# block 1

**src/rtl/alu_share_arbiter.sv**
```systemverilog
// alu_share_arbiter
//   Shares the single execute-stage ALU between the integer issue path
//   (requester 0) and the branch/address-generation path (requester 1).
//   The granted requester's operands/control drive the ALU combinationally;
//   the ALU result is captured into one response slot tagged with the
//   requester id. Valid/ready backpressure on both sides.
// Ports
//   clk, rst_n                 clock, async active-low reset
//   reqN_valid/ready           requester handshake (N = 0,1)
//   reqN_a/b/ctrl              requester operands and opaque ALU control
//   alu_a/alu_b/alu_ctrl       drive to ALU (zero when nothing granted)
//   alu_result/alu_zero        combinational ALU outputs
//   rsp_valid/ready            response handshake
//   rsp_id/result/zero         registered response contents
//   grant0_cnt/grant1_cnt      saturating accepted-operation counters

module alu_share_cnt #(
  parameter int CNT_W = 16
) (
  input  logic             clk,
  input  logic             rst_n,
  input  logic             inc_i,
  output logic [CNT_W-1:0] cnt_o
);
  logic [CNT_W-1:0] cnt_q;

  always_ff @(posedge clk or negedge rst_n) begin
    if (!rst_n)                     cnt_q <= '0;
    else if (inc_i && cnt_q != '1)  cnt_q <= cnt_q + 1'b1;
  end

  assign cnt_o = cnt_q;
endmodule

module alu_share_arbiter #(
  parameter int DATA_W = 32,
  parameter int CTRL_W = 4,
  parameter int CNT_W  = 16
) (
  input  logic              clk,
  input  logic              rst_n,
  input  logic              req0_valid,
  output logic              req0_ready,
  input  logic [DATA_W-1:0] req0_a,
  input  logic [DATA_W-1:0] req0_b,
  input  logic [CTRL_W-1:0] req0_ctrl,
  input  logic              req1_valid,
  output logic              req1_ready,
  input  logic [DATA_W-1:0] req1_a,
  input  logic [DATA_W-1:0] req1_b,
  input  logic [CTRL_W-1:0] req1_ctrl,
  output logic [DATA_W-1:0] alu_a,
  output logic [DATA_W-1:0] alu_b,
  output logic [CTRL_W-1:0] alu_ctrl,
  input  logic [DATA_W-1:0] alu_result,
  input  logic              alu_zero,
  output logic              rsp_valid,
  input  logic              rsp_ready,
  output logic              rsp_id,
  output logic [DATA_W-1:0] rsp_result,
  output logic              rsp_zero,
  output logic [CNT_W-1:0]  grant0_cnt,
  output logic [CNT_W-1:0]  grant1_cnt
);
  localparam int NREQ = 2;

  logic [NREQ-1:0]             vld, gnt;
  logic [NREQ-1:0][DATA_W-1:0] op_a, op_b;
  logic [NREQ-1:0][CTRL_W-1:0] op_c;
  logic [NREQ-1:0][CNT_W-1:0]  cnt;

  logic              rsp_valid_q, rsp_valid_d;
  logic              rsp_id_q, rsp_id_d;
  logic [DATA_W-1:0] rsp_result_q, rsp_result_d;
  logic              rsp_zero_q, rsp_zero_d;
  logic              rr_ptr_q, rr_ptr_d;
  logic              slot_free, xfer, sel;

  assign vld  = {req1_valid, req0_valid};
  assign op_a = {req1_a, req0_a};
  assign op_b = {req1_b, req0_b};
  assign op_c = {req1_ctrl, req0_ctrl};

  // Slot can take a new op when empty or being drained this same cycle.
  assign slot_free = !rsp_valid_q || rsp_ready;

  // rst_n gates the grant so ready stays low for the whole reset window.
  always_comb begin
    gnt = '0;
    if (rst_n && slot_free) begin
      if (&vld) gnt[rr_ptr_q] = 1'b1;
      else      gnt = vld;
    end
  end

  assign req0_ready = gnt[0];
  assign req1_ready = gnt[1];
  assign xfer       = |gnt;   // a grant is only ever issued to a valid requester
  assign sel        = gnt[1];

  assign alu_a    = xfer ? op_a[sel] : '0;
  assign alu_b    = xfer ? op_b[sel] : '0;
  assign alu_ctrl = xfer ? op_c[sel] : '0;

  always_comb begin
    rsp_valid_d  = rsp_valid_q;
    rsp_id_d     = rsp_id_q;
    rsp_result_d = rsp_result_q;
    rsp_zero_d   = rsp_zero_q;
    // The winner always hands priority to the other side, so a loser under
    // contention is served next and neither requester starves.
    rr_ptr_d     = rr_ptr_q;
    if (xfer) begin
      rsp_valid_d  = 1'b1;
      rsp_id_d     = sel;
      rsp_result_d = alu_result;
      rsp_zero_d   = alu_zero;
      rr_ptr_d     = ~sel;
    end else if (rsp_ready) begin
      rsp_valid_d  = 1'b0;
    end
  end

  always_ff @(posedge clk or negedge rst_n) begin
    if (!rst_n) begin
      rsp_valid_q  <= 1'b0;
      rsp_id_q     <= 1'b0;
      rsp_result_q <= '0;
      rsp_zero_q   <= 1'b0;
      rr_ptr_q     <= 1'b0;
    end else begin
      rsp_valid_q  <= rsp_valid_d;
      rsp_id_q     <= rsp_id_d;
      rsp_result_q <= rsp_result_d;
      rsp_zero_q   <= rsp_zero_d;
      rr_ptr_q     <= rr_ptr_d;
    end
  end

  assign rsp_valid  = rsp_valid_q;
  assign rsp_id     = rsp_id_q;
  assign rsp_result = rsp_result_q;
  assign rsp_zero   = rsp_zero_q;

  for (genvar n = 0; n < NREQ; n++) begin : g_req
    alu_share_cnt #(.CNT_W(CNT_W)) u_cnt (
      .clk   (clk),
      .rst_n (rst_n),
      .inc_i (gnt[n]),
      .cnt_o (cnt[n])
    );

    // Requester protocol: a pending op stays presented and unchanged.
    a_hold : assert property (@(posedge clk) disable iff (!rst_n)
      (vld[n] && !gnt[n]) |=> (vld[n] && $stable(op_a[n]) &&
                                $stable(op_b[n]) && $stable(op_c[n])))
      else $error("requester %0d changed a pending op", n);
  end

  assign grant0_cnt = cnt[0];
  assign grant1_cnt = cnt[1];
endmodule
```
**config.mk**
```make
export PLATFORM = sky130hd
export DESIGN_NAME = alu_share_arbiter
export DESIGN_NICKNAME = d
export VERILOG_FILES = /design/src/rtl/alu_share_arbiter.sv
export SDC_FILE = /design/constraint.sdc
export NUM_CORES = 1
export LEC_CHECK = 0
export ABC_AREA = 1
export CORE_AREA = 4 4 119 121
export CTS_BUF_LIST = sky130_fd_sc_hd__clkbuf_8 sky130_fd_sc_hd__clkbuf_16
export DETAILED_ROUTE_END_ITERATION = 8
export DIE_AREA = 0 0 123 125
export PLACE_DENSITY = 0.85
export SETUP_SLACK_MARGIN = 0.15
export SYNTH_ARGS = -nofsm -noshare
export SYNTH_HDL_FRONTEND = slang
export SYNTH_SLANG_ARGS = --single-unit
```
**constraint.sdc**
```tcl
create_clock -name clk -period 2.1 [get_ports clk]
set_clock_uncertainty 0.1 [all_clocks]
set_input_delay 0.315 -clock clk [delete_from_list [all_inputs] [get_ports clk]]
set_output_delay 0.315 -clock clk [all_outputs]
set_load 0.01 [all_outputs]
```
# block 2

`src/rtl/ndp_axis_packer_if.sv`:
```
// Stream bundle around the packer: narrow DMA side (s_axis_*) and packed lane side (m_axis_*).
// slave = packer view, master = environment view.
interface ndp_axis_packer_if #(
  parameter int IN_WIDTH  = 32,
  parameter int OUT_WIDTH = 64,
  parameter int LANES     = 4
);
  logic [IN_WIDTH-1:0]  s_axis_tdata;
  logic                 s_axis_tlast;
  logic                 s_axis_tvalid;
  logic                 s_axis_tready;
  logic [OUT_WIDTH-1:0] m_axis_tdata;
  logic [LANES-1:0]     m_axis_tkeep;
  logic                 m_axis_tlast;
  logic                 m_axis_tvalid;
  logic                 m_axis_tready;

  modport slave (
    input  s_axis_tdata, s_axis_tlast, s_axis_tvalid, m_axis_tready,
    output s_axis_tready, m_axis_tdata, m_axis_tkeep, m_axis_tlast, m_axis_tvalid
  );

  modport master (
    output s_axis_tdata, s_axis_tlast, s_axis_tvalid, m_axis_tready,
    input  s_axis_tready, m_axis_tdata, m_axis_tkeep, m_axis_tlast, m_axis_tvalid
  );
endinterface

```
`src/rtl/ndp_axis_packer.sv`:
```
// Packs RATIO narrow DMA beats LSB-first into one LANES-wide beat and buffers them in a FIFO.
// Optional statistics counters are enabled with `define NDP_PACK_STATS_EN.
module ndp_axis_packer #(
  parameter int IN_WIDTH   = 32,
  parameter int ELEM_WIDTH = 16,
  parameter int LANES      = 4,
  parameter int FIFO_DEPTH = 4
) (
  input  logic             axi_aclk,
  input  logic             axi_areset,
  ndp_axis_packer_if.slave axis
`ifdef NDP_PACK_STATS_EN
  ,
  output logic [31:0]      stat_in_beats,
  output logic [31:0]      stat_out_pkts,
  output logic [31:0]      stat_stall
`endif
);
  localparam int OUT_WIDTH = ELEM_WIDTH * LANES;
  localparam int EPI       = IN_WIDTH / ELEM_WIDTH;
  localparam int RATIO     = OUT_WIDTH / IN_WIDTH;
  localparam int IDX_W     = (RATIO > 1) ? $clog2(RATIO) : 1;
  localparam int PTR_W     = $clog2(FIFO_DEPTH);
  localparam int CNT_W     = $clog2(FIFO_DEPTH) + 1;

  logic [OUT_WIDTH-1:0] mem_data_r [FIFO_DEPTH];
  logic [LANES-1:0]     mem_keep_r [FIFO_DEPTH];
  logic                 mem_last_r [FIFO_DEPTH];
  logic [PTR_W-1:0]     wr_ptr_r;
  logic [PTR_W-1:0]     rd_ptr_r;
  logic [CNT_W-1:0]     count_r;
  logic [IDX_W-1:0]     idx_r;
  logic [OUT_WIDTH-1:0] asm_r;

  logic                 accept_s;
  logic                 complete_s;
  logic                 pop_s;
  logic [OUT_WIDTH-1:0] push_data_s;
  logic [LANES-1:0]     push_keep_s;

  assign axis.s_axis_tready = (count_r < CNT_W'(FIFO_DEPTH));
  assign axis.m_axis_tvalid = (count_r != {CNT_W{1'b0}});
  assign axis.m_axis_tdata  = mem_data_r[rd_ptr_r];
  assign axis.m_axis_tkeep  = mem_keep_r[rd_ptr_r];
  assign axis.m_axis_tlast  = mem_last_r[rd_ptr_r];

  assign accept_s   = axis.s_axis_tvalid & axis.s_axis_tready;
  assign complete_s = accept_s & ((idx_r == IDX_W'(RATIO - 1)) | axis.s_axis_tlast);
  assign pop_s      = axis.m_axis_tvalid & axis.m_axis_tready;

  // Merge the incoming word into its slot; slots above idx are still zero from the last clear.
  always_comb begin
    push_data_s = asm_r;
    push_keep_s = {LANES{1'b0}};
    for (int i = 0; i < RATIO; i++) begin
      push_data_s[i*IN_WIDTH +: IN_WIDTH] = (idx_r == IDX_W'(i)) ? axis.s_axis_tdata
                                                                 : asm_r[i*IN_WIDTH +: IN_WIDTH];
    end
    for (int l = 0; l < LANES; l++) begin
      push_keep_s[l] = (l < (int'(idx_r) + 1) * EPI);
    end
  end

  // Assembly register, beat index, FIFO storage, pointers and occupancy.
  always_ff @(posedge axi_aclk or posedge axi_areset) begin
    if (axi_areset) begin
      idx_r    <= {IDX_W{1'b0}};
      asm_r    <= {OUT_WIDTH{1'b0}};
      wr_ptr_r <= {PTR_W{1'b0}};
      rd_ptr_r <= {PTR_W{1'b0}};
      count_r  <= {CNT_W{1'b0}};
      for (int e = 0; e < FIFO_DEPTH; e++) begin
        mem_data_r[e] <= {OUT_WIDTH{1'b0}};
        mem_keep_r[e] <= {LANES{1'b0}};
        mem_last_r[e] <= 1'b0;
      end
    end else begin
      if (complete_s) begin
        idx_r                <= {IDX_W{1'b0}};
        asm_r                <= {OUT_WIDTH{1'b0}};
        mem_data_r[wr_ptr_r] <= push_data_s;
        mem_keep_r[wr_ptr_r] <= push_keep_s;
        mem_last_r[wr_ptr_r] <= axis.s_axis_tlast;
        wr_ptr_r             <= wr_ptr_r + 1'b1;
      end else if (accept_s) begin
        idx_r <= idx_r + 1'b1;
        asm_r <= push_data_s;
      end else begin
        idx_r <= idx_r;
        asm_r <= asm_r;
      end
      if (pop_s) begin
        rd_ptr_r <= rd_ptr_r + 1'b1;
      end else begin
        rd_ptr_r <= rd_ptr_r;
      end
      case ({complete_s, pop_s})
        2'b10:   count_r <= count_r + 1'b1;
        2'b01:   count_r <= count_r - 1'b1;
        default: count_r <= count_r;
      endcase
    end
  end

`ifdef NDP_PACK_STATS_EN
  // Free-running event counters; they wrap naturally at 2^32.
  always_ff @(posedge axi_aclk or posedge axi_areset) begin
    if (axi_areset) begin
      stat_in_beats <= 32'd0;
      stat_out_pkts <= 32'd0;
      stat_stall    <= 32'd0;
    end else begin
      stat_in_beats <= stat_in_beats + {31'd0, accept_s};
      stat_out_pkts <= stat_out_pkts + {31'd0, pop_s & axis.m_axis_tlast};
      stat_stall    <= stat_stall + {31'd0, axis.s_axis_tvalid & ~axis.s_axis_tready};
    end
  end
`endif
endmodule
```
`src/flat_wrapper.sv`:
```
// flat-port wrapper written by rule: the top's interface ports become plain ports
module ndp_axis_packer_flat 
#(
  parameter int IN_WIDTH   = 32,
  parameter int ELEM_WIDTH = 16,
  parameter int LANES      = 4,
  parameter int FIFO_DEPTH = 4
)
  (axi_aclk, axi_areset, axis_s_axis_tdata, axis_s_axis_tlast, axis_s_axis_tvalid, axis_m_axis_tready, axis_s_axis_tready, axis_m_axis_tdata, axis_m_axis_tkeep, axis_m_axis_tlast, axis_m_axis_tvalid);
  ndp_axis_packer_if #(.IN_WIDTH(IN_WIDTH), .LANES(LANES)) axis_i ();
  input  logic axi_aclk;
  input  logic axi_areset;
  input wire logic [$bits(axis_i.s_axis_tdata)-1:0] axis_s_axis_tdata;
  input wire logic [$bits(axis_i.s_axis_tlast)-1:0] axis_s_axis_tlast;
  input wire logic [$bits(axis_i.s_axis_tvalid)-1:0] axis_s_axis_tvalid;
  input wire logic [$bits(axis_i.m_axis_tready)-1:0] axis_m_axis_tready;
  output wire logic [$bits(axis_i.s_axis_tready)-1:0] axis_s_axis_tready;
  output wire logic [$bits(axis_i.m_axis_tdata)-1:0] axis_m_axis_tdata;
  output wire logic [$bits(axis_i.m_axis_tkeep)-1:0] axis_m_axis_tkeep;
  output wire logic [$bits(axis_i.m_axis_tlast)-1:0] axis_m_axis_tlast;
  output wire logic [$bits(axis_i.m_axis_tvalid)-1:0] axis_m_axis_tvalid;
  assign axis_i.s_axis_tdata = axis_s_axis_tdata;
  assign axis_i.s_axis_tlast = axis_s_axis_tlast;
  assign axis_i.s_axis_tvalid = axis_s_axis_tvalid;
  assign axis_i.m_axis_tready = axis_m_axis_tready;
  assign axis_s_axis_tready = axis_i.s_axis_tready;
  assign axis_m_axis_tdata = axis_i.m_axis_tdata;
  assign axis_m_axis_tkeep = axis_i.m_axis_tkeep;
  assign axis_m_axis_tlast = axis_i.m_axis_tlast;
  assign axis_m_axis_tvalid = axis_i.m_axis_tvalid;
  ndp_axis_packer #(.IN_WIDTH(IN_WIDTH), .ELEM_WIDTH(ELEM_WIDTH), .LANES(LANES), .FIFO_DEPTH(FIFO_DEPTH)) u_core (.axi_aclk(axi_aclk), .axi_areset(axi_areset), .axis(axis_i));
endmodule
```
`config.mk`:
```
export PLATFORM = sky130hd
export DESIGN_NAME = ndp_axis_packer_flat
export DESIGN_NICKNAME = d
export VERILOG_FILES = /design/src/rtl/ndp_axis_packer_if.sv /design/src/rtl/ndp_axis_packer.sv /design/src/flat_wrapper.sv
export SDC_FILE = /design/constraint.sdc
export NUM_CORES = 1
export LEC_CHECK = 0
export ABC_AREA = 0
export CAP_MARGIN = 20
export CORE_MARGIN = 2
export CORE_UTILIZATION = 40
export CTS_CLUSTER_SIZE = 12
export DETAILED_ROUTE_END_ITERATION = 10
export GPL_TIMING_DRIVEN = 1
export PLACE_DENSITY_LB_ADDON = 0.3
export SETUP_SLACK_MARGIN = 0.2
export SLEW_MARGIN = 25
export SYNTH_ARGS = -nofsm -noshare
export SYNTH_HDL_FRONTEND = slang
export SYNTH_SLANG_ARGS = --single-unit
```
`constraint.sdc`:
```
create_clock -name axi_aclk -period 30.5 [get_ports axi_aclk]
set_input_delay 3.05 -clock axi_aclk [delete_from_list [all_inputs] [get_ports axi_aclk]]
set_output_delay 3.05 -clock axi_aclk [all_outputs]
set_load 0.05 [all_outputs]
```
# block 3

===== config.mk =====
export PLATFORM = sky130hd
export DESIGN_NAME = alu_issue_stage
export DESIGN_NICKNAME = d
export VERILOG_FILES = /design/src/rtl/alu_pkg.sv /design/src/rtl/alu_skid_buf.sv /design/src/rtl/alu_issue_stage.sv
export SDC_FILE = /design/constraint.sdc
export NUM_CORES = 1
export LEC_CHECK = 0
export CORE_AREA = 3 3 196 198
export CTS_BUF_LIST = sky130_fd_sc_hd__clkbuf_4 sky130_fd_sc_hd__clkbuf_8
export DETAILED_ROUTE_END_ITERATION = 10
export DIE_AREA = 0 0 199 201
export HOLD_SLACK_MARGIN = 0.12
export PLACE_DENSITY = 0.79
export SKIP_LAST_GASP = 1
export SYNTH_ARGS = -nofsm -noshare
export SYNTH_HDL_FRONTEND = slang
export SYNTH_SLANG_ARGS = --single-unit

===== constraint.sdc =====
create_clock -name clk -period 13 [get_ports clk]
set_input_delay 2.6 -clock clk [delete_from_list [all_inputs] [get_ports clk]]
set_output_delay 2.6 -clock clk [all_outputs]
set_load 0.005 [all_outputs]

===== src/rtl/alu_pkg.sv =====
// Shared definitions for the ALU issue stage: opcode constants, ALU control
// encodings, the issued-op payload and the skid-buffer state type.
package alu_pkg;

    localparam int XLEN    = 64;
    localparam int SHAMT_W = 6;

    // RV64I integer opcodes handled by this stage
    localparam logic [6:0] OPC_OP     = 7'b0110011;
    localparam logic [6:0] OPC_OP_IMM = 7'b0010011;
    localparam logic [6:0] OPC_LUI    = 7'b0110111;
    localparam logic [6:0] OPC_AUIPC  = 7'b0010111;

    // funct7 values accepted on register-register ops
    localparam logic [6:0] F7_BASE = 7'b0000000;
    localparam logic [6:0] F7_ALT  = 7'b0100000;

    // ALU control = {alt, funct3}
    localparam logic [3:0] ALU_ADD  = 4'b0000;
    localparam logic [3:0] ALU_SUB  = 4'b1000;
    localparam logic [3:0] ALU_SLL  = 4'b0001;
    localparam logic [3:0] ALU_SLT  = 4'b0010;
    localparam logic [3:0] ALU_SLTU = 4'b0011;
    localparam logic [3:0] ALU_XOR  = 4'b0100;
    localparam logic [3:0] ALU_SRL  = 4'b0101;
    localparam logic [3:0] ALU_SRA  = 4'b1101;
    localparam logic [3:0] ALU_OR   = 4'b0110;
    localparam logic [3:0] ALU_AND  = 4'b0111;

    // Occupancy of the two-entry skid buffer
    typedef enum logic [1:0] {
        ST_EMPTY = 2'd0,
        ST_ONE   = 2'd1,
        ST_TWO   = 2'd2
    } skid_state_e;

    // One decoded op as handed to the ALU
    typedef struct packed {
        logic [XLEN-1:0] a;
        logic [XLEN-1:0] b;
        logic [3:0]      control;
        logic [4:0]      rd;
        logic            illegal;
    } issue_entry_t;

    localparam int ISSUE_W = $bits(issue_entry_t);

endpackage


===== src/rtl/alu_skid_buf.sv =====
// Generic two-entry valid/ready skid buffer. Both in_ready and out_valid are
// registered, so neither handshake side sees a combinational path through it.
// Handshake: a transfer happens on a side in every cycle where valid and ready
// are both high at the rising edge; valid never waits on ready.
module alu_skid_buf
    import alu_pkg::*;
#(
    parameter int W = 8
) (
    input  logic        clk,
    input  logic        rst,
    input  logic        flush,
    input  logic        in_valid,
    output logic        in_ready,
    input  logic [W-1:0] in_data,
    output logic        out_valid,
    input  logic        out_ready,
    output logic [W-1:0] out_data,
    output skid_state_e state
);

    logic [W-1:0] skid_q;
    logic         in_fire;
    logic         out_fire;

    assign in_fire  = in_valid & in_ready;
    assign out_fire = out_valid & out_ready;

    // Occupancy FSM; main entry drives out_data directly, skid holds the younger op
    always_ff @(posedge clk or posedge rst) begin
        if (rst) begin
            state     <= ST_EMPTY;
            in_ready  <= 1'b1;
            out_valid <= 1'b0;
            out_data  <= '0;
            skid_q    <= '0;
        end else if (flush) begin
            state     <= ST_EMPTY;
            in_ready  <= 1'b1;
            out_valid <= 1'b0;
        end else begin
            case (state)
                ST_EMPTY: begin
                    if (in_fire) begin
                        out_data  <= in_data;
                        out_valid <= 1'b1;
                        state     <= ST_ONE;
                    end
                end
                ST_ONE: begin
                    if (in_fire && out_fire) begin
                        out_data <= in_data;
                    end else if (in_fire) begin
                        skid_q   <= in_data;
                        in_ready <= 1'b0;
                        state    <= ST_TWO;
                    end else if (out_fire) begin
                        out_valid <= 1'b0;
                        state     <= ST_EMPTY;
                    end
                end
                ST_TWO: begin
                    // input is stalled here; only the older op can leave
                    if (out_fire) begin
                        out_data <= skid_q;
                        in_ready <= 1'b1;
                        state    <= ST_ONE;
                    end
                end
                default: begin
                    state     <= ST_EMPTY;
                    in_ready  <= 1'b1;
                    out_valid <= 1'b0;
                end
            endcase
        end
    end

endmodule


===== src/rtl/alu_issue_stage.sv =====
// ID->EX issue stage for the 64-bit ALU: decodes OP/OP-IMM/LUI/AUIPC into
// operands and a 4-bit ALU control, then queues the result in a two-entry
// skid buffer. Optional writeback bypass at accept: ALU_ISSUE_FWD_EN.
module alu_issue_stage
    import alu_pkg::*;
(
    input  logic            clk,
    input  logic            rst,
    input  logic            flush,
    input  logic            in_valid,
    output logic            in_ready,
    input  logic [6:0]      in_opcode,
    input  logic [2:0]      in_funct3,
    input  logic [6:0]      in_funct7,
    input  logic [4:0]      in_rs1,
    input  logic [4:0]      in_rs2,
    input  logic [4:0]      in_rd,
    input  logic [XLEN-1:0] in_rs1_val,
    input  logic [XLEN-1:0] in_rs2_val,
    input  logic [XLEN-1:0] in_imm,
    input  logic [XLEN-1:0] in_pc,
    input  logic            fwd_valid,
    input  logic [4:0]      fwd_rd,
    input  logic [XLEN-1:0] fwd_data,
    output logic            out_valid,
    input  logic            out_ready,
    output logic [XLEN-1:0] out_a,
    output logic [XLEN-1:0] out_b,
    output logic [3:0]      out_control,
    output logic [4:0]      out_rd,
    output logic            out_illegal,
    output logic [1:0]      dbg_state
);

    logic [XLEN-1:0] rs1_v;
    logic [XLEN-1:0] rs2_v;
    logic            is_shift;
    issue_entry_t    dec;
    issue_entry_t    held;
    skid_state_e     buf_state;

`ifdef ALU_ISSUE_FWD_EN
    // Writeback bypass: x0 is never forwarded
    always_comb begin
        rs1_v = in_rs1_val;
        rs2_v = in_rs2_val;
        if (fwd_valid && (fwd_rd != 5'd0) && (fwd_rd == in_rs1)) rs1_v = fwd_data;
        if (fwd_valid && (fwd_rd != 5'd0) && (fwd_rd == in_rs2)) rs2_v = fwd_data;
    end
`else
    logic fwd_unused;
    assign fwd_unused = ^{fwd_valid, fwd_rd, fwd_data, in_rs1, in_rs2};
    assign rs1_v = in_rs1_val;
    assign rs2_v = in_rs2_val;
`endif

    assign is_shift = (in_funct3 == 3'b001) || (in_funct3 == 3'b101);

    // Operand selection and funct3/funct7 -> ALU control mapping
    always_comb begin
        dec    = '0;
        dec.rd = in_rd;
        case (in_opcode)
            OPC_OP: begin
                if ((in_funct7 == F7_BASE) || (in_funct7 == F7_ALT)) begin
                    dec.a       = rs1_v;
                    dec.b       = rs2_v;
                    dec.control = {((in_funct3 == 3'b000) || (in_funct3 == 3'b101)) & in_funct7[5],
                                   in_funct3};
                end else begin
                    dec.illegal = 1'b1;
                end
            end
            OPC_OP_IMM: begin
                // ADDI has no subtract form; only SRAI uses the alt bit (imm[10])
                dec.a       = rs1_v;
                dec.b       = in_imm;
                dec.control = {(in_funct3 == 3'b101) & in_imm[10], in_funct3};
            end
            OPC_LUI: begin
                dec.b       = in_imm;
                dec.control = ALU_ADD;
            end
            OPC_AUIPC: begin
                dec.a       = in_pc;
                dec.b       = in_imm;
                dec.control = ALU_ADD;
            end
            default: dec.illegal = 1'b1;
        endcase
        // shifts only carry the shift amount; upper bits are cleared
        if (is_shift && !dec.illegal && ((in_opcode == OPC_OP) || (in_opcode == OPC_OP_IMM))) begin
            dec.b = {{(XLEN-SHAMT_W){1'b0}}, dec.b[SHAMT_W-1:0]};
        end
    end

    alu_skid_buf #(.W(ISSUE_W)) u_buf (
        .clk       (clk),
        .rst       (rst),
        .flush     (flush),
        .in_valid  (in_valid),
        .in_ready  (in_ready),
        .in_data   (dec),
        .out_valid (out_valid),
        .out_ready (out_ready),
        .out_data  (held),
        .state     (buf_state)
    );

    assign out_a       = held.a;
    assign out_b       = held.b;
    assign out_control = held.control;
    assign out_rd      = held.rd;
    assign out_illegal = held.illegal;
    assign dbg_state   = buf_state;

endmodule



==> layout pictures side by side <==
Sizing map.
Plate I
Bar = 50 µm.
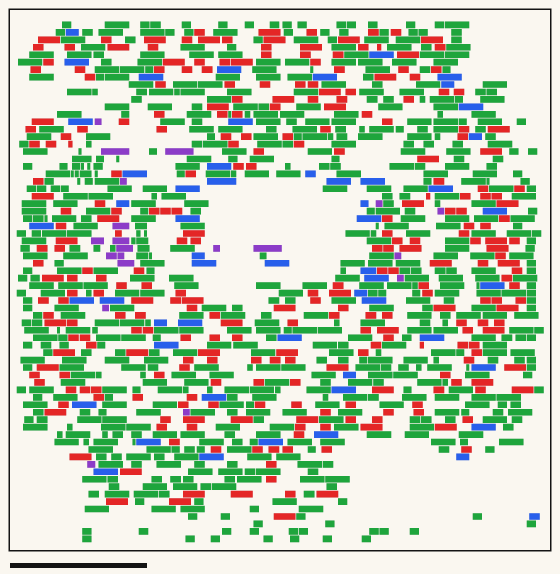
Plate II
Bar = 20 µm.
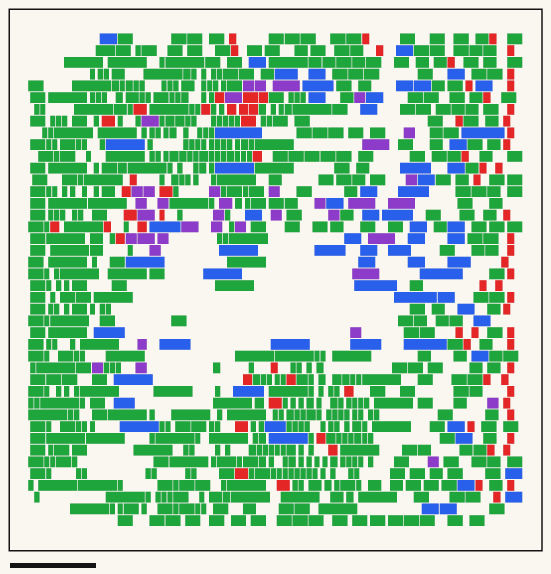
Plate III
Bar = 50 µm.
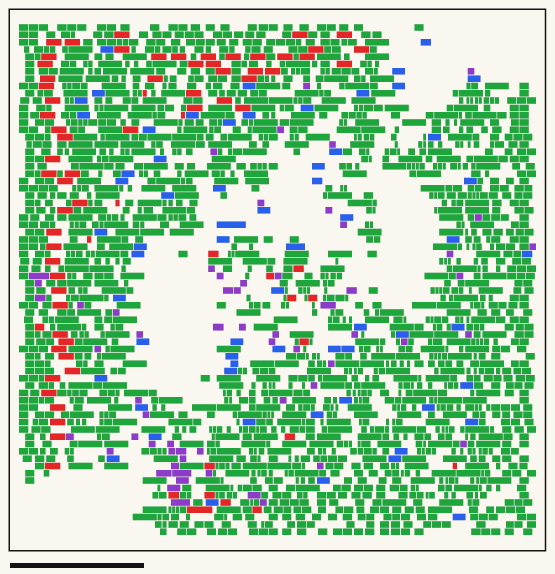
| from | picture |
|---|---|
| block 2 | Plate I |
| block 1 | Plate II |
| block 3 | Plate III |
Of these, fewest cells: Plate II

Key to Plate I:
drive 3 to 4: drawn in purple, cells 20. drive 6 and up: drawn in blue, cells 54. drive 1 or less: drawn in green, cells 666. drive 2: drawn in red, cells 284.

Figure 1. Logic cells by family (block 1).
Bar = 20 µm.
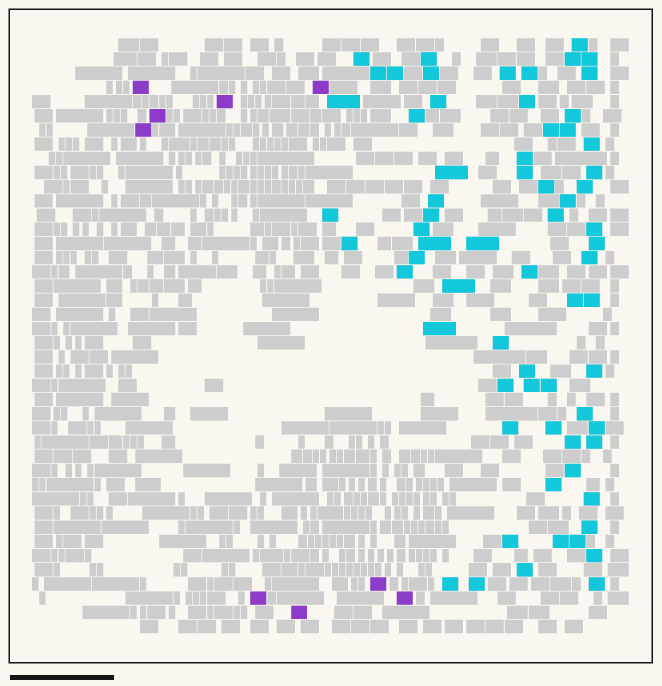
XOR/XNOR gates: drawn in purple, cells 9. AND-OR and OR-AND gates: drawn in cyan, cells 68.
Comb area share: 26.9%
final cell count without fillers: 1085
most common logic cell in the routed design: clkdlybuf4s50_1

Figure 2. Cell classes on the final placement (block 1).
Bar = 20 µm.
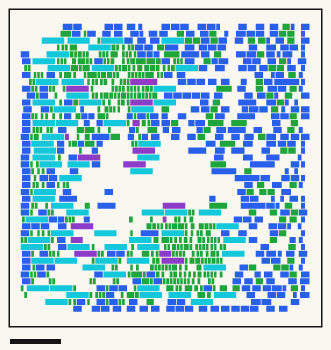
clock drivers and dummy loads: drawn in purple, cells 15. flip-flops: drawn in cyan, cells 68. all other logic: drawn in green, cells 459. other buffers and delay cells: drawn in blue, cells 365.

==> deck_impl_summary.md, block 1 <==
Run Summary

Timing
  • Final hold slack: 242 ps
  • Final worst slack: -126 ps
  • Setup violations, final: between 60 and 70
  • RSZ-0062 raised after global routing: yes

Run
  • Tool warnings: 28

Synthesis
  • Flip-flops with a built-in enable: 0
  • Synth Area in Adders: 0.593%
  • Synth Area in Simple Gates: around a third
  • Mapped Area: roughly 4200 µm²

CTS
  • TritonCTS Buffers: 9
  • Post-CTS Setup Inserts: 13
  • Late-Pin Clk Latency: 330 ps
  • CTS root buf: clkbuf_16

Floorplanning
  • Die H: between 100 and 150 µm
  • Ports: 311

Placed design
  • DP Cell Count: 1046

Final layout
  • Sequential cell area share: 20.7%
  • Clock network area share: under 10%
  • Largest class: buffers
  • Flop count: just under 70

Power and ir drop
  • Internal: about 0.0043 W
  • PwrDens: roughly 780 nW/µm²

Status
  • Status: finished, violations left
  • Failing checks: negative setup slack

Worst setup path
  • Setup Crit Path Kind: reg -> out

Drt
  • DRT Wirelength: 20000 µm
  • Via count: roughly 5200
Figure 3. Logic cells by family (block 2).
Bar = 50 µm.
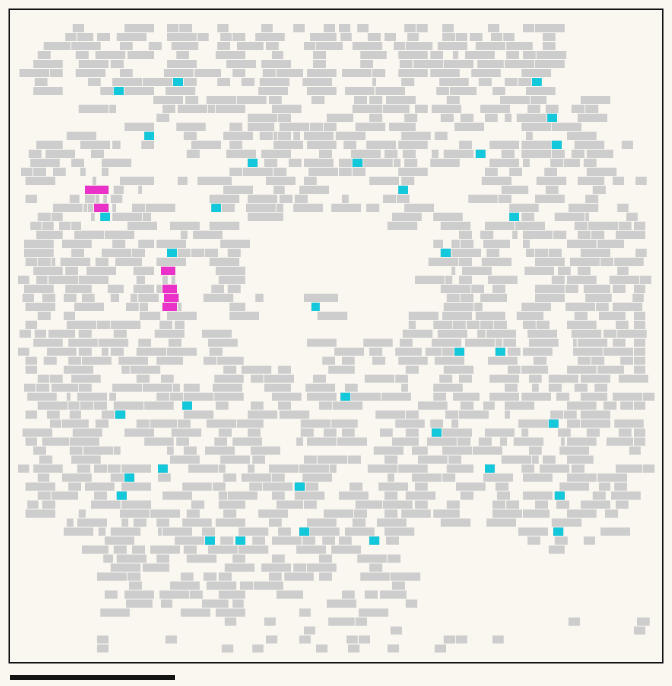
adder and majority cells: drawn in magenta, cells 6, where west. AND-OR and OR-AND gates: drawn in cyan, cells 34, where spread over the die.
final cell count without fillers: 1492
Comb area share: 34.2%
most common logic cell in the routed design: dfrtp_1

Figure 4. Register map, names as in the netlist (block 2).
Bar = 50 µm. Other sequential cells in the stronger grey, the rest of the logic in the fainter grey.
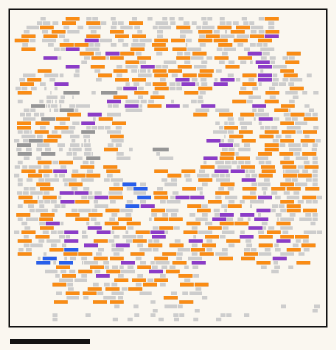
`u_core.asm_r`: drawn in purple, sequential cells 64. `u_core.mem_keep_r`: drawn in blue, sequential cells 8. `u_core.mem_data_r`: drawn in orange, sequential cells 256, where spread over the die.
Seq group: 0.000717 W
Seq. cell area: 8520 µm²
sequential cell area share: 48.5%
Final Util: 47.8%

==> deck_impl_summary.md, block 2 <==
Run Summary

CTS
  • Clock-pin slew on the worst setup and hold paths: around 60 ps
  • CTS Hold Bufs: 0
  • Bufs on Longest Clock Path: 3
  • Clk sinks: roughly 340
  • Late-Pin Clk Latency: approximately 530 ps
  • Post-CTS Setup Inserts: 0

Power and ir drop
  • Comb group: slightly below 0.0009 W
  • PwrDens: 117 nW/µm²
  • Pleak: around 8.0 nW
  • Internal: between 0.001 and 0.0015 W

Placed design
  • Port Buffers: about 110
  • Pre-CTS setup slack: 24280 ps
  • Cell Area, Placed: around 16000 µm²
  • Placer Congestion: roughly 0.71

Global routing
  • Met2 Resource Use GR: 28.6%
  • First-pass GRT wire length: between 50000 and 60000 µm
  • Residual overflow from global routing: 0

Synthesis
  • Synth Area in Adders: less than 1%
  • YS chip area: ~15000 µm²
  • Cell accounting for the most synthesized area: dfrtp_1
  • Flops after synth: between 300 and 400
  • Register share after synthesis: a little under three fifths
  • Flip-flops with a built-in enable: 0
  • Area share, top type: 57.0%
  • Post-synth top cells: 340 x dfrtp_1, 212 x mux2_2, 116 x mux2_1

Hold path
  • HP Class: reg -> reg

Drt
  • Vias per cell: between 5 and 6
  • Met1 WL: 15400 µm

Timing
  • Final worst slack: approximately 24000 ps
  • Slew Viols, Final: 0

Worst setup path
  • Slowest cell delay on critical path: between 800 and 900 ps

Final layout
  • Multi-input comb cells: 492
  • Data buffer area share: 6.59%

Status
  • Status: completed

Floorplanning
  • Ports: roughly 110
  • FP Core Util: about two fifths
  • Total die size: between 30000 and 40000 µm²
Figure 5. Logic cells by family (block 3).
Bar = 50 µm.
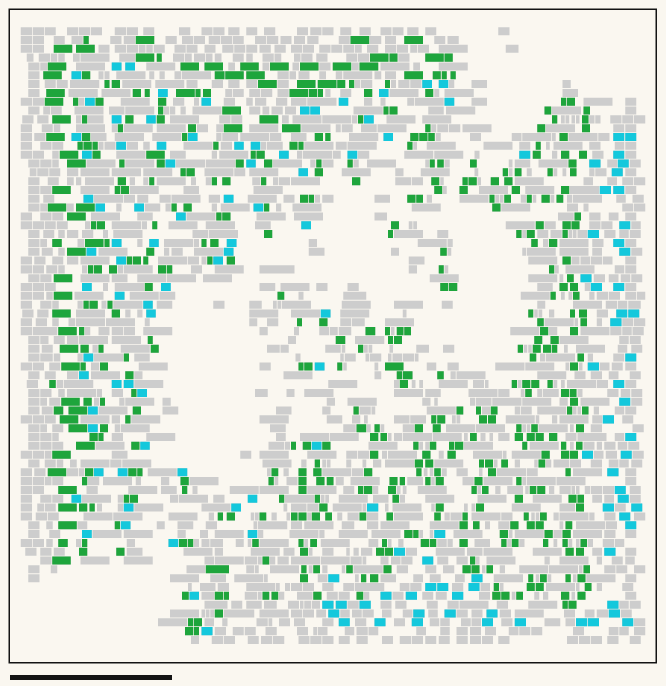
AND-OR and OR-AND gates: drawn in cyan, cells 136, where spread over the die. inverting AOI/OAI gates: drawn in green, cells 464, where spread over the die.
Comb area share: 38.3%
final cell count without fillers: 2397

==> deck_impl_summary.md, block 3 <==
Run Summary

Status
  • Status: completed

Power and ir drop
  • Combinational share of power: approximately 33%

Final layout
  • Final Cell Area: approximately 21000 µm²
  • Fillers: a little over 3000
  • Seq. cell area: roughly 7000 µm²

Drt
  • Detail Route Antenna Nets: 0

Worst setup path
  • CP top delay family: buffers and inverters
  • Reg-to-reg setup timing slack: slightly below 10000 ps
  • Reg2Reg Launch Point: u_buf.state[0]

Global routing
  • Vias in the first global route: 14912
  • Residual overflow from global routing: 0

Timing
  • Final hold vios: 0
  • RSZ-0062 raised after global routing: no

Synthesis
  • Synth Area in Simple Gates: about 15%
  • Mux frac, synth: around 4.6%

Run
  • Tool warnings: between 100 and 150

# block 4

$ cat config.mk
export PLATFORM = sky130hd
export DESIGN_NAME = hazard_stall_unit
export DESIGN_NICKNAME = d
export VERILOG_FILES = /design/src/rtl/hazard_stall_unit.sv
export SDC_FILE = /design/constraint.sdc
export NUM_CORES = 1
export LEC_CHECK = 0
export CORE_MARGIN = 2
export CORE_UTILIZATION = 40
export DETAILED_ROUTE_END_ITERATION = 16
export PLACE_DENSITY = 0.74
export SLEW_MARGIN = 20
export SYNTH_ARGS = -nofsm -noshare
export SYNTH_HDL_FRONTEND = slang
export SYNTH_SLANG_ARGS = --single-unit
$ cat constraint.sdc
create_clock -name clk -period 1.8 [get_ports clk]
set_input_delay 0.18 -clock clk [delete_from_list [all_inputs] [get_ports clk]]
set_output_delay 0.18 -clock clk [all_outputs]
set_load 0.05 [all_outputs]
$ cat src/rtl/hazard_stall_unit.sv
// hazard_stall_unit
//
// Producer-side hazard controller for the 5-stage pipeline. It keeps shadow
// copies of the destination register and write/load flags of the EX and MEM
// stage instructions. These copies feed the forwarding unit. The unit also
// detects the hazards that forwarding cannot cover:
//   - load-use
//   - HI/LO access or mult/div issue while the mult/div unit is busy
//   - taken-branch squash
//
// Ports:
//   clk, rst_n     rising-edge clock, asynchronous active-low reset
//   IDrs, IDrt     source register fields of the ID instruction
//   IDusesRt       ID instruction actually reads rt
//   IDrd           resolved destination of the ID instruction
//   IDregWrite     ID instruction writes the register file
//   IDmemRead      ID instruction is a load
//   IDmulDiv       ID instruction is mult/multu/div/divu
//   IDreadsHiLo    ID instruction is mfhi/mflo
//   branchTaken    branch/jump resolved taken in EX this cycle
//   stall          hold PC and IF/ID
//   bubble         zero the control fields entering ID/EX
//   flush          clear IF/ID
//   EXrd/EXregWrite, MEMrd/MEMregWrite   shadow pipeline state
//   mdBusy         mult/div unit busy
//   hazardCount    saturating count of stall cycles
module hazard_stall_unit #(
    parameter int unsigned MD_LATENCY = 4
) (
    input  logic        clk,
    input  logic        rst_n,
    input  logic [4:0]  IDrs,
    input  logic [4:0]  IDrt,
    input  logic        IDusesRt,
    input  logic [4:0]  IDrd,
    input  logic        IDregWrite,
    input  logic        IDmemRead,
    input  logic        IDmulDiv,
    input  logic        IDreadsHiLo,
    input  logic        branchTaken,
    output logic        stall,
    output logic        bubble,
    output logic        flush,
    output logic [4:0]  EXrd,
    output logic        EXregWrite,
    output logic [4:0]  MEMrd,
    output logic        MEMregWrite,
    output logic        mdBusy,
    output logic [15:0] hazardCount
);

    localparam logic [3:0] MD_LOAD = 4'(MD_LATENCY);

    logic [4:0]  exRd;
    logic        exRegWrite;
    logic        exMemRead;
    logic [4:0]  memRd;
    logic        memRegWrite;
    logic [3:0]  mdCount;

    logic loadUse;
    logic mdHaz;

    assign EXrd        = exRd;
    assign EXregWrite  = exRegWrite;
    assign MEMrd       = memRd;
    assign MEMregWrite = memRegWrite;
    assign mdBusy      = (mdCount != 4'd0);

    // Register $0 is never a hazard source. rt only counts when it is really read.
    always_comb begin
        loadUse = exMemRead && exRegWrite && (exRd != 5'd0) &&
                  ((exRd == IDrs) || (IDusesRt && (exRd == IDrt)));
        mdHaz   = mdBusy && (IDreadsHiLo || IDmulDiv);
    end

    // A taken branch squashes the ID instruction. A squash never needs to
    // stall, so it masks both stall sources. All three are held low in reset.
    always_comb begin
        stall  = 1'b0;
        bubble = 1'b0;
        flush  = 1'b0;
        if (rst_n) begin
            if (branchTaken) begin
                flush  = 1'b1;
                bubble = 1'b1;
            end else if (loadUse || mdHaz) begin
                stall  = 1'b1;
                bubble = 1'b1;
            end
        end
    end

    // Shadow EX/MEM pipeline state
    always_ff @(posedge clk or negedge rst_n) begin
        if (!rst_n) begin
            exRd        <= '0;
            exRegWrite  <= 1'b0;
            exMemRead   <= 1'b0;
            memRd       <= '0;
            memRegWrite <= 1'b0;
        end else begin
            memRd       <= exRd;
            memRegWrite <= exRegWrite;
            if (bubble) begin
                exRd       <= '0;
                exRegWrite <= 1'b0;
                exMemRead  <= 1'b0;
            end else begin
                exRd       <= IDrd;
                exRegWrite <= IDregWrite;
                exMemRead  <= IDmemRead;
            end
        end
    end

    // Only a mult/div that actually leaves ID (no bubble) starts the unit.
    always_ff @(posedge clk or negedge rst_n) begin
        if (!rst_n) begin
            mdCount <= '0;
        end else if (IDmulDiv && !bubble) begin
            mdCount <= MD_LOAD;
        end else if (mdCount != 4'd0) begin
            mdCount <= mdCount - 4'd1;
        end
    end

    always_ff @(posedge clk or negedge rst_n) begin
        if (!rst_n) begin
            hazardCount <= '0;
        end else if (stall && (hazardCount != '1)) begin
            hazardCount <= hazardCount + 16'd1;
        end
    end

endmodule
# block 5

### src/rtl/flt_result_fix_fifo.sv
// flt_result_fix_fifo: converts IEEE-754 single-precision results from the
// reciprocal core (which cannot be stalled) into saturated signed fixed point.
// Results are buffered in a small FIFO and presented on an AXI4-Stream master.
//
// Ports:
//   i_aclk, i_areset_n        clock, asynchronous active-low reset
//   i_axi4s_result_tdata/vld  float beats from the core (no ready returned)
//   o_axi4s_fix_tdata/tvalid  head of FIFO (registered), valid = non-empty
//   i_axi4s_fix_tready        downstream ready
//   o_level                   FIFO occupancy
//   o_sat / o_nan             one-cycle pulses aligned with the write becoming visible
//   o_drop_err                sticky, a result was lost on a full FIFO
//
// Latency: 2 cycles from input to tvalid (empty FIFO), throughput one per cycle.
// Optional macro FLT2FIX_ROUND_NEAREST_EN: round-to-nearest-even on right shifts
// instead of truncation toward zero.
module flt_result_fix_fifo #(
   parameter int OUT_WIDTH  = 32,
   parameter int FRAC_BITS  = 16,
   parameter int FIFO_DEPTH = 8
) (
   input  logic                        i_aclk,
   input  logic                        i_areset_n,
   input  logic [31:0]                 i_axi4s_result_tdata,
   input  logic                        i_axi4s_result_tvalid,
   output logic [OUT_WIDTH-1:0]        o_axi4s_fix_tdata,
   output logic                        o_axi4s_fix_tvalid,
   input  logic                        i_axi4s_fix_tready,
   output logic [$clog2(FIFO_DEPTH):0] o_level,
   output logic                        o_sat,
   output logic                        o_nan,
   output logic                        o_drop_err
);

   localparam int ADDR_W = $clog2(FIFO_DEPTH);

   // k = e - 150 + FRAC_BITS; 10 signed bits cover -150..136
   localparam logic signed [9:0] K_BIAS = 10'(FRAC_BITS - 150);

   localparam logic [OUT_WIDTH-1:0] FIX_MAX = {1'b0, {(OUT_WIDTH-1){1'b1}}};
   localparam logic [OUT_WIDTH-1:0] FIX_MIN = {1'b1, {(OUT_WIDTH-1){1'b0}}};
   // Largest representable magnitudes for each sign, for the saturation compare
   localparam logic [63:0] MAG_MAX_POS = {{(64-OUT_WIDTH){1'b0}}, FIX_MAX};
   localparam logic [63:0] MAG_MAX_NEG = {{(64-OUT_WIDTH){1'b0}}, FIX_MIN};
   localparam logic [ADDR_W:0] PTR_ONE = {{ADDR_W{1'b0}}, 1'b1};

   typedef enum logic [1:0] {
      CLS_ZERO,   // zero or denormal
      CLS_INF,
      CLS_NAN,
      CLS_NORM
   } cls_t;

   // ---------------- input decode ----------------
   logic [7:0]  in_exp;
   logic [22:0] in_frac;
   cls_t        in_cls;

   assign in_exp  = i_axi4s_result_tdata[30:23];
   assign in_frac = i_axi4s_result_tdata[22:0];

   always_comb begin
      in_cls = CLS_NORM;
      if (in_exp == 8'd0) begin
         in_cls = CLS_ZERO;
      end else if (in_exp == 8'hFF) begin
         in_cls = (in_frac == 23'd0) ? CLS_INF : CLS_NAN;
      end
   end

   // ---------------- stage 1 registers ----------------
   logic              s1_vld;
   logic              s1_sign;
   logic [23:0]       s1_mant;
   cls_t              s1_cls;
   logic signed [9:0] s1_k;

   always_ff @(posedge i_aclk or negedge i_areset_n) begin
      if (!i_areset_n) begin
         s1_vld  <= 1'b0;
         s1_sign <= 1'b0;
         s1_mant <= '0;
         s1_cls  <= CLS_ZERO;
         s1_k    <= '0;
      end else begin
         s1_vld <= i_axi4s_result_tvalid;
         // data registers only load on a valid beat; idle tdata is ignored
         if (i_axi4s_result_tvalid) begin
            s1_sign <= i_axi4s_result_tdata[31];
            s1_mant <= {1'b1, in_frac};
            s1_cls  <= in_cls;
            s1_k    <= $signed({2'b00, in_exp}) + K_BIAS;
         end
      end
   end

   // ---------------- stage 2: shift, round, saturate, sign ----------------
   logic [63:0]          mag;      // unsigned magnitude, wide enough for k <= 32
   logic                 huge;     // shift so large that any width saturates
   logic [5:0]           lsh;
   logic [5:0]           rsh;
   logic [OUT_WIDTH-1:0] s2_res;
   logic                 s2_sat;
   logic                 s2_nan;
`ifdef FLT2FIX_ROUND_NEAREST_EN
   logic [63:0]          shr;      // [63:40] integer part, [39] guard, [38:0] sticky
   logic                 rnd_up;
`endif

   always_comb begin
      mag    = '0;
      huge   = 1'b0;
      lsh    = '0;
      rsh    = '0;
      s2_res = '0;
      s2_sat = 1'b0;
      s2_nan = 1'b0;
`ifdef FLT2FIX_ROUND_NEAREST_EN
      shr    = '0;
      rnd_up = 1'b0;
`endif

      if (s1_k >= 10'sd0) begin
         if (s1_k > 10'sd32) begin
            huge = 1'b1;
         end else begin
            lsh = s1_k[5:0];
            mag = {40'b0, s1_mant} << lsh;
         end
      end else if (s1_k > -10'sd25) begin
         // -k is 1..24 here, so the low six bits negated give the shift
         rsh = 6'd0 - s1_k[5:0];
`ifdef FLT2FIX_ROUND_NEAREST_EN
         shr    = {s1_mant, 40'b0} >> rsh;
         rnd_up = shr[39] & ((|shr[38:0]) | shr[40]);
         // a round-up past the limit is caught by the saturation compare below
         mag    = {40'b0, shr[63:40]} + {63'b0, rnd_up};
`else
         mag = {40'b0, s1_mant >> rsh};
`endif
      end
      // k <= -25: every mantissa bit shifts out, magnitude stays 0

      case (s1_cls)
         CLS_ZERO: s2_res = '0;
         CLS_NAN: begin
            s2_res = '0;
            s2_nan = 1'b1;
         end
         CLS_INF: begin
            s2_res = s1_sign ? FIX_MIN : FIX_MAX;
            s2_sat = 1'b1;
         end
         default: begin
            if (s1_sign) begin
               // exactly -2^(W-1) is representable, so only strictly larger saturates
               if (huge || (mag > MAG_MAX_NEG)) begin
                  s2_res = FIX_MIN;
                  s2_sat = 1'b1;
               end else begin
                  s2_res = -mag[OUT_WIDTH-1:0];
               end
            end else begin
               if (huge || (mag > MAG_MAX_POS)) begin
                  s2_res = FIX_MAX;
                  s2_sat = 1'b1;
               end else begin
                  s2_res = mag[OUT_WIDTH-1:0];
               end
            end
         end
      endcase
   end

   // ---------------- FIFO ----------------
   logic [OUT_WIDTH-1:0] mem [FIFO_DEPTH];
   logic [ADDR_W:0]      wr_ptr;
   logic [ADDR_W:0]      rd_ptr;
   logic                 empty;
   logic                 full;
   logic                 rd_en;
   logic                 wr_en;

   assign empty = (wr_ptr == rd_ptr);
   assign full  = (wr_ptr[ADDR_W] != rd_ptr[ADDR_W]) &&
                  (wr_ptr[ADDR_W-1:0] == rd_ptr[ADDR_W-1:0]);
   assign rd_en = !empty && i_axi4s_fix_tready;
   // a read in the same cycle frees the slot, so a full FIFO still accepts
   assign wr_en = s1_vld && (!full || rd_en);

   assign o_axi4s_fix_tvalid = !empty;
   assign o_axi4s_fix_tdata  = mem[rd_ptr[ADDR_W-1:0]];
   assign o_level            = wr_ptr - rd_ptr;

   always_ff @(posedge i_aclk or negedge i_areset_n) begin
      if (!i_areset_n) begin
         wr_ptr     <= '0;
         rd_ptr     <= '0;
         o_sat      <= 1'b0;
         o_nan      <= 1'b0;
         o_drop_err <= 1'b0;
         // storage is cleared so tdata reads 0 out of reset
         for (int i = 0; i < FIFO_DEPTH; i++) begin
            mem[i] <= '0;
         end
      end else begin
         if (wr_en) begin
            mem[wr_ptr[ADDR_W-1:0]] <= s2_res;
            wr_ptr <= wr_ptr + PTR_ONE;
         end
         if (rd_en) begin
            rd_ptr <= rd_ptr + PTR_ONE;
         end
         // flags only report values that actually landed in the FIFO
         o_sat <= wr_en & s2_sat;
         o_nan <= wr_en & s2_nan;
         if (s1_vld && !wr_en) begin
            o_drop_err <= 1'b1;
         end
      end
   end

endmodule

### config.mk
export PLATFORM = sky130hd
export DESIGN_NAME = flt_result_fix_fifo
export DESIGN_NICKNAME = d
export VERILOG_FILES = /design/src/rtl/flt_result_fix_fifo.sv
export SDC_FILE = /design/constraint.sdc
export NUM_CORES = 1
export LEC_CHECK = 0
export CAP_MARGIN = 20
export CORE_UTILIZATION = 50
export CTS_CLUSTER_DIAMETER = 150
export CTS_CLUSTER_SIZE = 8
export DETAILED_ROUTE_END_ITERATION = 7
export PLACE_DENSITY = 0.7
export SYNTH_ARGS = -nofsm -noshare
export SYNTH_HDL_FRONTEND = slang
export SYNTH_SLANG_ARGS = --single-unit
### constraint.sdc
create_clock -name i_aclk -period 11.1 [get_ports i_aclk]
set_clock_uncertainty 0.2 [all_clocks]
set_input_delay 2.22 -clock i_aclk [delete_from_list [all_inputs] [get_ports i_aclk]]
set_output_delay 2.22 -clock i_aclk [all_outputs]
set_load 0.03 [all_outputs]
# block 6

## src/rtl/tx_fifo_arbiter.sv

```systemverilog
// Round-robin arbiter moving whole packets from two requesters into a shared FIFO.
// Grant one cycle after an eligible request; beats pass through combinationally and stall on valid=0.
module tx_fifo_arbiter #(
  parameter int WIDTH     = 8,
  parameter int DEPTH     = 16,
  parameter int ADDR_BITS = $clog2(DEPTH)
) (
  input  logic                 clk,
  input  logic                 rst,
  input  logic                 req_a,
  input  logic [ADDR_BITS:0]   len_a,
  input  logic                 a_valid,
  input  logic [WIDTH-1:0]     a_data,
  output logic                 a_ready,
  input  logic                 req_b,
  input  logic [ADDR_BITS:0]   len_b,
  input  logic                 b_valid,
  input  logic [WIDTH-1:0]     b_data,
  output logic                 b_ready,
  input  logic [ADDR_BITS:0]   fifo_free,
  output logic                 fifo_wr_en,
  output logic [WIDTH-1:0]     fifo_wr_data,
  output logic [1:0]           gnt,
  output logic                 busy,
  output logic                 err_len
);

  localparam logic [ADDR_BITS:0] MAX_LEN = (ADDR_BITS+1)'(DEPTH);
  localparam logic [ADDR_BITS:0] ONE     = (ADDR_BITS+1)'(1);

  typedef enum logic {IDLE, XFER} state_t;

  state_t             state_q, state_d;
  logic [1:0]         gnt_q, gnt_d;
  logic [ADDR_BITS:0] rem_q, rem_d;
  logic               ptr_q, ptr_d;
  logic               err_q, err_d;
  logic               live_q;

  logic bad_a, bad_b, elig_a, elig_b, win_b, beat;

  assign bad_a  = req_a && ((len_a == '0) || (len_a > MAX_LEN));
  assign bad_b  = req_b && ((len_b == '0) || (len_b > MAX_LEN));
  assign elig_a = req_a && !bad_a && (fifo_free >= len_a);
  assign elig_b = req_b && !bad_b && (fifo_free >= len_b);
  // ptr_q=1 favours B when both are eligible
  assign win_b  = elig_b && (!elig_a || ptr_q);
  assign beat   = (gnt_q[0] & a_valid) | (gnt_q[1] & b_valid);

  always_comb begin
    state_d = state_q;
    gnt_d   = gnt_q;
    rem_d   = rem_q;
    ptr_d   = ptr_q;
    err_d   = 1'b0;
    case (state_q)
      IDLE: begin
        err_d = bad_a | bad_b;
        // live_q holds off grants until one edge after reset release
        if (live_q && (elig_a || elig_b)) begin
          state_d = XFER;
          gnt_d   = win_b ? 2'b10 : 2'b01;
          rem_d   = win_b ? len_b : len_a;
        end
      end
      XFER: begin
        if (beat) begin
          if (rem_q == ONE) begin
            state_d = IDLE;
            gnt_d   = 2'b00;
            rem_d   = '0;
            ptr_d   = gnt_q[0];
          end else begin
            rem_d = rem_q - ONE;
          end
        end
      end
    endcase
  end

  always_ff @(posedge clk or posedge rst) begin
    if (rst) begin
      state_q <= IDLE;
      gnt_q   <= 2'b00;
      rem_q   <= '0;
      ptr_q   <= 1'b0;
      err_q   <= 1'b0;
      live_q  <= 1'b0;
    end else begin
      state_q <= state_d;
      gnt_q   <= gnt_d;
      rem_q   <= rem_d;
      ptr_q   <= ptr_d;
      err_q   <= err_d;
      live_q  <= 1'b1;
    end
  end

  assign a_ready      = gnt_q[0];
  assign b_ready      = gnt_q[1];
  assign fifo_wr_en   = beat;
  assign fifo_wr_data = gnt_q[1] ? b_data : a_data;
  assign gnt          = gnt_q;
  assign busy         = (state_q == XFER);
  assign err_len      = err_q;

endmodule
```

## config.mk

```make
export PLATFORM = sky130hd
export DESIGN_NAME = tx_fifo_arbiter
export DESIGN_NICKNAME = d
export VERILOG_FILES = /design/src/rtl/tx_fifo_arbiter.sv
export SDC_FILE = /design/constraint.sdc
export NUM_CORES = 1
export LEC_CHECK = 0
export ABC_AREA = 1
export CAP_MARGIN = 5
export CORE_AREA = 8 8 68 70
export DETAILED_ROUTE_END_ITERATION = 8
export DIE_AREA = 0 0 76 78
export HOLD_SLACK_MARGIN = 0.06
export PLACE_DENSITY_LB_ADDON = 0.08
export SETUP_SLACK_MARGIN = 0.4
export SLEW_MARGIN = 15
export SYNTH_ARGS = -nofsm -noshare
export SYNTH_HDL_FRONTEND = slang
export SYNTH_SLANG_ARGS = --single-unit
```

## constraint.sdc

```tcl
create_clock -name clk -period 1.1 [get_ports clk]
set_input_delay 0.22 -clock clk [delete_from_list [all_inputs] [get_ports clk]]
set_output_delay 0.22 -clock clk [all_outputs]
set_load 0.005 [all_outputs]
```

# block 7

File: src/rtl/mmio_bus_bridge_pkg.sv
// rtl/mmio_bus_bridge_pkg.sv - shared constants for the CPU-to-MMIO bridge
// Purpose: FSM state encodings, response error codes, the default slot map
//   (DM, TC1, TC2, interrupt generator) and a byte-enable helper.
// Ports: none (package).
package mmio_bus_bridge_pkg;

  localparam logic [1:0] ST_IDLE = 2'd0;
  localparam logic [1:0] ST_BUSY = 2'd1;
  localparam logic [1:0] ST_RESP = 2'd2;

  localparam logic [1:0] ERR_NONE     = 2'd0;
  localparam logic [1:0] ERR_UNMAP    = 2'd1;
  localparam logic [1:0] ERR_WORDONLY = 2'd2;
  localparam logic [1:0] ERR_TIMEOUT  = 2'd3;

  // Default 4-slot map, slot 0 in the low word:
  //   slot 0 DM     0x0000-0x0FFF
  //   slot 1 TC1    0x7F00-0x7F0F
  //   slot 2 TC2    0x7F10-0x7F1F
  //   slot 3 intgen 0x7F20-0x7F2F
  localparam logic [127:0] DEF_SLOT_BASE =
    {32'h0000_7F20, 32'h0000_7F10, 32'h0000_7F00, 32'h0000_0000};
  localparam logic [127:0] DEF_SLOT_MASK =
    {32'hFFFF_FFF0, 32'hFFFF_FFF0, 32'hFFFF_FFF0, 32'hFFFF_F000};
  localparam logic [3:0]   DEF_WORD_ONLY = 4'b0110;

  // A word-only slot accepts a read (0000) or a full-word write (1111).
  function automatic logic word_ok(input logic [3:0] byteen);
    return (byteen == 4'b0000) || (byteen == 4'b1111);
  endfunction

endpackage

File: src/rtl/mmio_slot_decoder.sv
// rtl/mmio_slot_decoder.sv - combinational address decoder for the MMIO bridge
// Purpose: map an access address to the lowest-indexed hitting slot and flag
//   sub-word writes to word-only slots.
// Ports:
//   addr     in  32  byte address of the access
//   byteen   in  4   byte enables (0000 = read)
//   hit      out 1   some slot matched
//   slot     out SW  index of the lowest matching slot
//   wo_viol  out 1   matched slot is word-only and byteen is partial
import mmio_bus_bridge_pkg::*;

module mmio_slot_decoder #(
  parameter int                      N_SLOTS   = 4,
  parameter logic [32*N_SLOTS-1:0]   SLOT_BASE = {N_SLOTS{32'h0}},
  parameter logic [32*N_SLOTS-1:0]   SLOT_MASK = {N_SLOTS{32'h0}},
  parameter logic [N_SLOTS-1:0]      WORD_ONLY = '0,
  parameter int                      SW        = 2
) (
  input  logic [31:0]   addr,
  input  logic [3:0]    byteen,
  output logic          hit,
  output logic [SW-1:0] slot,
  output logic          wo_viol
);

  // Scan from the top down so the lowest hitting index is the last write.
  always_comb begin
    hit  = 1'b0;
    slot = '0;
    for (int k = N_SLOTS - 1; k >= 0; k--) begin
      if ((addr & SLOT_MASK[32*k +: 32]) == SLOT_BASE[32*k +: 32]) begin
        hit  = 1'b1;
        slot = SW'(k);
      end
    end
  end

  assign wo_viol = hit && WORD_ONLY[slot] && !word_ok(byteen);

endmodule

File: src/rtl/mmio_bus_bridge.sv
// rtl/mmio_bus_bridge.sv - CPU-to-MMIO bridge with slot decode and timeout
// Purpose: capture one CPU data access, forward it to the decoded slot with a
//   req/ready handshake, and return read data or an error code with a
//   one-cycle cpu_ack. The MEM stage stalls while cpu_busy is high.
// Ports:
//   clk, reset                    clock, synchronous active-high reset
//   cpu_req/addr/wdata/byteen     access pulse and payload (sampled in IDLE)
//   cpu_busy, cpu_ack             stall and response strobe
//   cpu_rdata, cpu_err            response payload, zero outside cpu_ack
//   bad_addr                      address of the most recent errored access
//   slv_req                       one-hot request, held until ready
//   slv_addr/wdata/byteen         captured access, shared by all slots
//   slv_rdata, slv_ready          per-slot read data and completion
import mmio_bus_bridge_pkg::*;

module mmio_bus_bridge #(
  parameter int                      N_SLOTS   = 4,
  parameter logic [32*N_SLOTS-1:0]   SLOT_BASE = {N_SLOTS{32'h0}},
  parameter logic [32*N_SLOTS-1:0]   SLOT_MASK = {N_SLOTS{32'h0}},
  parameter logic [N_SLOTS-1:0]      WORD_ONLY = 4'b0110,
  parameter int                      TIMEOUT   = 16
) (
  input  logic                    clk,
  input  logic                    reset,
  input  logic                    cpu_req,
  input  logic [31:0]             cpu_addr,
  input  logic [31:0]             cpu_wdata,
  input  logic [3:0]              cpu_byteen,
  output logic                    cpu_busy,
  output logic                    cpu_ack,
  output logic [31:0]             cpu_rdata,
  output logic [1:0]              cpu_err,
  output logic [31:0]             bad_addr,
  output logic [N_SLOTS-1:0]      slv_req,
  output logic [31:0]             slv_addr,
  output logic [31:0]             slv_wdata,
  output logic [3:0]              slv_byteen,
  input  logic [32*N_SLOTS-1:0]   slv_rdata,
  input  logic [N_SLOTS-1:0]      slv_ready
);

  localparam int         SW       = (N_SLOTS > 1) ? $clog2(N_SLOTS) : 1;
  localparam logic [7:0] CNT_LAST = 8'(TIMEOUT - 1);

  logic [1:0]    state;
  logic [SW-1:0] cur_slot;
  logic [7:0]    cnt;
  logic [31:0]   resp_rdata;
  logic [1:0]    resp_err;

  logic          dec_hit;
  logic [SW-1:0] dec_slot;
  logic          dec_wo_viol;

  logic          sel_ready;
  logic [31:0]   sel_rdata;

  mmio_slot_decoder #(
    .N_SLOTS   (N_SLOTS),
    .SLOT_BASE (SLOT_BASE),
    .SLOT_MASK (SLOT_MASK),
    .WORD_ONLY (WORD_ONLY),
    .SW        (SW)
  ) u_decoder (
    .addr    (cpu_addr),
    .byteen  (cpu_byteen),
    .hit     (dec_hit),
    .slot    (dec_slot),
    .wo_viol (dec_wo_viol)
  );

  // Only the active slot's ready/rdata are observed; strays are ignored.
  always_comb begin
    sel_ready = 1'b0;
    sel_rdata = '0;
    for (int k = 0; k < N_SLOTS; k++) begin
      if (cur_slot == SW'(k)) begin
        sel_ready = slv_ready[k];
        sel_rdata = slv_rdata[32*k +: 32];
      end
    end
  end

  always_comb begin
    slv_req = '0;
    if (state == ST_BUSY) slv_req[cur_slot] = 1'b1;
  end

  assign cpu_busy  = (state != ST_IDLE);
  assign cpu_ack   = (state == ST_RESP);
  assign cpu_rdata = cpu_ack ? resp_rdata : 32'h0;
  assign cpu_err   = cpu_ack ? resp_err   : ERR_NONE;

  always_ff @(posedge clk) begin
    if (reset) begin
      state      <= ST_IDLE;
      cur_slot   <= '0;
      cnt        <= '0;
      resp_rdata <= '0;
      resp_err   <= ERR_NONE;
      bad_addr   <= '0;
      slv_addr   <= '0;
      slv_wdata  <= '0;
      slv_byteen <= '0;
    end else begin
      case (state)
        ST_IDLE: begin
          if (cpu_req) begin
            slv_addr   <= cpu_addr;
            slv_wdata  <= cpu_wdata;
            slv_byteen <= cpu_byteen;
            cnt        <= '0;
            resp_rdata <= '0;
            if (!dec_hit) begin
              resp_err <= ERR_UNMAP;
              bad_addr <= cpu_addr;
              state    <= ST_RESP;
            end else if (dec_wo_viol) begin
              resp_err <= ERR_WORDONLY;
              bad_addr <= cpu_addr;
              state    <= ST_RESP;
            end else begin
              resp_err <= ERR_NONE;
              cur_slot <= dec_slot;
              state    <= ST_BUSY;
            end
          end
        end
        ST_BUSY: begin
          // Ready is checked first so it beats a same-cycle timeout.
          if (sel_ready) begin
            resp_rdata <= (slv_byteen == 4'b0000) ? sel_rdata : 32'h0;
            resp_err   <= ERR_NONE;
            state      <= ST_RESP;
          end else if (cnt == CNT_LAST) begin
            resp_err <= ERR_TIMEOUT;
            bad_addr <= slv_addr;
            state    <= ST_RESP;
          end else begin
            cnt <= cnt + 8'd1;
          end
        end
        ST_RESP: state <= ST_IDLE;
        default: state <= ST_IDLE;
      endcase
    end
  end

endmodule

File: config.mk
export PLATFORM = sky130hd
export DESIGN_NAME = mmio_bus_bridge
export DESIGN_NICKNAME = d
export VERILOG_FILES = /design/src/rtl/mmio_bus_bridge_pkg.sv /design/src/rtl/mmio_slot_decoder.sv /design/src/rtl/mmio_bus_bridge.sv
export SDC_FILE = /design/constraint.sdc
export NUM_CORES = 1
export LEC_CHECK = 0
export CAP_MARGIN = 20
export CORE_AREA = 2 2 133 135
export DETAILED_ROUTE_END_ITERATION = 7
export DIE_AREA = 0 0 135 137
export HOLD_SLACK_MARGIN = 0.05
export PLACE_DENSITY = 0.73
export SLEW_MARGIN = 20
export SYNTH_ARGS = -nofsm -noshare
export SYNTH_HDL_FRONTEND = slang
export SYNTH_SLANG_ARGS = --single-unit
File: constraint.sdc
create_clock -name clk -period 3.8 [get_ports clk]
set_input_delay 0.95 -clock clk [delete_from_list [all_inputs] [get_ports clk]]
set_output_delay 0.95 -clock clk [all_outputs]
set_load 0.03 [all_outputs]
Figure 6. Track usage over the die (block 4).
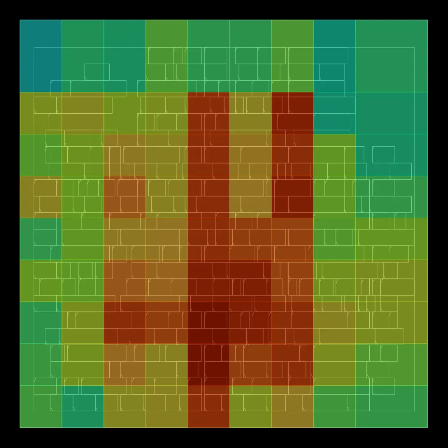
M3 GR Usage: 4.22%
met2 Resource Use GR: 40.0%
gr busiest metal: met2

Figure 7. Register map, names as in the netlist (block 4).
Bar = 20 µm. Other sequential cells in the stronger grey, the rest of the logic in the fainter grey.
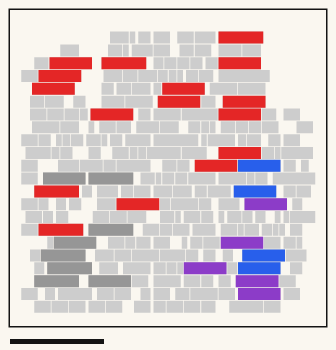
`hazardCount`: drawn in red, sequential cells 16. `mdCount`: drawn in blue, sequential cells 4. `MEMrd`: drawn in purple, sequential cells 5, where south-east.
Final Util: 79.6%
Seq group: 0.000970 W
Seq. cell area: 837 µm²

==> deck_impl_summary.md, block 4 <==
Run Summary

Status
  • Status: finished, violations left
  • Failing checks: negative setup slack

Final layout
  • Flop count: 33
  • Clock buffer cells: 6
  • Final cell count without fillers: around 300
  • Clock network area share: approximately 4.0%

Worst setup path
  • Reg2Reg Launch Point: EXrd[3]
  • CP Capture Type: primary output
  • Crit. path cell count: 9
  • Reg-to-reg setup timing slack: -570 ps
  • Crit path launch type: flop

Timing
  • RSZ-0062 raised after global routing: yes
  • Final hold vios: 0
  • Setup violations, final: 29
  • Final hold slack: between 300 and 400 ps
  • Fmax: ~0.42 GHz
  • Final worst slack: -588 ps

Synthesis
  • Flip-flops with a built-in enable: 0
  • Synth Area in Simple Gates: approximately a fifth
  • Ys async rst share: 100%
  • Post-synth top cells: 33 x dfrtp_1, 14 x xnor2_1, 13 x nand2_1

Floorplanning
  • Die width: about 67 µm
  • Tapcells inserted: between 40 and 50
  • Rows: 22

Placed design
  • Pre-CTS setup slack: -284 ps

Global routing
  • Vias in the first global route: roughly 1600

Power and ir drop
  • Internal: between 0.002 and 0.0025 W
  • Pwr Total: 0.00342 W
  • Comb group: 0.00172 W
  • Top Consumer: combinational cells

Drt
  • Detail Route Antenna Nets: 0
  • Drt wl/cell: between 15 and 20 µm

CTS
  • CTS Hold Bufs: 0
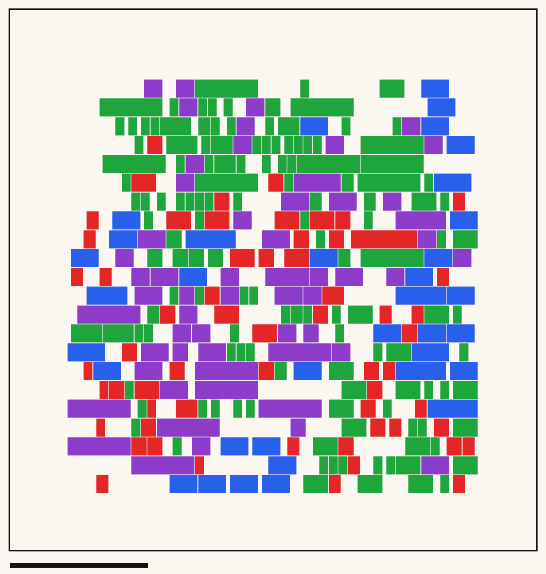
Figure 8: block 6, sizing map.
Bar = 20 µm.
drive 6 and up: drawn in blue, cells 35. drive 2: drawn in red, cells 60. drive 3 to 4: drawn in purple, cells 57. drive 1 or less: drawn in green, cells 135.

==> deck_impl_summary.md, block 6 <==
Run Summary

Timing
  • Final hold slack: about 220 ps
  • Setup TNS: -5340 ps
  • Final worst slack: -354 ps
  • Setup violations, final: 21
  • RSZ-0062 raised after global routing: yes

CTS
  • TritonCTS Buffers: 3
  • CTS root buf: clkbuf_4
  • Post-CTS Setup Inserts: 10

Status
  • Status: finished, violations left
  • Failing checks: negative setup slack

Final layout
  • ANT cells: 0
  • Flop count: 11
  • Logic inverters: 28
  • Register name with the most flops: rem_q
  • Most common logic cell in the routed design: nand2_1

Worst setup path
  • Slowest cell delay on critical path: approximately 460 ps
  • Cells along the critical path: inv_8 -> buf_8 -> buf_6 -> nand2_1 -> nand2_1 -> buf_2
  • CP Capture Type: primary output

Synthesis
  • Register share after synthesis: between 20 and 25%
  • Synth Area per Inst: 6.26 µm²
  • Top non-seq family: simple AND/OR/NAND/NOR gates
  • Area share, top type: a little under a quarter
  • Mux frac, synth: 0%
  • YS chip area: between 1000 and 1500 µm²

Power and ir drop
  • P_sw: 0.00153 W
  • Combinational share of power: between 70% and 80%
  • Internal: approximately 0.0023 W
  • Comb group: 0.00283 W
  • Pleak: ~1.2 nW
  • Clock group share of total power: 7.3%

Floorplanning
  • Total die size: 5930 µm²

Placed design
  • Placer Congestion: 0.796

Drt
  • Met1 WL: roughly 1800 µm
  • DRC: 0
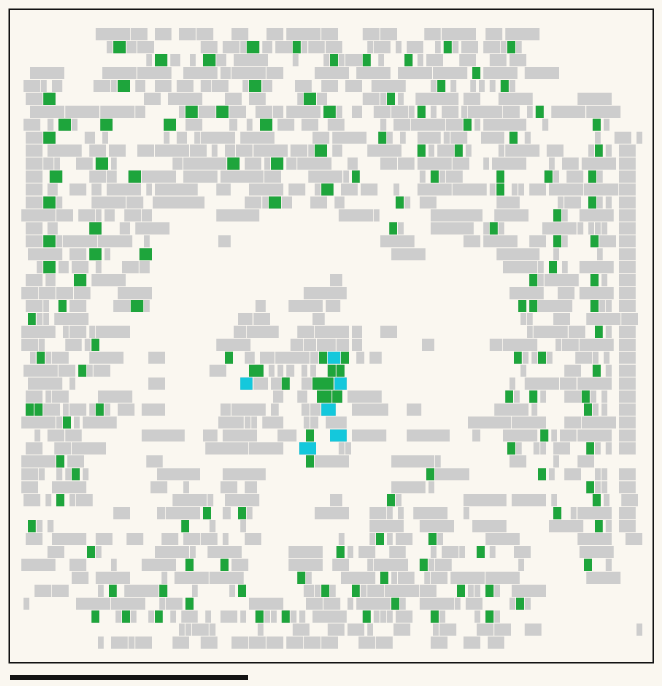
Figure 9: block 7, logic cells by family.
Bar = 50 µm.
AND-OR and OR-AND gates: drawn in cyan, cells 6, where centre. inverting AOI/OAI gates: drawn in green, cells 145, where spread over the die.

Figure 10. Sizing map (block 7).
Bar = 50 µm.
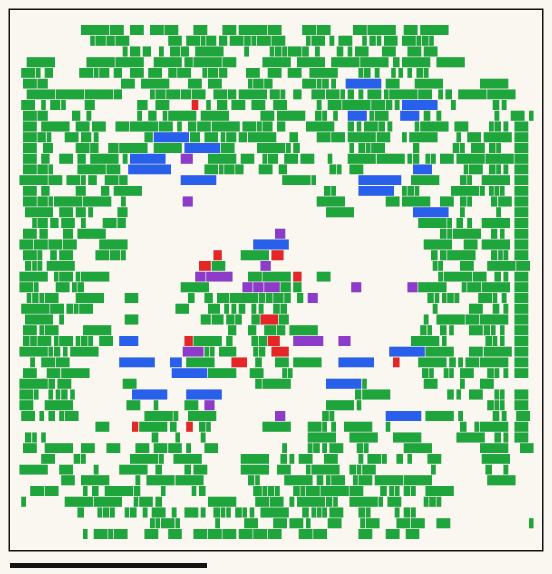
drive 6 and up: drawn in blue, cells 24. drive 1 or less: drawn in green, cells 831. drive 3 to 4: drawn in purple, cells 17. drive 2: drawn in red, cells 13.

==> deck_impl_summary.md, block 7 <==
Run Summary

Status
  • Status: completed

CTS
  • Clk sinks: ~140
  • CTS resizes: 0
  • CTS Hold Bufs: 0

Final layout
  • Buffers excl. clock: 250
  • Largest class: registers
  • Fillers: roughly 1700

Placed design
  • Placer Congestion: 0.774

Timing
  • Setup TNS: 0 ps
  • Final hold slack: ~450 ps

Power and ir drop
  • Pwr Total: 0.00377 W
  • Net Sw Frac: 25.0%

Synthesis
  • Synth Area in Adders: less than 1%
  • Area share, top type: a little over half
  • Count of cell types in the netlist: 42

Global routing
  • Vias in the first global route: around 5000
  • M3 GR Usage: 7.22%

Worst setup path
  • Crit. path cell count: 4
  • Worst r2r dst: bad_addr[20]
  • Crit path DAT: between 2000 and 2500 ps

Drt
  • Drt wl/cell: ~14 µm

Floorplanning
  • Total die size: between 15000 and 20000 µm²
  • Core area: 17100 µm²
Figure 11. Logic cells by family (block 5).
Bar = 50 µm.
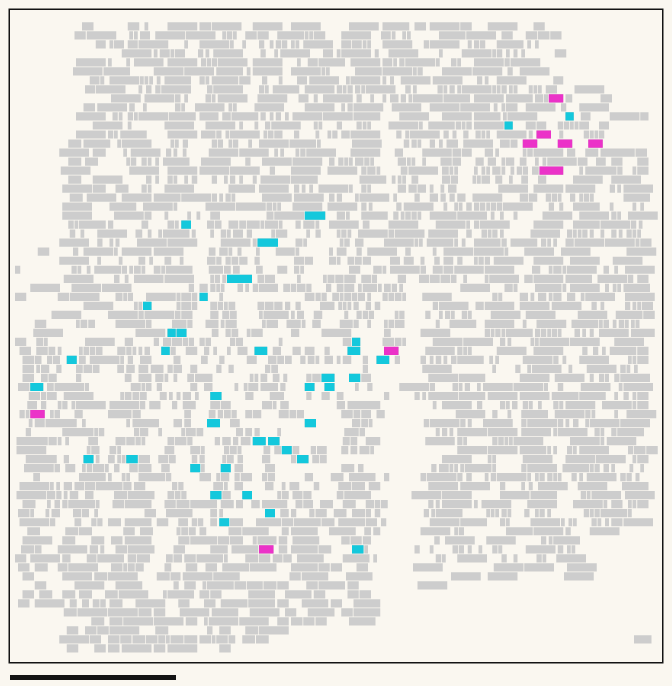
adder and majority cells: drawn in magenta, cells 9. AND-OR and OR-AND gates: drawn in cyan, cells 37.
most common logic cell in the routed design: dfrtp_1
Comb area share: 49.6%
final cell count without fillers: 2461

==> deck_impl_summary.md, block 5 <==
Run Summary

Global routing
  • M3 GR Usage: under 10%
  • GRT Overall Usage: 31.2%
  • Largest net degree at the start of global routing: between 150 and 200

Synthesis
  • Yosys top cell by instances: dfrtp_1
  • Yosys cell count: around 1900
  • Mux frac, synth: between 10% and 20%
  • Synthesized instance count: between 1500 and 2000
  • Register share after synthesis: between 40% and 50%
  • Ys async rst share: 100%

Final layout
  • Max reg flops: 256
  • Fillers: around 3200
  • Clock network area share: between 5 and 6%
  • Comb area: ~10000 µm²
  • Flop count: 305
  • Register name with the most flops: mem
  • Sequential cell area share: between 30% and 40%
  • Most frequent cells in the layout: 299 x dfrtp_1, 276 x nand2_1, 208 x nor2_1

Drt
  • DRC: 0
  • Vias per cell: about 6.6
  • Detail Route Antenna Nets: 0

Power and ir drop
  • Internal: 0.00351 W
  • Clock group share of total power: between 20% and 30%

Timing
  • Crit share post-route: 68.1%
  • Slew Viols, Final: 0
  • Final hold slack: ~260 ps
  • Headroom to the max-slew limit: 21.8%
  • Final worst slack: 3540 ps

Floorplanning
  • Rows: about 70
  • Core area: 37000 µm²

CTS
  • H-tree depth: 2

Placed design
  • Placer Congestion: between 0.9 and 1
  • Port Buffers: about 75

Worst setup path
  • Slowest cell delay on critical path: 860 ps
  • R2R cell count: 18
  • Setup crit end: mem[233]
  • Crit path launch type: flop
  • Data required, critical path: 11380 ps

Hold path
  • Hold Path Sink: o_drop_err

Status
  • Status: completed

# block 8

===== src/rtl/rst_clk_seq_ctrl.sv =====
// ============================================================================
//  Module   : rst_clk_seq_ctrl
//  Purpose  : Power-on / re-sequence controller for NUM_CH reset domains:
//             gate clocks, assert resets, staggered release, ungate, settle.
//  Options  : RST_SEQ_STAGGER_EN - ungate clock enables one channel per cycle
//  Revision : 1.0 - initial release
// ============================================================================
`default_nettype none

module rst_clk_seq_ctrl #(
  parameter int NUM_CH     = 4,
  parameter int CNT_W      = 8,
  parameter int GATE_CYC   = 2,
  parameter int ASSERT_CYC = 5,
  parameter int HOLD_CYC   = 5,
  parameter int SETTLE_CYC = 10
) (
  input  logic                    i_refclk,
  input  logic                    i_rst_n,
  input  logic                    i_start,
  input  logic [NUM_CH*CNT_W-1:0] i_dly,
  output logic [NUM_CH-1:0]       o_rst_n,
  output logic [NUM_CH-1:0]       o_clk_en,
  output logic                    o_busy,
  output logic                    o_done,
  output logic                    o_start_ovr,
  output logic [2:0]              o_state
);

  localparam int c_tw      = CNT_W + $clog2(NUM_CH) + 1;
  localparam int c_max_ga  = (GATE_CYC > ASSERT_CYC) ? GATE_CYC : ASSERT_CYC;
  localparam int c_max_hs  = (HOLD_CYC > SETTLE_CYC) ? HOLD_CYC : SETTLE_CYC;
  localparam int c_max_cyc = (c_max_ga > c_max_hs) ? c_max_ga : c_max_hs;
  localparam int c_cnt_w   = $clog2(c_max_cyc + 1);
  localparam int c_ug_w    = (NUM_CH > 1) ? $clog2(NUM_CH) : 1;

  localparam logic [c_cnt_w-1:0] c_gate_ld   = c_cnt_w'(GATE_CYC - 1);
  localparam logic [c_cnt_w-1:0] c_assert_ld = c_cnt_w'(ASSERT_CYC - 1);
  localparam logic [c_cnt_w-1:0] c_hold_ld   = c_cnt_w'(HOLD_CYC - 1);
  // UNGATE itself accounts for the first settle cycle
  localparam logic [c_cnt_w-1:0] c_settle_ld = c_cnt_w'((SETTLE_CYC >= 2) ? SETTLE_CYC - 2 : 0);
  localparam logic [c_ug_w-1:0]  c_ug_last   = c_ug_w'(NUM_CH - 1);

`ifdef RST_SEQ_STAGGER_EN
  localparam bit c_stagger = 1'b1;
`else
  localparam bit c_stagger = 1'b0;
`endif

  typedef enum logic [2:0] {
    S_IDLE    = 3'd0,
    S_GATE    = 3'd1,
    S_ASSERT  = 3'd2,
    S_RELEASE = 3'd3,
    S_HOLD    = 3'd4,
    S_UNGATE  = 3'd5,
    S_SETTLE  = 3'd6
  } state_t;

  state_t                    r_state;
  logic [c_cnt_w-1:0]        r_cnt;
  logic [c_tw-1:0]           r_rel_cnt;
  logic [c_ug_w-1:0]         r_ug_idx;
  logic [NUM_CH*CNT_W-1:0]   r_dly;
  logic [NUM_CH-1:0]         r_rst_n;
  logic [NUM_CH-1:0]         r_clk_en;
  logic                      r_busy;
  logic                      r_done;
  logic                      r_start_ovr;

  logic [c_tw-1:0]           w_tsum [NUM_CH];
  logic [c_tw-1:0]           w_acc;
  logic [NUM_CH-1:0]         w_rel_mask;

  // Cumulative release times; width leaves headroom so the sum cannot wrap
  always_comb begin
    w_acc = '0;
    for (int k = 0; k < NUM_CH; k++) begin
      w_acc     = w_acc + c_tw'(r_dly[k*CNT_W +: CNT_W]);
      w_tsum[k] = w_acc;
    end
  end

  generate
    for (genvar k = 0; k < NUM_CH; k++) begin : g_rel
      assign w_rel_mask[k] = (w_tsum[k] <= r_rel_cnt);
    end
  endgenerate

  always_ff @(posedge i_refclk or negedge i_rst_n) begin
    if (!i_rst_n) begin
      r_state     <= S_IDLE;
      r_cnt       <= '0;
      r_rel_cnt   <= '0;
      r_ug_idx    <= '0;
      r_dly       <= '0;
      r_rst_n     <= '0;
      r_clk_en    <= '0;
      r_busy      <= 1'b0;
      r_done      <= 1'b0;
      r_start_ovr <= 1'b0;
    end else begin
      r_start_ovr <= i_start && r_busy;
      case (r_state)
        S_IDLE: begin
          if (i_start) begin
            r_dly     <= i_dly;
            r_state   <= S_GATE;
            r_cnt     <= c_gate_ld;
            r_rel_cnt <= '0;
            r_busy    <= 1'b1;
            r_done    <= 1'b0;
            r_clk_en  <= '0;
          end
        end
        S_GATE: begin
          if (r_cnt == '0) begin
            r_state <= S_ASSERT;
            r_cnt   <= c_assert_ld;
            r_rst_n <= '0;
          end else begin
            r_cnt <= r_cnt - c_cnt_w'(1);
          end
        end
        S_ASSERT: begin
          if (r_cnt == '0) begin
            // Channels with zero cumulative delay release on this same edge
            r_rst_n   <= w_rel_mask;
            r_rel_cnt <= c_tw'(1);
            if (w_rel_mask[NUM_CH-1]) begin
              r_state <= S_HOLD;
              r_cnt   <= c_hold_ld;
            end else begin
              r_state <= S_RELEASE;
            end
          end else begin
            r_cnt <= r_cnt - c_cnt_w'(1);
          end
        end
        S_RELEASE: begin
          r_rst_n <= w_rel_mask;
          if (w_rel_mask[NUM_CH-1]) begin
            r_state <= S_HOLD;
            r_cnt   <= c_hold_ld;
          end else begin
            r_rel_cnt <= r_rel_cnt + c_tw'(1);
          end
        end
        S_HOLD: begin
          if (r_cnt == '0) begin
            r_state  <= S_UNGATE;
            r_clk_en <= c_stagger ? NUM_CH'(1) : '1;
            r_ug_idx <= c_stagger ? '0 : c_ug_last;
          end else begin
            r_cnt <= r_cnt - c_cnt_w'(1);
          end
        end
        S_UNGATE: begin
          if (r_ug_idx == c_ug_last) begin
            if (SETTLE_CYC > 1) begin
              r_state <= S_SETTLE;
              r_cnt   <= c_settle_ld;
            end else begin
              r_state <= S_IDLE;
              r_busy  <= 1'b0;
              r_done  <= 1'b1;
            end
          end else begin
            r_ug_idx <= r_ug_idx + c_ug_w'(1);
            r_clk_en <= (r_clk_en << 1) | NUM_CH'(1);
          end
        end
        S_SETTLE: begin
          if (r_cnt == '0) begin
            r_state <= S_IDLE;
            r_busy  <= 1'b0;
            r_done  <= 1'b1;
          end else begin
            r_cnt <= r_cnt - c_cnt_w'(1);
          end
        end
        default: r_state <= S_IDLE;
      endcase
    end
  end

  assign o_rst_n     = r_rst_n;
  assign o_clk_en    = r_clk_en;
  assign o_busy      = r_busy;
  assign o_done      = r_done;
  assign o_start_ovr = r_start_ovr;
  assign o_state     = r_state;

endmodule

`default_nettype wire


===== config.mk =====
export PLATFORM = sky130hd
export DESIGN_NAME = rst_clk_seq_ctrl
export DESIGN_NICKNAME = d
export VERILOG_FILES = /design/src/rtl/rst_clk_seq_ctrl.sv
export SDC_FILE = /design/constraint.sdc
export NUM_CORES = 1
export LEC_CHECK = 0
export CELL_PAD_IN_SITES_DETAIL_PLACEMENT = 0
export CELL_PAD_IN_SITES_GLOBAL_PLACEMENT = 1
export CORE_MARGIN = 5
export CORE_UTILIZATION = 44
export DETAILED_ROUTE_END_ITERATION = 7
export PLACE_DENSITY_LB_ADDON = 0.1
export SLEW_MARGIN = 20
export SYNTH_ARGS = -nofsm -noshare
export SYNTH_HDL_FRONTEND = slang
export SYNTH_SLANG_ARGS = --single-unit
export TNS_END_PERCENT = 1

===== constraint.sdc =====
create_clock -name i_refclk -period 7.26 [get_ports i_refclk]
set_clock_uncertainty 0.1 [all_clocks]
set_input_delay 0.726 -clock i_refclk [delete_from_list [all_inputs] [get_ports i_refclk]]
set_output_delay 0.726 -clock i_refclk [all_outputs]
set_load 0.02 [all_outputs]

# block 9

File: src/rtl/ipsxe_floating_point_pipe_pkg.sv
// rtl/ipsxe_floating_point_pipe_pkg.sv - shared limits, count-width helper and stage-valid vector type
package ipsxe_floating_point_pipe_pkg;

    localparam int STAGES_MAX = 16;

    typedef logic [STAGES_MAX-1:0] stage_vec_t;

    // Bits needed to count 0..n live stages inclusive
    function automatic int cnt_width(input int n);
        return $clog2(n + 1);
    endfunction

endpackage

File: src/rtl/ipsxe_floating_point_pipe_ctrl_v1_0_if.sv
// rtl/ipsxe_floating_point_pipe_ctrl_v1_0_if.sv - producer/consumer handshake bundle (i_flush with IPSXE_FLOATING_POINT_PIPE_FLUSH_EN)
interface ipsxe_floating_point_pipe_ctrl_v1_0_if #(
    parameter int STAGES = 4,
    parameter int CNT_W  = 5
);
    logic              i_aclken;
    logic              i_valid;
    logic              o_ready;
    logic [STAGES-1:0] o_stage_en;
    logic [STAGES-1:0] o_stage_vld;
    logic              o_valid;
    logic              i_ready;
    logic [CNT_W-1:0]  o_count;
    logic              o_busy;
`ifdef IPSXE_FLOATING_POINT_PIPE_FLUSH_EN
    logic              i_flush;

    modport master (output i_aclken, i_valid, i_ready, i_flush,
                    input  o_ready, o_stage_en, o_stage_vld, o_valid, o_count, o_busy);
    modport slave  (input  i_aclken, i_valid, i_ready, i_flush,
                    output o_ready, o_stage_en, o_stage_vld, o_valid, o_count, o_busy);
`else
    modport master (output i_aclken, i_valid, i_ready,
                    input  o_ready, o_stage_en, o_stage_vld, o_valid, o_count, o_busy);
    modport slave  (input  i_aclken, i_valid, i_ready,
                    output o_ready, o_stage_en, o_stage_vld, o_valid, o_count, o_busy);
`endif
endinterface

File: src/rtl/ipsxe_floating_point_pipe_stage_v1_0.sv
// rtl/ipsxe_floating_point_pipe_stage_v1_0.sv - one stage valid bit plus its bubble-collapsing enable
module ipsxe_floating_point_pipe_stage_v1_0 (
    input  logic clk,
    input  logic rst,
    input  logic aclken,
    input  logic clr,
    input  logic load,
    input  logic en_dn,
    output logic en,
    output logic vld
);

    // An empty stage may always take data; a full one only when its contents move on
    assign en = aclken & (~vld | en_dn);

    always_ff @(posedge clk or posedge rst) begin
        if (rst) begin
            vld <= 1'b0;
        end else if (clr) begin
            vld <= 1'b0;
        end else if (en) begin
            vld <= load;
        end
    end

endmodule

File: src/rtl/ipsxe_floating_point_pipe_ctrl_v1_0.sv
// rtl/ipsxe_floating_point_pipe_ctrl_v1_0.sv - stage valid/stall controller top (optional flush: IPSXE_FLOATING_POINT_PIPE_FLUSH_EN)
module ipsxe_floating_point_pipe_ctrl_v1_0
    import ipsxe_floating_point_pipe_pkg::*;
#(
    parameter int STAGES = 4,
    parameter int CNT_W  = 5
) (
    input  logic i_clk,
    input  logic i_rst,
    ipsxe_floating_point_pipe_ctrl_v1_0_if.slave pipe
);

    if (STAGES < 2 || STAGES > STAGES_MAX || CNT_W < cnt_width(STAGES)) begin : g_bad_cfg
        $error("ipsxe_floating_point_pipe_ctrl_v1_0: STAGES out of range or CNT_W too narrow");
    end

    logic [STAGES-1:0] en;
    logic [STAGES-1:0] vld;
    logic [CNT_W-1:0]  cnt;
    logic              flush;
    logic              accept;
    logic              retire;

`ifdef IPSXE_FLOATING_POINT_PIPE_FLUSH_EN
    assign flush = pipe.i_flush;
`else
    assign flush = 1'b0;
`endif

    for (genvar k = 0; k < STAGES; k++) begin : g_stage
        logic en_k;
        logic vld_k;
        logic en_dn;
        logic load;

        if (k == STAGES - 1) begin : g_last
            assign en_dn = pipe.i_ready;
        end else begin : g_mid
            assign en_dn = g_stage[k+1].en_k;
        end

        // Stage 0 only loads when enabled, and its enable is o_ready, so i_valid alone suffices
        if (k == 0) begin : g_first
            assign load = pipe.i_valid;
        end else begin : g_next
            assign load = vld[k-1];
        end

        ipsxe_floating_point_pipe_stage_v1_0 u_stage (
            .clk    (i_clk),
            .rst    (i_rst),
            .aclken (pipe.i_aclken),
            .clr    (flush),
            .load   (load),
            .en_dn  (en_dn),
            .en     (en_k),
            .vld    (vld_k)
        );

        assign en[k]  = en_k;
        assign vld[k] = vld_k;
    end

    assign pipe.o_ready     = en[0] & ~flush;
    assign pipe.o_valid     = vld[STAGES-1] & ~flush;
    assign pipe.o_stage_en  = en;
    assign pipe.o_stage_vld = vld;
    assign pipe.o_count     = cnt;
    assign pipe.o_busy      = (cnt != '0);

    assign accept = pipe.i_valid & pipe.o_ready;
    assign retire = pipe.o_valid & pipe.i_ready & pipe.i_aclken;

    always_ff @(posedge i_clk or posedge i_rst) begin
        if (i_rst) begin
            cnt <= '0;
        end else if (flush) begin
            cnt <= '0;
        end else begin
            cnt <= cnt + CNT_W'(accept) - CNT_W'(retire);
        end
    end

endmodule

File: src/flat_wrapper.sv
// flat-port wrapper written by rule: the top's interface ports become plain ports
module ipsxe_floating_point_pipe_ctrl_v1_0_flat import ipsxe_floating_point_pipe_pkg::*;
#(
    parameter int STAGES = 4,
    parameter int CNT_W  = 5
)
  (i_clk, i_rst, pipe_i_aclken, pipe_i_valid, pipe_i_ready, pipe_o_ready, pipe_o_stage_en, pipe_o_stage_vld, pipe_o_valid, pipe_o_count, pipe_o_busy);
  ipsxe_floating_point_pipe_ctrl_v1_0_if #(.STAGES(STAGES), .CNT_W(CNT_W)) pipe_i ();
  input  logic i_clk;
  input  logic i_rst;
  input wire logic [$bits(pipe_i.i_aclken)-1:0] pipe_i_aclken;
  input wire logic [$bits(pipe_i.i_valid)-1:0] pipe_i_valid;
  input wire logic [$bits(pipe_i.i_ready)-1:0] pipe_i_ready;
  output wire logic [$bits(pipe_i.o_ready)-1:0] pipe_o_ready;
  output wire logic [$bits(pipe_i.o_stage_en)-1:0] pipe_o_stage_en;
  output wire logic [$bits(pipe_i.o_stage_vld)-1:0] pipe_o_stage_vld;
  output wire logic [$bits(pipe_i.o_valid)-1:0] pipe_o_valid;
  output wire logic [$bits(pipe_i.o_count)-1:0] pipe_o_count;
  output wire logic [$bits(pipe_i.o_busy)-1:0] pipe_o_busy;
  assign pipe_i.i_aclken = pipe_i_aclken;
  assign pipe_i.i_valid = pipe_i_valid;
  assign pipe_i.i_ready = pipe_i_ready;
  assign pipe_o_ready = pipe_i.o_ready;
  assign pipe_o_stage_en = pipe_i.o_stage_en;
  assign pipe_o_stage_vld = pipe_i.o_stage_vld;
  assign pipe_o_valid = pipe_i.o_valid;
  assign pipe_o_count = pipe_i.o_count;
  assign pipe_o_busy = pipe_i.o_busy;
  ipsxe_floating_point_pipe_ctrl_v1_0 #(.STAGES(STAGES), .CNT_W(CNT_W)) u_core (.i_clk(i_clk), .i_rst(i_rst), .pipe(pipe_i));
endmodule
File: config.mk
export PLATFORM = sky130hd
export DESIGN_NAME = ipsxe_floating_point_pipe_ctrl_v1_0_flat
export DESIGN_NICKNAME = d
export VERILOG_FILES = /design/src/rtl/ipsxe_floating_point_pipe_pkg.sv /design/src/rtl/ipsxe_floating_point_pipe_ctrl_v1_0_if.sv /design/src/rtl/ipsxe_floating_point_pipe_stage_v1_0.sv /design/src/rtl/ipsxe_floating_point_pipe_ctrl_v1_0.sv /design/src/flat_wrapper.sv
export SDC_FILE = /design/constraint.sdc
export NUM_CORES = 1
export LEC_CHECK = 0
export ABC_AREA = 1
export CORE_MARGIN = 5
export CORE_UTILIZATION = 34
export DETAILED_ROUTE_END_ITERATION = 8
export MAX_ROUTING_LAYER = met4
export PLACE_DENSITY = 0.69
export SETUP_SLACK_MARGIN = 0.3
export SKIP_LAST_GASP = 1
export SLEW_MARGIN = 20
export SYNTH_ARGS = -nofsm -noshare
export SYNTH_HDL_FRONTEND = slang
export SYNTH_SLANG_ARGS = --single-unit
File: constraint.sdc
create_clock -name i_clk -period 2.6 [get_ports i_clk]
set_input_delay 0.39 -clock i_clk [delete_from_list [all_inputs] [get_ports i_clk]]
set_output_delay 0.39 -clock i_clk [all_outputs]
set_load 0.01 [all_outputs]
# block 10

<file path="config.mk">
export PLATFORM = sky130hd
export DESIGN_NAME = lsu_ctrl_flat
export DESIGN_NICKNAME = d
export VERILOG_FILES = /design/src/rtl/lsu_ctrl_if.sv /design/src/rtl/lsu_ctrl.sv /design/src/flat_wrapper.sv
export SDC_FILE = /design/constraint.sdc
export NUM_CORES = 1
export LEC_CHECK = 0
export CAP_MARGIN = 10
export CORE_ASPECT_RATIO = 1.2
export CORE_MARGIN = 4
export CORE_UTILIZATION = 54
export CTS_CLUSTER_SIZE = 30
export DETAILED_ROUTE_END_ITERATION = 7
export MAX_ROUTING_LAYER = met4
export PLACE_DENSITY_LB_ADDON = 0.25
export SYNTH_ARGS = -nofsm -noshare
export SYNTH_HDL_FRONTEND = slang
export SYNTH_SLANG_ARGS = --single-unit
</file>
<file path="constraint.sdc">
create_clock -name clk -period 4.8 [get_ports clk]
set_input_delay 0.72 -clock clk [delete_from_list [all_inputs] [get_ports clk]]
set_output_delay 0.72 -clock clk [all_outputs]
set_load 0.01 [all_outputs]
</file>
<file path="src/rtl/lsu_ctrl_if.sv">
// Request/response and data-memory signals of the load/store unit.
// slave: the unit's view; master: the pipeline/memory side driving it.
interface lsu_ctrl_if;
    logic        req_valid;
    logic        req_ready;
    logic        req_store;
    logic [1:0]  req_size;
    logic        req_unsigned;
    logic [31:0] req_addr;
    logic [31:0] req_wdata;
    logic        resp_valid;
    logic [31:0] resp_rdata;
    logic        resp_err;
    logic        mem_read;
    logic        mem_write;
    logic [31:0] mem_address;
    logic [31:0] mem_data_write;
    logic [31:0] mem_data_read;

    modport slave (
        input  req_valid, req_store, req_size, req_unsigned, req_addr, req_wdata,
        input  mem_data_read,
        output req_ready, resp_valid, resp_rdata, resp_err,
        output mem_read, mem_write, mem_address, mem_data_write
    );

    modport master (
        output req_valid, req_store, req_size, req_unsigned, req_addr, req_wdata,
        output mem_data_read,
        input  req_ready, resp_valid, resp_rdata, resp_err,
        input  mem_read, mem_write, mem_address, mem_data_write
    );
endinterface

</file>
<file path="src/rtl/lsu_ctrl.sv">
// Load/store unit: one request at a time towards a big-endian word-wide data memory.
// Sub-word stores are read-modify-write; sub-word loads are extracted and extended here.
module lsu_ctrl #(
    parameter int unsigned MEM_DEPTH = 1024
) (
    input logic      clk,
    input logic      rst_n,
    lsu_ctrl_if.slave bus
);

    typedef enum logic [1:0] {
        StIdle,
        StRd,
        StWr,
        StResp
    } state_e;

    state_e      state_q, state_d;
    logic        store_q;
    logic [1:0]  size_q;
    logic        unsigned_q;
    logic [31:0] addr_q;
    logic [31:0] wdata_q;
    logic [31:0] rword_q;
    logic [31:0] resp_rdata_q;
    logic        resp_err_q;

    logic        accept;
    logic        req_err;
    logic [1:0]  nbytes_m1;
    logic [33:0] last_byte;
    logic [31:0] load_value;
    logic [31:0] store_word;

    // Byte/half lane selection and extension; big-endian so offset 0 is bits [31:24].
    function automatic logic [31:0] load_extract(input logic [31:0] word, input logic [1:0] size,
                                                 input logic uns, input logic [1:0] off);
        logic [7:0]  b;
        logic [15:0] h;
        logic [31:0] res;
        res = word;
        b   = 8'h00;
        h   = 16'h0000;
        case (size)
            2'b00: begin
                case (off)
                    2'd0:    b = word[31:24];
                    2'd1:    b = word[23:16];
                    2'd2:    b = word[15:8];
                    default: b = word[7:0];
                endcase
                res = uns ? {24'h000000, b} : {{24{b[7]}}, b};
            end
            2'b01: begin
                h   = off[1] ? word[15:0] : word[31:16];
                res = uns ? {16'h0000, h} : {{16{h[15]}}, h};
            end
            default: res = word;
        endcase
        return res;
    endfunction

    // Replace the addressed lane of the previously read word with the store data.
    function automatic logic [31:0] store_merge(input logic [31:0] word, input logic [31:0] wdata,
                                                input logic [1:0] size, input logic [1:0] off);
        logic [31:0] res;
        res = word;
        case (size)
            2'b00: begin
                case (off)
                    2'd0:    res[31:24] = wdata[7:0];
                    2'd1:    res[23:16] = wdata[7:0];
                    2'd2:    res[15:8]  = wdata[7:0];
                    default: res[7:0]   = wdata[7:0];
                endcase
            end
            2'b01: begin
                if (off[1]) begin
                    res[15:0] = wdata[15:0];
                end else begin
                    res[31:16] = wdata[15:0];
                end
            end
            default: res = wdata;
        endcase
        return res;
    endfunction

    // Request decode: error detection uses 34-bit arithmetic so the range check never wraps.
    always_comb begin
        accept = bus.req_valid && (state_q == StIdle);
        case (bus.req_size)
            2'b00:   nbytes_m1 = 2'd0;
            2'b01:   nbytes_m1 = 2'd1;
            default: nbytes_m1 = 2'd3;
        endcase
        last_byte = {2'b00, bus.req_addr} + {32'h0000_0000, nbytes_m1};
        req_err   = (bus.req_size == 2'b11)
                 || ((bus.req_size == 2'b01) && bus.req_addr[0])
                 || ((bus.req_size == 2'b10) && (bus.req_addr[1:0] != 2'b00))
                 || (last_byte >= 34'(MEM_DEPTH));
        load_value = load_extract(bus.mem_data_read, size_q, unsigned_q, addr_q[1:0]);
        store_word = store_merge(rword_q, wdata_q, size_q, addr_q[1:0]);
    end

    // Next-state logic.
    always_comb begin
        state_d = state_q;
        unique case (state_q)
            StIdle: begin
                if (accept) begin
                    if (req_err) begin
                        state_d = StResp;
                    end else if (!bus.req_store) begin
                        state_d = StRd;
                    end else if (bus.req_size == 2'b10) begin
                        state_d = StWr;
                    end else begin
                        state_d = StRd;
                    end
                end
            end
            StRd:    state_d = store_q ? StWr : StResp;
            StWr:    state_d = StResp;
            StResp:  state_d = StIdle;
            default: state_d = StIdle;
        endcase
    end

    // State register.
    always_ff @(posedge clk or negedge rst_n) begin
        if (!rst_n) begin
            state_q <= StIdle;
        end else begin
            state_q <= state_d;
        end
    end

    // Request capture, read-word capture and response registers.
    always_ff @(posedge clk or negedge rst_n) begin
        if (!rst_n) begin
            store_q      <= 1'b0;
            size_q       <= 2'b00;
            unsigned_q   <= 1'b0;
            addr_q       <= 32'h0000_0000;
            wdata_q      <= 32'h0000_0000;
            rword_q      <= 32'h0000_0000;
            resp_rdata_q <= 32'h0000_0000;
            resp_err_q   <= 1'b0;
        end else begin
            if (accept) begin
                store_q    <= bus.req_store;
                size_q     <= bus.req_size;
                unsigned_q <= bus.req_unsigned;
                addr_q     <= bus.req_addr;
                wdata_q    <= bus.req_wdata;
                if (req_err) begin
                    resp_rdata_q <= 32'h0000_0000;
                    resp_err_q   <= 1'b1;
                end
            end
            if (state_q == StRd) begin
                rword_q <= bus.mem_data_read;
                if (!store_q) begin
                    resp_rdata_q <= load_value;
                    resp_err_q   <= 1'b0;
                end
            end
            if (state_q == StWr) begin
                resp_rdata_q <= 32'h0000_0000;
                resp_err_q   <= 1'b0;
            end
        end
    end

    // Outputs decoded from registered state only; reset drops mem_write at once.
    always_comb begin
        bus.req_ready      = (state_q == StIdle);
        bus.resp_valid     = (state_q == StResp);
        bus.resp_rdata     = resp_rdata_q;
        bus.resp_err       = resp_err_q;
        bus.mem_read       = (state_q == StRd);
        bus.mem_write      = (state_q == StWr);
        bus.mem_address    = {addr_q[31:2], 2'b00};
        bus.mem_data_write = (state_q == StWr) ? store_word : 32'h0000_0000;
    end

endmodule

</file>
<file path="src/flat_wrapper.sv">
// flat-port wrapper written by rule: the top's interface ports become plain ports
module lsu_ctrl_flat 
#(
    parameter int unsigned MEM_DEPTH = 1024
)
  (clk, rst_n, bus_req_valid, bus_req_store, bus_req_size, bus_req_unsigned, bus_req_addr, bus_req_wdata, bus_mem_data_read, bus_req_ready, bus_resp_valid, bus_resp_rdata, bus_resp_err, bus_mem_read, bus_mem_write, bus_mem_address, bus_mem_data_write);
  lsu_ctrl_if bus_i ();
  input logic clk;
  input logic rst_n;
  input wire logic [$bits(bus_i.req_valid)-1:0] bus_req_valid;
  input wire logic [$bits(bus_i.req_store)-1:0] bus_req_store;
  input wire logic [$bits(bus_i.req_size)-1:0] bus_req_size;
  input wire logic [$bits(bus_i.req_unsigned)-1:0] bus_req_unsigned;
  input wire logic [$bits(bus_i.req_addr)-1:0] bus_req_addr;
  input wire logic [$bits(bus_i.req_wdata)-1:0] bus_req_wdata;
  input wire logic [$bits(bus_i.mem_data_read)-1:0] bus_mem_data_read;
  output wire logic [$bits(bus_i.req_ready)-1:0] bus_req_ready;
  output wire logic [$bits(bus_i.resp_valid)-1:0] bus_resp_valid;
  output wire logic [$bits(bus_i.resp_rdata)-1:0] bus_resp_rdata;
  output wire logic [$bits(bus_i.resp_err)-1:0] bus_resp_err;
  output wire logic [$bits(bus_i.mem_read)-1:0] bus_mem_read;
  output wire logic [$bits(bus_i.mem_write)-1:0] bus_mem_write;
  output wire logic [$bits(bus_i.mem_address)-1:0] bus_mem_address;
  output wire logic [$bits(bus_i.mem_data_write)-1:0] bus_mem_data_write;
  assign bus_i.req_valid = bus_req_valid;
  assign bus_i.req_store = bus_req_store;
  assign bus_i.req_size = bus_req_size;
  assign bus_i.req_unsigned = bus_req_unsigned;
  assign bus_i.req_addr = bus_req_addr;
  assign bus_i.req_wdata = bus_req_wdata;
  assign bus_i.mem_data_read = bus_mem_data_read;
  assign bus_req_ready = bus_i.req_ready;
  assign bus_resp_valid = bus_i.resp_valid;
  assign bus_resp_rdata = bus_i.resp_rdata;
  assign bus_resp_err = bus_i.resp_err;
  assign bus_mem_read = bus_i.mem_read;
  assign bus_mem_write = bus_i.mem_write;
  assign bus_mem_address = bus_i.mem_address;
  assign bus_mem_data_write = bus_i.mem_data_write;
  lsu_ctrl #(.MEM_DEPTH(MEM_DEPTH)) u_core (.clk(clk), .rst_n(rst_n), .bus(bus_i));
endmodule
</file>
# block 11

<file path="config.mk">
export PLATFORM = sky130hd
export DESIGN_NAME = core_execution_unit_muldiv
export DESIGN_NICKNAME = d
export VERILOG_FILES = /design/src/rtl/core_execution_unit_muldiv.sv
export SDC_FILE = /design/constraint.sdc
export NUM_CORES = 1
export LEC_CHECK = 0
export CAP_MARGIN = 20
export CORE_MARGIN = 10
export CORE_UTILIZATION = 44
export DETAILED_ROUTE_END_ITERATION = 12
export GPL_TIMING_DRIVEN = 0
export HOLD_SLACK_MARGIN = 0.05
export PLACE_DENSITY = 0.73
export SYNTH_ARGS = -nofsm -noshare
export SYNTH_HDL_FRONTEND = slang
export SYNTH_SLANG_ARGS = --single-unit
</file>
<file path="constraint.sdc">
create_clock -name clk_i -period 4.5 [get_ports clk_i]
set_input_delay 1.125 -clock clk_i [delete_from_list [all_inputs] [get_ports clk_i]]
set_output_delay 1.125 -clock clk_i [all_outputs]
set_load 0.05 [all_outputs]
</file>
<file path="src/rtl/core_execution_unit_muldiv.sv">
// Iterative RV32M multiply/divide unit sitting beside the single-cycle ALU.
// Multiplies by radix-2 shift-add and divides by restoring division, one bit per
// cycle on operand magnitudes, then applies the sign correction in a final cycle.
// Divide-by-zero and signed-overflow divides complete on the accepting edge.
//
// Ports:
//   clk_i     clock, rising edge
//   rst_i     synchronous active-high reset
//   start_i   start request, accepted only in idle
//   kill_i    abort of the operation in flight (pipeline flush)
//   op_i      funct3: MUL, MULH, MULHSU, MULHU, DIV, DIVU, REM, REMU
//   s1_i      rs1 (multiplicand / dividend)
//   s2_i      rs2 (multiplier / divisor)
//   result_o  registered result, valid while done_o is high
//   busy_o    high in every state except idle
//   done_o    one-cycle pulse, result valid
module core_execution_unit_muldiv #(
    parameter int unsigned DATA_WIDTH = 32
) (
    input  logic                  clk_i,
    input  logic                  rst_i,
    input  logic                  start_i,
    input  logic                  kill_i,
    input  logic [2:0]            op_i,
    input  logic [DATA_WIDTH-1:0] s1_i,
    input  logic [DATA_WIDTH-1:0] s2_i,
    output logic [DATA_WIDTH-1:0] result_o,
    output logic                  busy_o,
    output logic                  done_o
);

    localparam int unsigned W     = DATA_WIDTH;
    localparam int unsigned CNT_W = $clog2(DATA_WIDTH);
    localparam logic [CNT_W-1:0] CNT_LAST = CNT_W'(DATA_WIDTH - 1);

    localparam logic [1:0] StIdle = 2'd0;
    localparam logic [1:0] StCalc = 2'd1;
    localparam logic [1:0] StFix  = 2'd2;
    localparam logic [1:0] StDone = 2'd3;

    localparam logic [2:0] OpMul    = 3'b000;
    localparam logic [2:0] OpMulh   = 3'b001;
    localparam logic [2:0] OpMulhsu = 3'b010;
    localparam logic [2:0] OpDiv    = 3'b100;
    localparam logic [2:0] OpRem    = 3'b110;

    localparam logic [W-1:0] MIN_NEG = {1'b1, {(W-1){1'b0}}};

    logic [1:0]       state_q, state_d;
    logic [2:0]       op_q, op_d;
    logic [W-1:0]     opnd_q, opnd_d;    // multiplicand or divisor magnitude
    logic [2*W-1:0]   acc_q, acc_d;      // product, or {remainder, dividend/quotient}
    logic [CNT_W-1:0] cnt_q, cnt_d;
    logic             neg_q, neg_d;      // negate product / quotient
    logic             rem_neg_q, rem_neg_d;
    logic [W-1:0]     result_q, result_d;

    // Operand decode on the accepting cycle
    logic           s1_signed, s2_signed, s1_neg, s2_neg;
    logic [W-1:0]   s1_mag, s2_mag;
    logic           is_div, div_zero, div_ovf;
    logic [W-1:0]   fast_result;

    always_comb begin
        s1_signed = (op_i == OpMul) || (op_i == OpMulh) || (op_i == OpMulhsu) ||
                    (op_i == OpDiv) || (op_i == OpRem);
        s2_signed = (op_i == OpMul) || (op_i == OpMulh) ||
                    (op_i == OpDiv) || (op_i == OpRem);
        s1_neg    = s1_signed && s1_i[W-1];
        s2_neg    = s2_signed && s2_i[W-1];
        s1_mag    = s1_neg ? (~s1_i + 1'b1) : s1_i;
        s2_mag    = s2_neg ? (~s2_i + 1'b1) : s2_i;
        is_div    = op_i[2];
        div_zero  = (s2_i == '0);
        div_ovf   = ((op_i == OpDiv) || (op_i == OpRem)) && (s1_i == MIN_NEG) && (s2_i == '1);
        // op_i[1] separates REM/REMU from DIV/DIVU
        if (div_zero) begin
            fast_result = op_i[1] ? s1_i : '1;
        end else begin
            fast_result = op_i[1] ? '0 : MIN_NEG;
        end
    end

    // One iteration step for each algorithm
    logic [W:0]     mul_sum;
    logic [2*W-1:0] mul_next;
    logic [W:0]     div_trial;
    logic           div_ge;
    logic [W-1:0]   div_diff;
    logic [2*W-1:0] div_next;

    always_comb begin
        mul_sum   = {1'b0, acc_q[2*W-1:W]} + (acc_q[0] ? {1'b0, opnd_q} : '0);
        mul_next  = {mul_sum, acc_q[W-1:1]};
        // Remainder shifted left with the next dividend bit brought in
        div_trial = acc_q[2*W-1:W-1];
        div_ge    = (div_trial >= {1'b0, opnd_q});
        div_diff  = div_trial[W-1:0] - opnd_q;
        div_next  = {(div_ge ? div_diff : div_trial[W-1:0]), acc_q[W-2:0], div_ge};
    end

    // Sign correction
    logic [2*W-1:0] prod_fixed;
    logic [W-1:0]   quot_raw, rem_raw, quot_fixed, rem_fixed, fix_result;

    always_comb begin
        prod_fixed = neg_q ? (~acc_q + 1'b1) : acc_q;
        quot_raw   = acc_q[W-1:0];
        rem_raw    = acc_q[2*W-1:W];
        quot_fixed = neg_q ? (~quot_raw + 1'b1) : quot_raw;
        rem_fixed  = rem_neg_q ? (~rem_raw + 1'b1) : rem_raw;
        if (op_q[2]) begin
            fix_result = op_q[1] ? rem_fixed : quot_fixed;
        end else begin
            fix_result = (op_q == OpMul) ? prod_fixed[W-1:0] : prod_fixed[2*W-1:W];
        end
    end

    always_comb begin
        state_d   = state_q;
        op_d      = op_q;
        opnd_d    = opnd_q;
        acc_d     = acc_q;
        cnt_d     = cnt_q;
        neg_d     = neg_q;
        rem_neg_d = rem_neg_q;
        result_d  = result_q;

        case (state_q)
            StIdle: begin
                if (start_i && !kill_i) begin
                    op_d      = op_i;
                    neg_d     = s1_neg ^ s2_neg;
                    rem_neg_d = s1_neg;
                    cnt_d     = '0;
                    if (is_div && (div_zero || div_ovf)) begin
                        result_d = fast_result;
                        state_d  = StDone;
                    end else begin
                        opnd_d  = is_div ? s2_mag : s1_mag;
                        acc_d   = {{W{1'b0}}, (is_div ? s1_mag : s2_mag)};
                        state_d = StCalc;
                    end
                end
            end
            StCalc: begin
                acc_d = op_q[2] ? div_next : mul_next;
                cnt_d = cnt_q + 1'b1;
                if (cnt_q == CNT_LAST) begin
                    state_d = StFix;
                end
            end
            StFix: begin
                result_d = fix_result;
                state_d  = StDone;
            end
            default: begin
                state_d = StIdle;
            end
        endcase

        // Flush wins over everything in flight; the previous result stays visible
        if (kill_i && (state_q != StIdle)) begin
            state_d  = StIdle;
            result_d = result_q;
        end
    end

    always_ff @(posedge clk_i) begin
        if (rst_i) begin
            state_q   <= StIdle;
            op_q      <= '0;
            opnd_q    <= '0;
            acc_q     <= '0;
            cnt_q     <= '0;
            neg_q     <= 1'b0;
            rem_neg_q <= 1'b0;
            result_q  <= '0;
        end else begin
            state_q   <= state_d;
            op_q      <= op_d;
            opnd_q    <= opnd_d;
            acc_q     <= acc_d;
            cnt_q     <= cnt_d;
            neg_q     <= neg_d;
            rem_neg_q <= rem_neg_d;
            result_q  <= result_d;
        end
    end

    assign result_o = result_q;
    assign busy_o   = (state_q != StIdle);
    assign done_o   = (state_q == StDone);

endmodule

</file>
Figure 12. Cell classes on the final placement (block 8).
Bar = 20 µm.
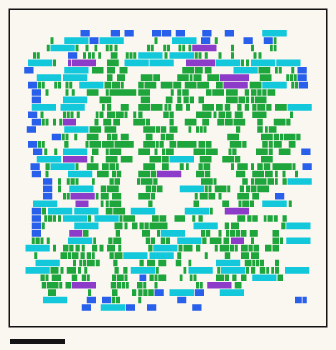
other buffers and delay cells: drawn in blue, cells 50. all other logic: drawn in green, cells 510. clock drivers and dummy loads: drawn in purple, cells 16. flip-flops: drawn in cyan, cells 63.

==> deck_impl_summary.md, block 8 <==
Run Summary

Drt
  • Met2 routed WL: between 5000 and 6000 µm
  • Met1 WL: about 6200 µm
  • Met3 wire length: about 610 µm

Hold path
  • Min-Delay Startpoint: o_rst_n[3]
  • HP Class: reg -> reg

Final layout
  • Nets: 741
  • Buffers excl. clock: 50
  • Largest class: logic gates
  • Clock buffer cells: 14

Status
  • Status: completed

Worst setup path
  • Crit. Startpoint: r_dly[0]
  • Crit path launch type: flop
  • Data required, critical path: 7430 ps
  • Combined buffer and inverter count along the critical path: 2
  • CP max stage cell: a21oi_1
  • Setup Crit Path Kind: reg -> reg

Placed design
  • DP Cell Count: 763

Floorplanning
  • Total die size: about 13000 µm²
  • Die width: around 120 µm
  • Ports: 49

Global routing
  • GRT Overall Usage: roughly a fifth
  • Met2 Resource Use GR: 32.1%

Timing
  • RSZ-0062 raised after global routing: no
  • Setup TNS: 0 ps

Synthesis
  • Mapped Area: 4940 µm²
  • Largest cells by area after synthesis: dfrtp_1 32%, ha_1 17%, nand2_1 9.5%, a21oi_1 4.5%, o21ai_0 3.9%
  • Yosys cell count: a little under 600
  • Ys flop type: dfrtp_1

CTS
  • Bufs on Longest Clock Path: 2
  • TritonCTS Buffers: 9
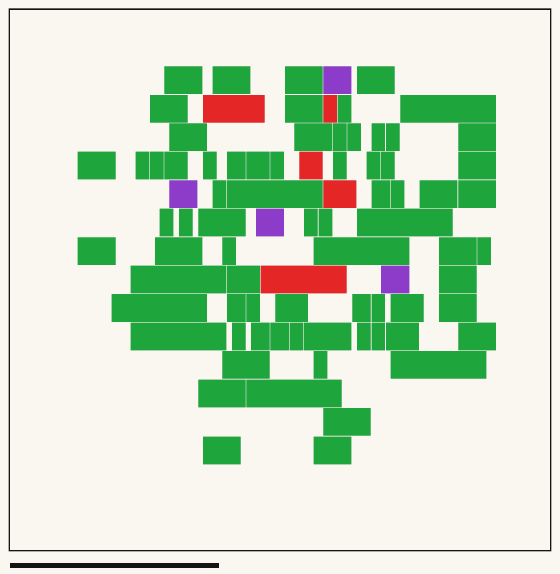
Figure 13: block 9, sizing map.
Bar = 20 µm.
drive 3 to 4: drawn in purple, cells 4. drive 1 or less: drawn in green, cells 74. drive 2: drawn in red, cells 5.
Buffers excl. clock: 21
final worst slack: 435 ps
area grow syn2layout: 34.0%
Final Cell Area: 788 µm²

==> deck_impl_summary.md, block 9 <==
Run Summary

Synthesis
  • Count of cell types in the netlist: 17
  • Register share after synthesis: a little under two fifths

CTS
  • Clock-pin slew on the worst setup and hold paths: ~60 ps
  • Late-Pin Clk Latency: between 200 and 300 ps
  • CTS resizes: 0

Final layout
  • Multi-input comb cells: 35
  • Most common logic cell in the routed design: clkdlybuf4s50_1

Status
  • Status: completed

Global routing
  • Met1 usage: 11.3%
  • Met2 Resource Use GR: 15.5%

Floorplanning
  • Core area: roughly 1700 µm²
  • Rows: 15

Worst setup path
  • Crit path DAT: around 1800 ps
  • CP top delay family: buffers and inverters
  • Combined buffer and inverter count along the critical path: 4

Timing
  • Fmax: approximately 0.46 GHz
  • Slew Viols, Final: 0

Placed design
  • DP Cell Count: 96
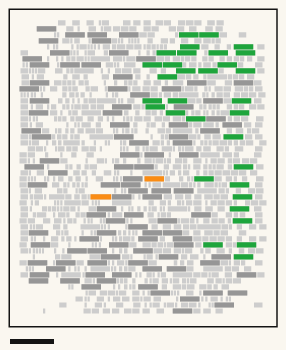
Figure 14: block 10, register map, names as in the netlist.
Bar = 20 µm. Other sequential cells in the stronger grey, the rest of the logic in the fainter grey.
`u_core.size_q`: drawn in orange, sequential cells 2. `u_core.bus.resp_rdata`: drawn in green, sequential cells 32.
Seq. cell area: 3380 µm²
Final Util: 71.5%
sequential cell area share: 31.6%

==> deck_impl_summary.md, block 10 <==
Run Summary

Placed design
  • Pre-CTS setup slack: around 390 ps

Timing
  • Worst clock skew: 7.34 ps
  • Headroom to the max-slew limit: about a quarter

Global routing
  • M3 GR Usage: 7.81%
  • Residual overflow from global routing: 0
  • Met1 usage: 36.4%

Drt
  • DRC: 0
  • Top sig layer: met4
  • Met3 wire length: 2210 µm

Synthesis
  • Flip-flops with a built-in enable: 0
  • YS chip area: a little over 8000 µm²
  • Synth Area in Simple Gates: 24.2%
  • Synthesized instance count: about 940
  • XOR Share, Synth: 0%
  • Largest cells by area after synthesis: dfrtp_1 41%, nand2_1 10%, mux2_2 4.5%, mux2i_1 4.3%, a21oi_1 3.3%
  • Count of cell types in the netlist: a little over 60
  • Register share after synthesis: about two fifths
  • Yosys top cell by instances: nand2_1

Floorplanning
  • Die width: 121 µm
  • Total die size: between 15000 and 20000 µm²
  • Core area: about 15000 µm²

Worst setup path
  • Crit. Startpoint: bus_req_size[1]
  • CP Capture Type: flop
  • CP max stage cell: clkdlybuf4s50_1
  • Slowest cell delay on critical path: 610 ps

CTS
  • CTS resizes: 0
  • H-tree depth: 4

Status
  • Status: completed

Final layout
  • Largest class: logic gates
  • Multi-input comb cells: around 680
  • Buffers excl. clock: between 200 and 250
  • Most common logic cell in the routed design: nand2_1
Figure 15. Sizing map (block 11).
Bar = 50 µm.
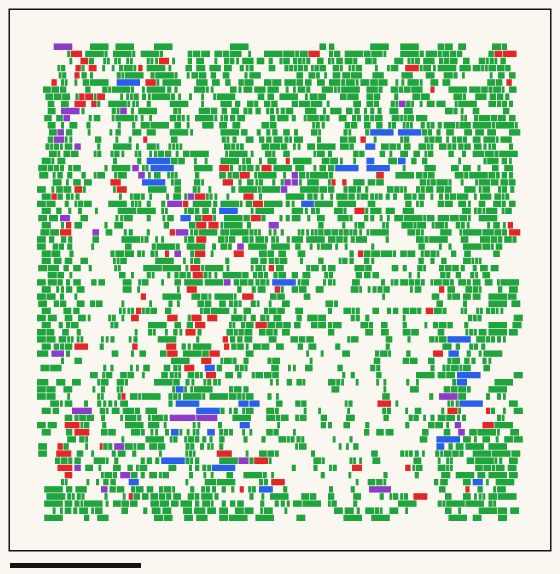
drive 2: drawn in red, cells 102. drive 3 to 4: drawn in purple, cells 36. drive 6 and up: drawn in blue, cells 36. drive 1 or less: drawn in green, cells 2090.

Figure 16. Logic cells by family (block 11).
Bar = 50 µm.
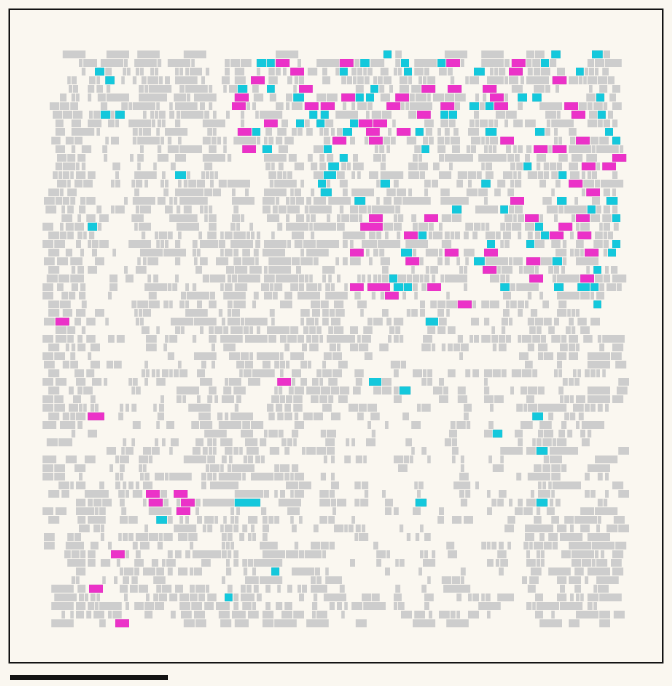
AND-OR and OR-AND gates: drawn in cyan, cells 95. adder and majority cells: drawn in magenta, cells 78.

==> deck_impl_summary.md, block 11 <==
Run Summary

Timing
  • Worst clock skew: 17.6 ps

Worst setup path
  • Reg-to-reg setup timing slack: about 80 ps
  • Crit path launch type: input pin

Final layout
  • Nets: roughly 2400
  • Comb area: between 10000 and 15000 µm²
  • Seq. cell area: between 2000 and 3000 µm²
  • Data buffer area share: a little over a tenth
  • Sequential cell area share: between 15 and 20%

Drt
  • DRT Wirelength: ~77000 µm

Run
  • Max cap viols: 0

Status
  • Status: completed

Floorplanning
  • FP Core Util: between 40% and 50%

CTS
  • TritonCTS clock tree: built
  • Late-Pin Clk Latency: around 470 ps
  • Post-CTS Setup Inserts: 4
  • Clk sinks: 140

Global routing
  • M3 GR Usage: 7.72%

Synthesis
  • Mux frac, synth: approximately 5.7%
  • Yosys top cell by instances: nor2_1
  • Ys flop type: dfxtp_1
  • Synth Area in Adders: ~6.5%


==> screenshots <==
Sizing map.
shot_01.png
Bar = 20 µm.
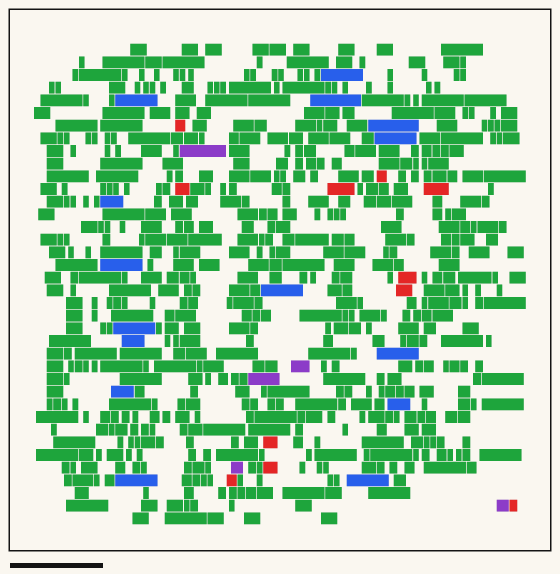
shot_02.png
Bar = 20 µm.
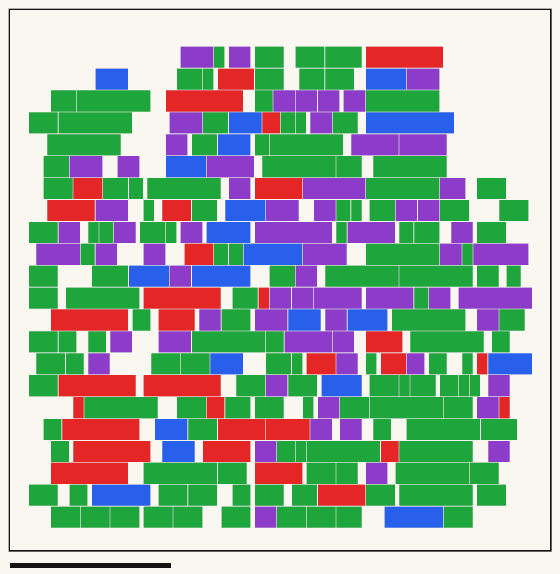
shot_03.png
Bar = 20 µm.
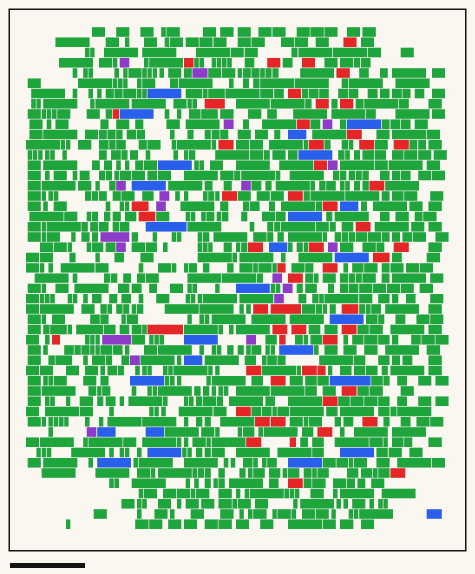
shot_04.png
Bar = 50 µm.
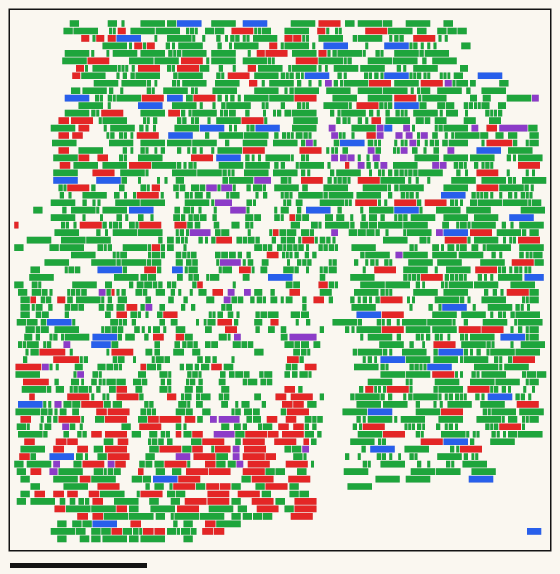
- block 5 = shot_04.png
- block 4 = shot_02.png
- block 10 = shot_03.png
- block 8 = shot_01.png
Of these, most cells: shot_04.png
Of these, smallest die: shot_02.png


==> screenshots <==
Register map, names as in the netlist.
panel A
Bar = 20 µm. Other sequential cells in the stronger grey, the rest of the logic in the fainter grey.
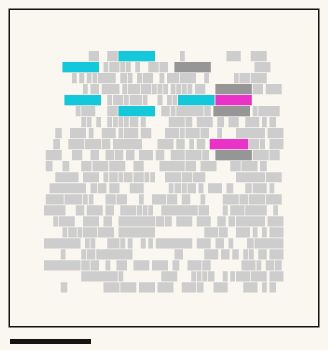
panel B
Bar = 20 µm. Other cells in grey.
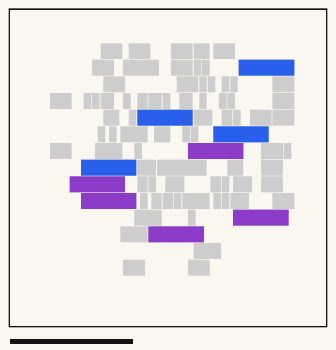
panel C
Bar = 50 µm. Other sequential cells in the stronger grey, the rest of the logic in the fainter grey.
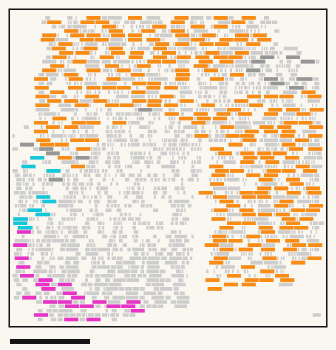
panel D
Bar = 50 µm. Other sequential cells in the stronger grey, the rest of the logic in the fainter grey.
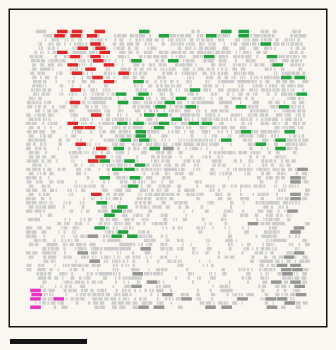
panel E
Bar = 50 µm. Other sequential cells in the stronger grey, the rest of the logic in the fainter grey.
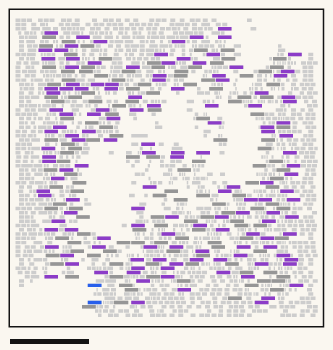
panel F
Bar = 50 µm. Other sequential cells in the stronger grey, the rest of the logic in the fainter grey.
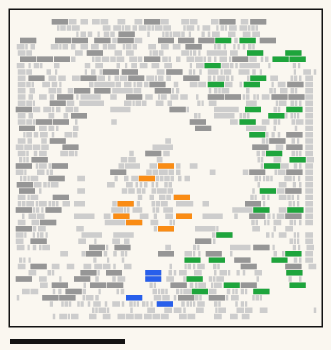
Of these, smallest die: panel B
Block 9 is panel B.
Block 11 is panel D.
Block 6 is panel A.
Block 7 is panel F.
Block 5 is panel C.
Block 3 is panel E.

Power and IR drop assume default switching activity.
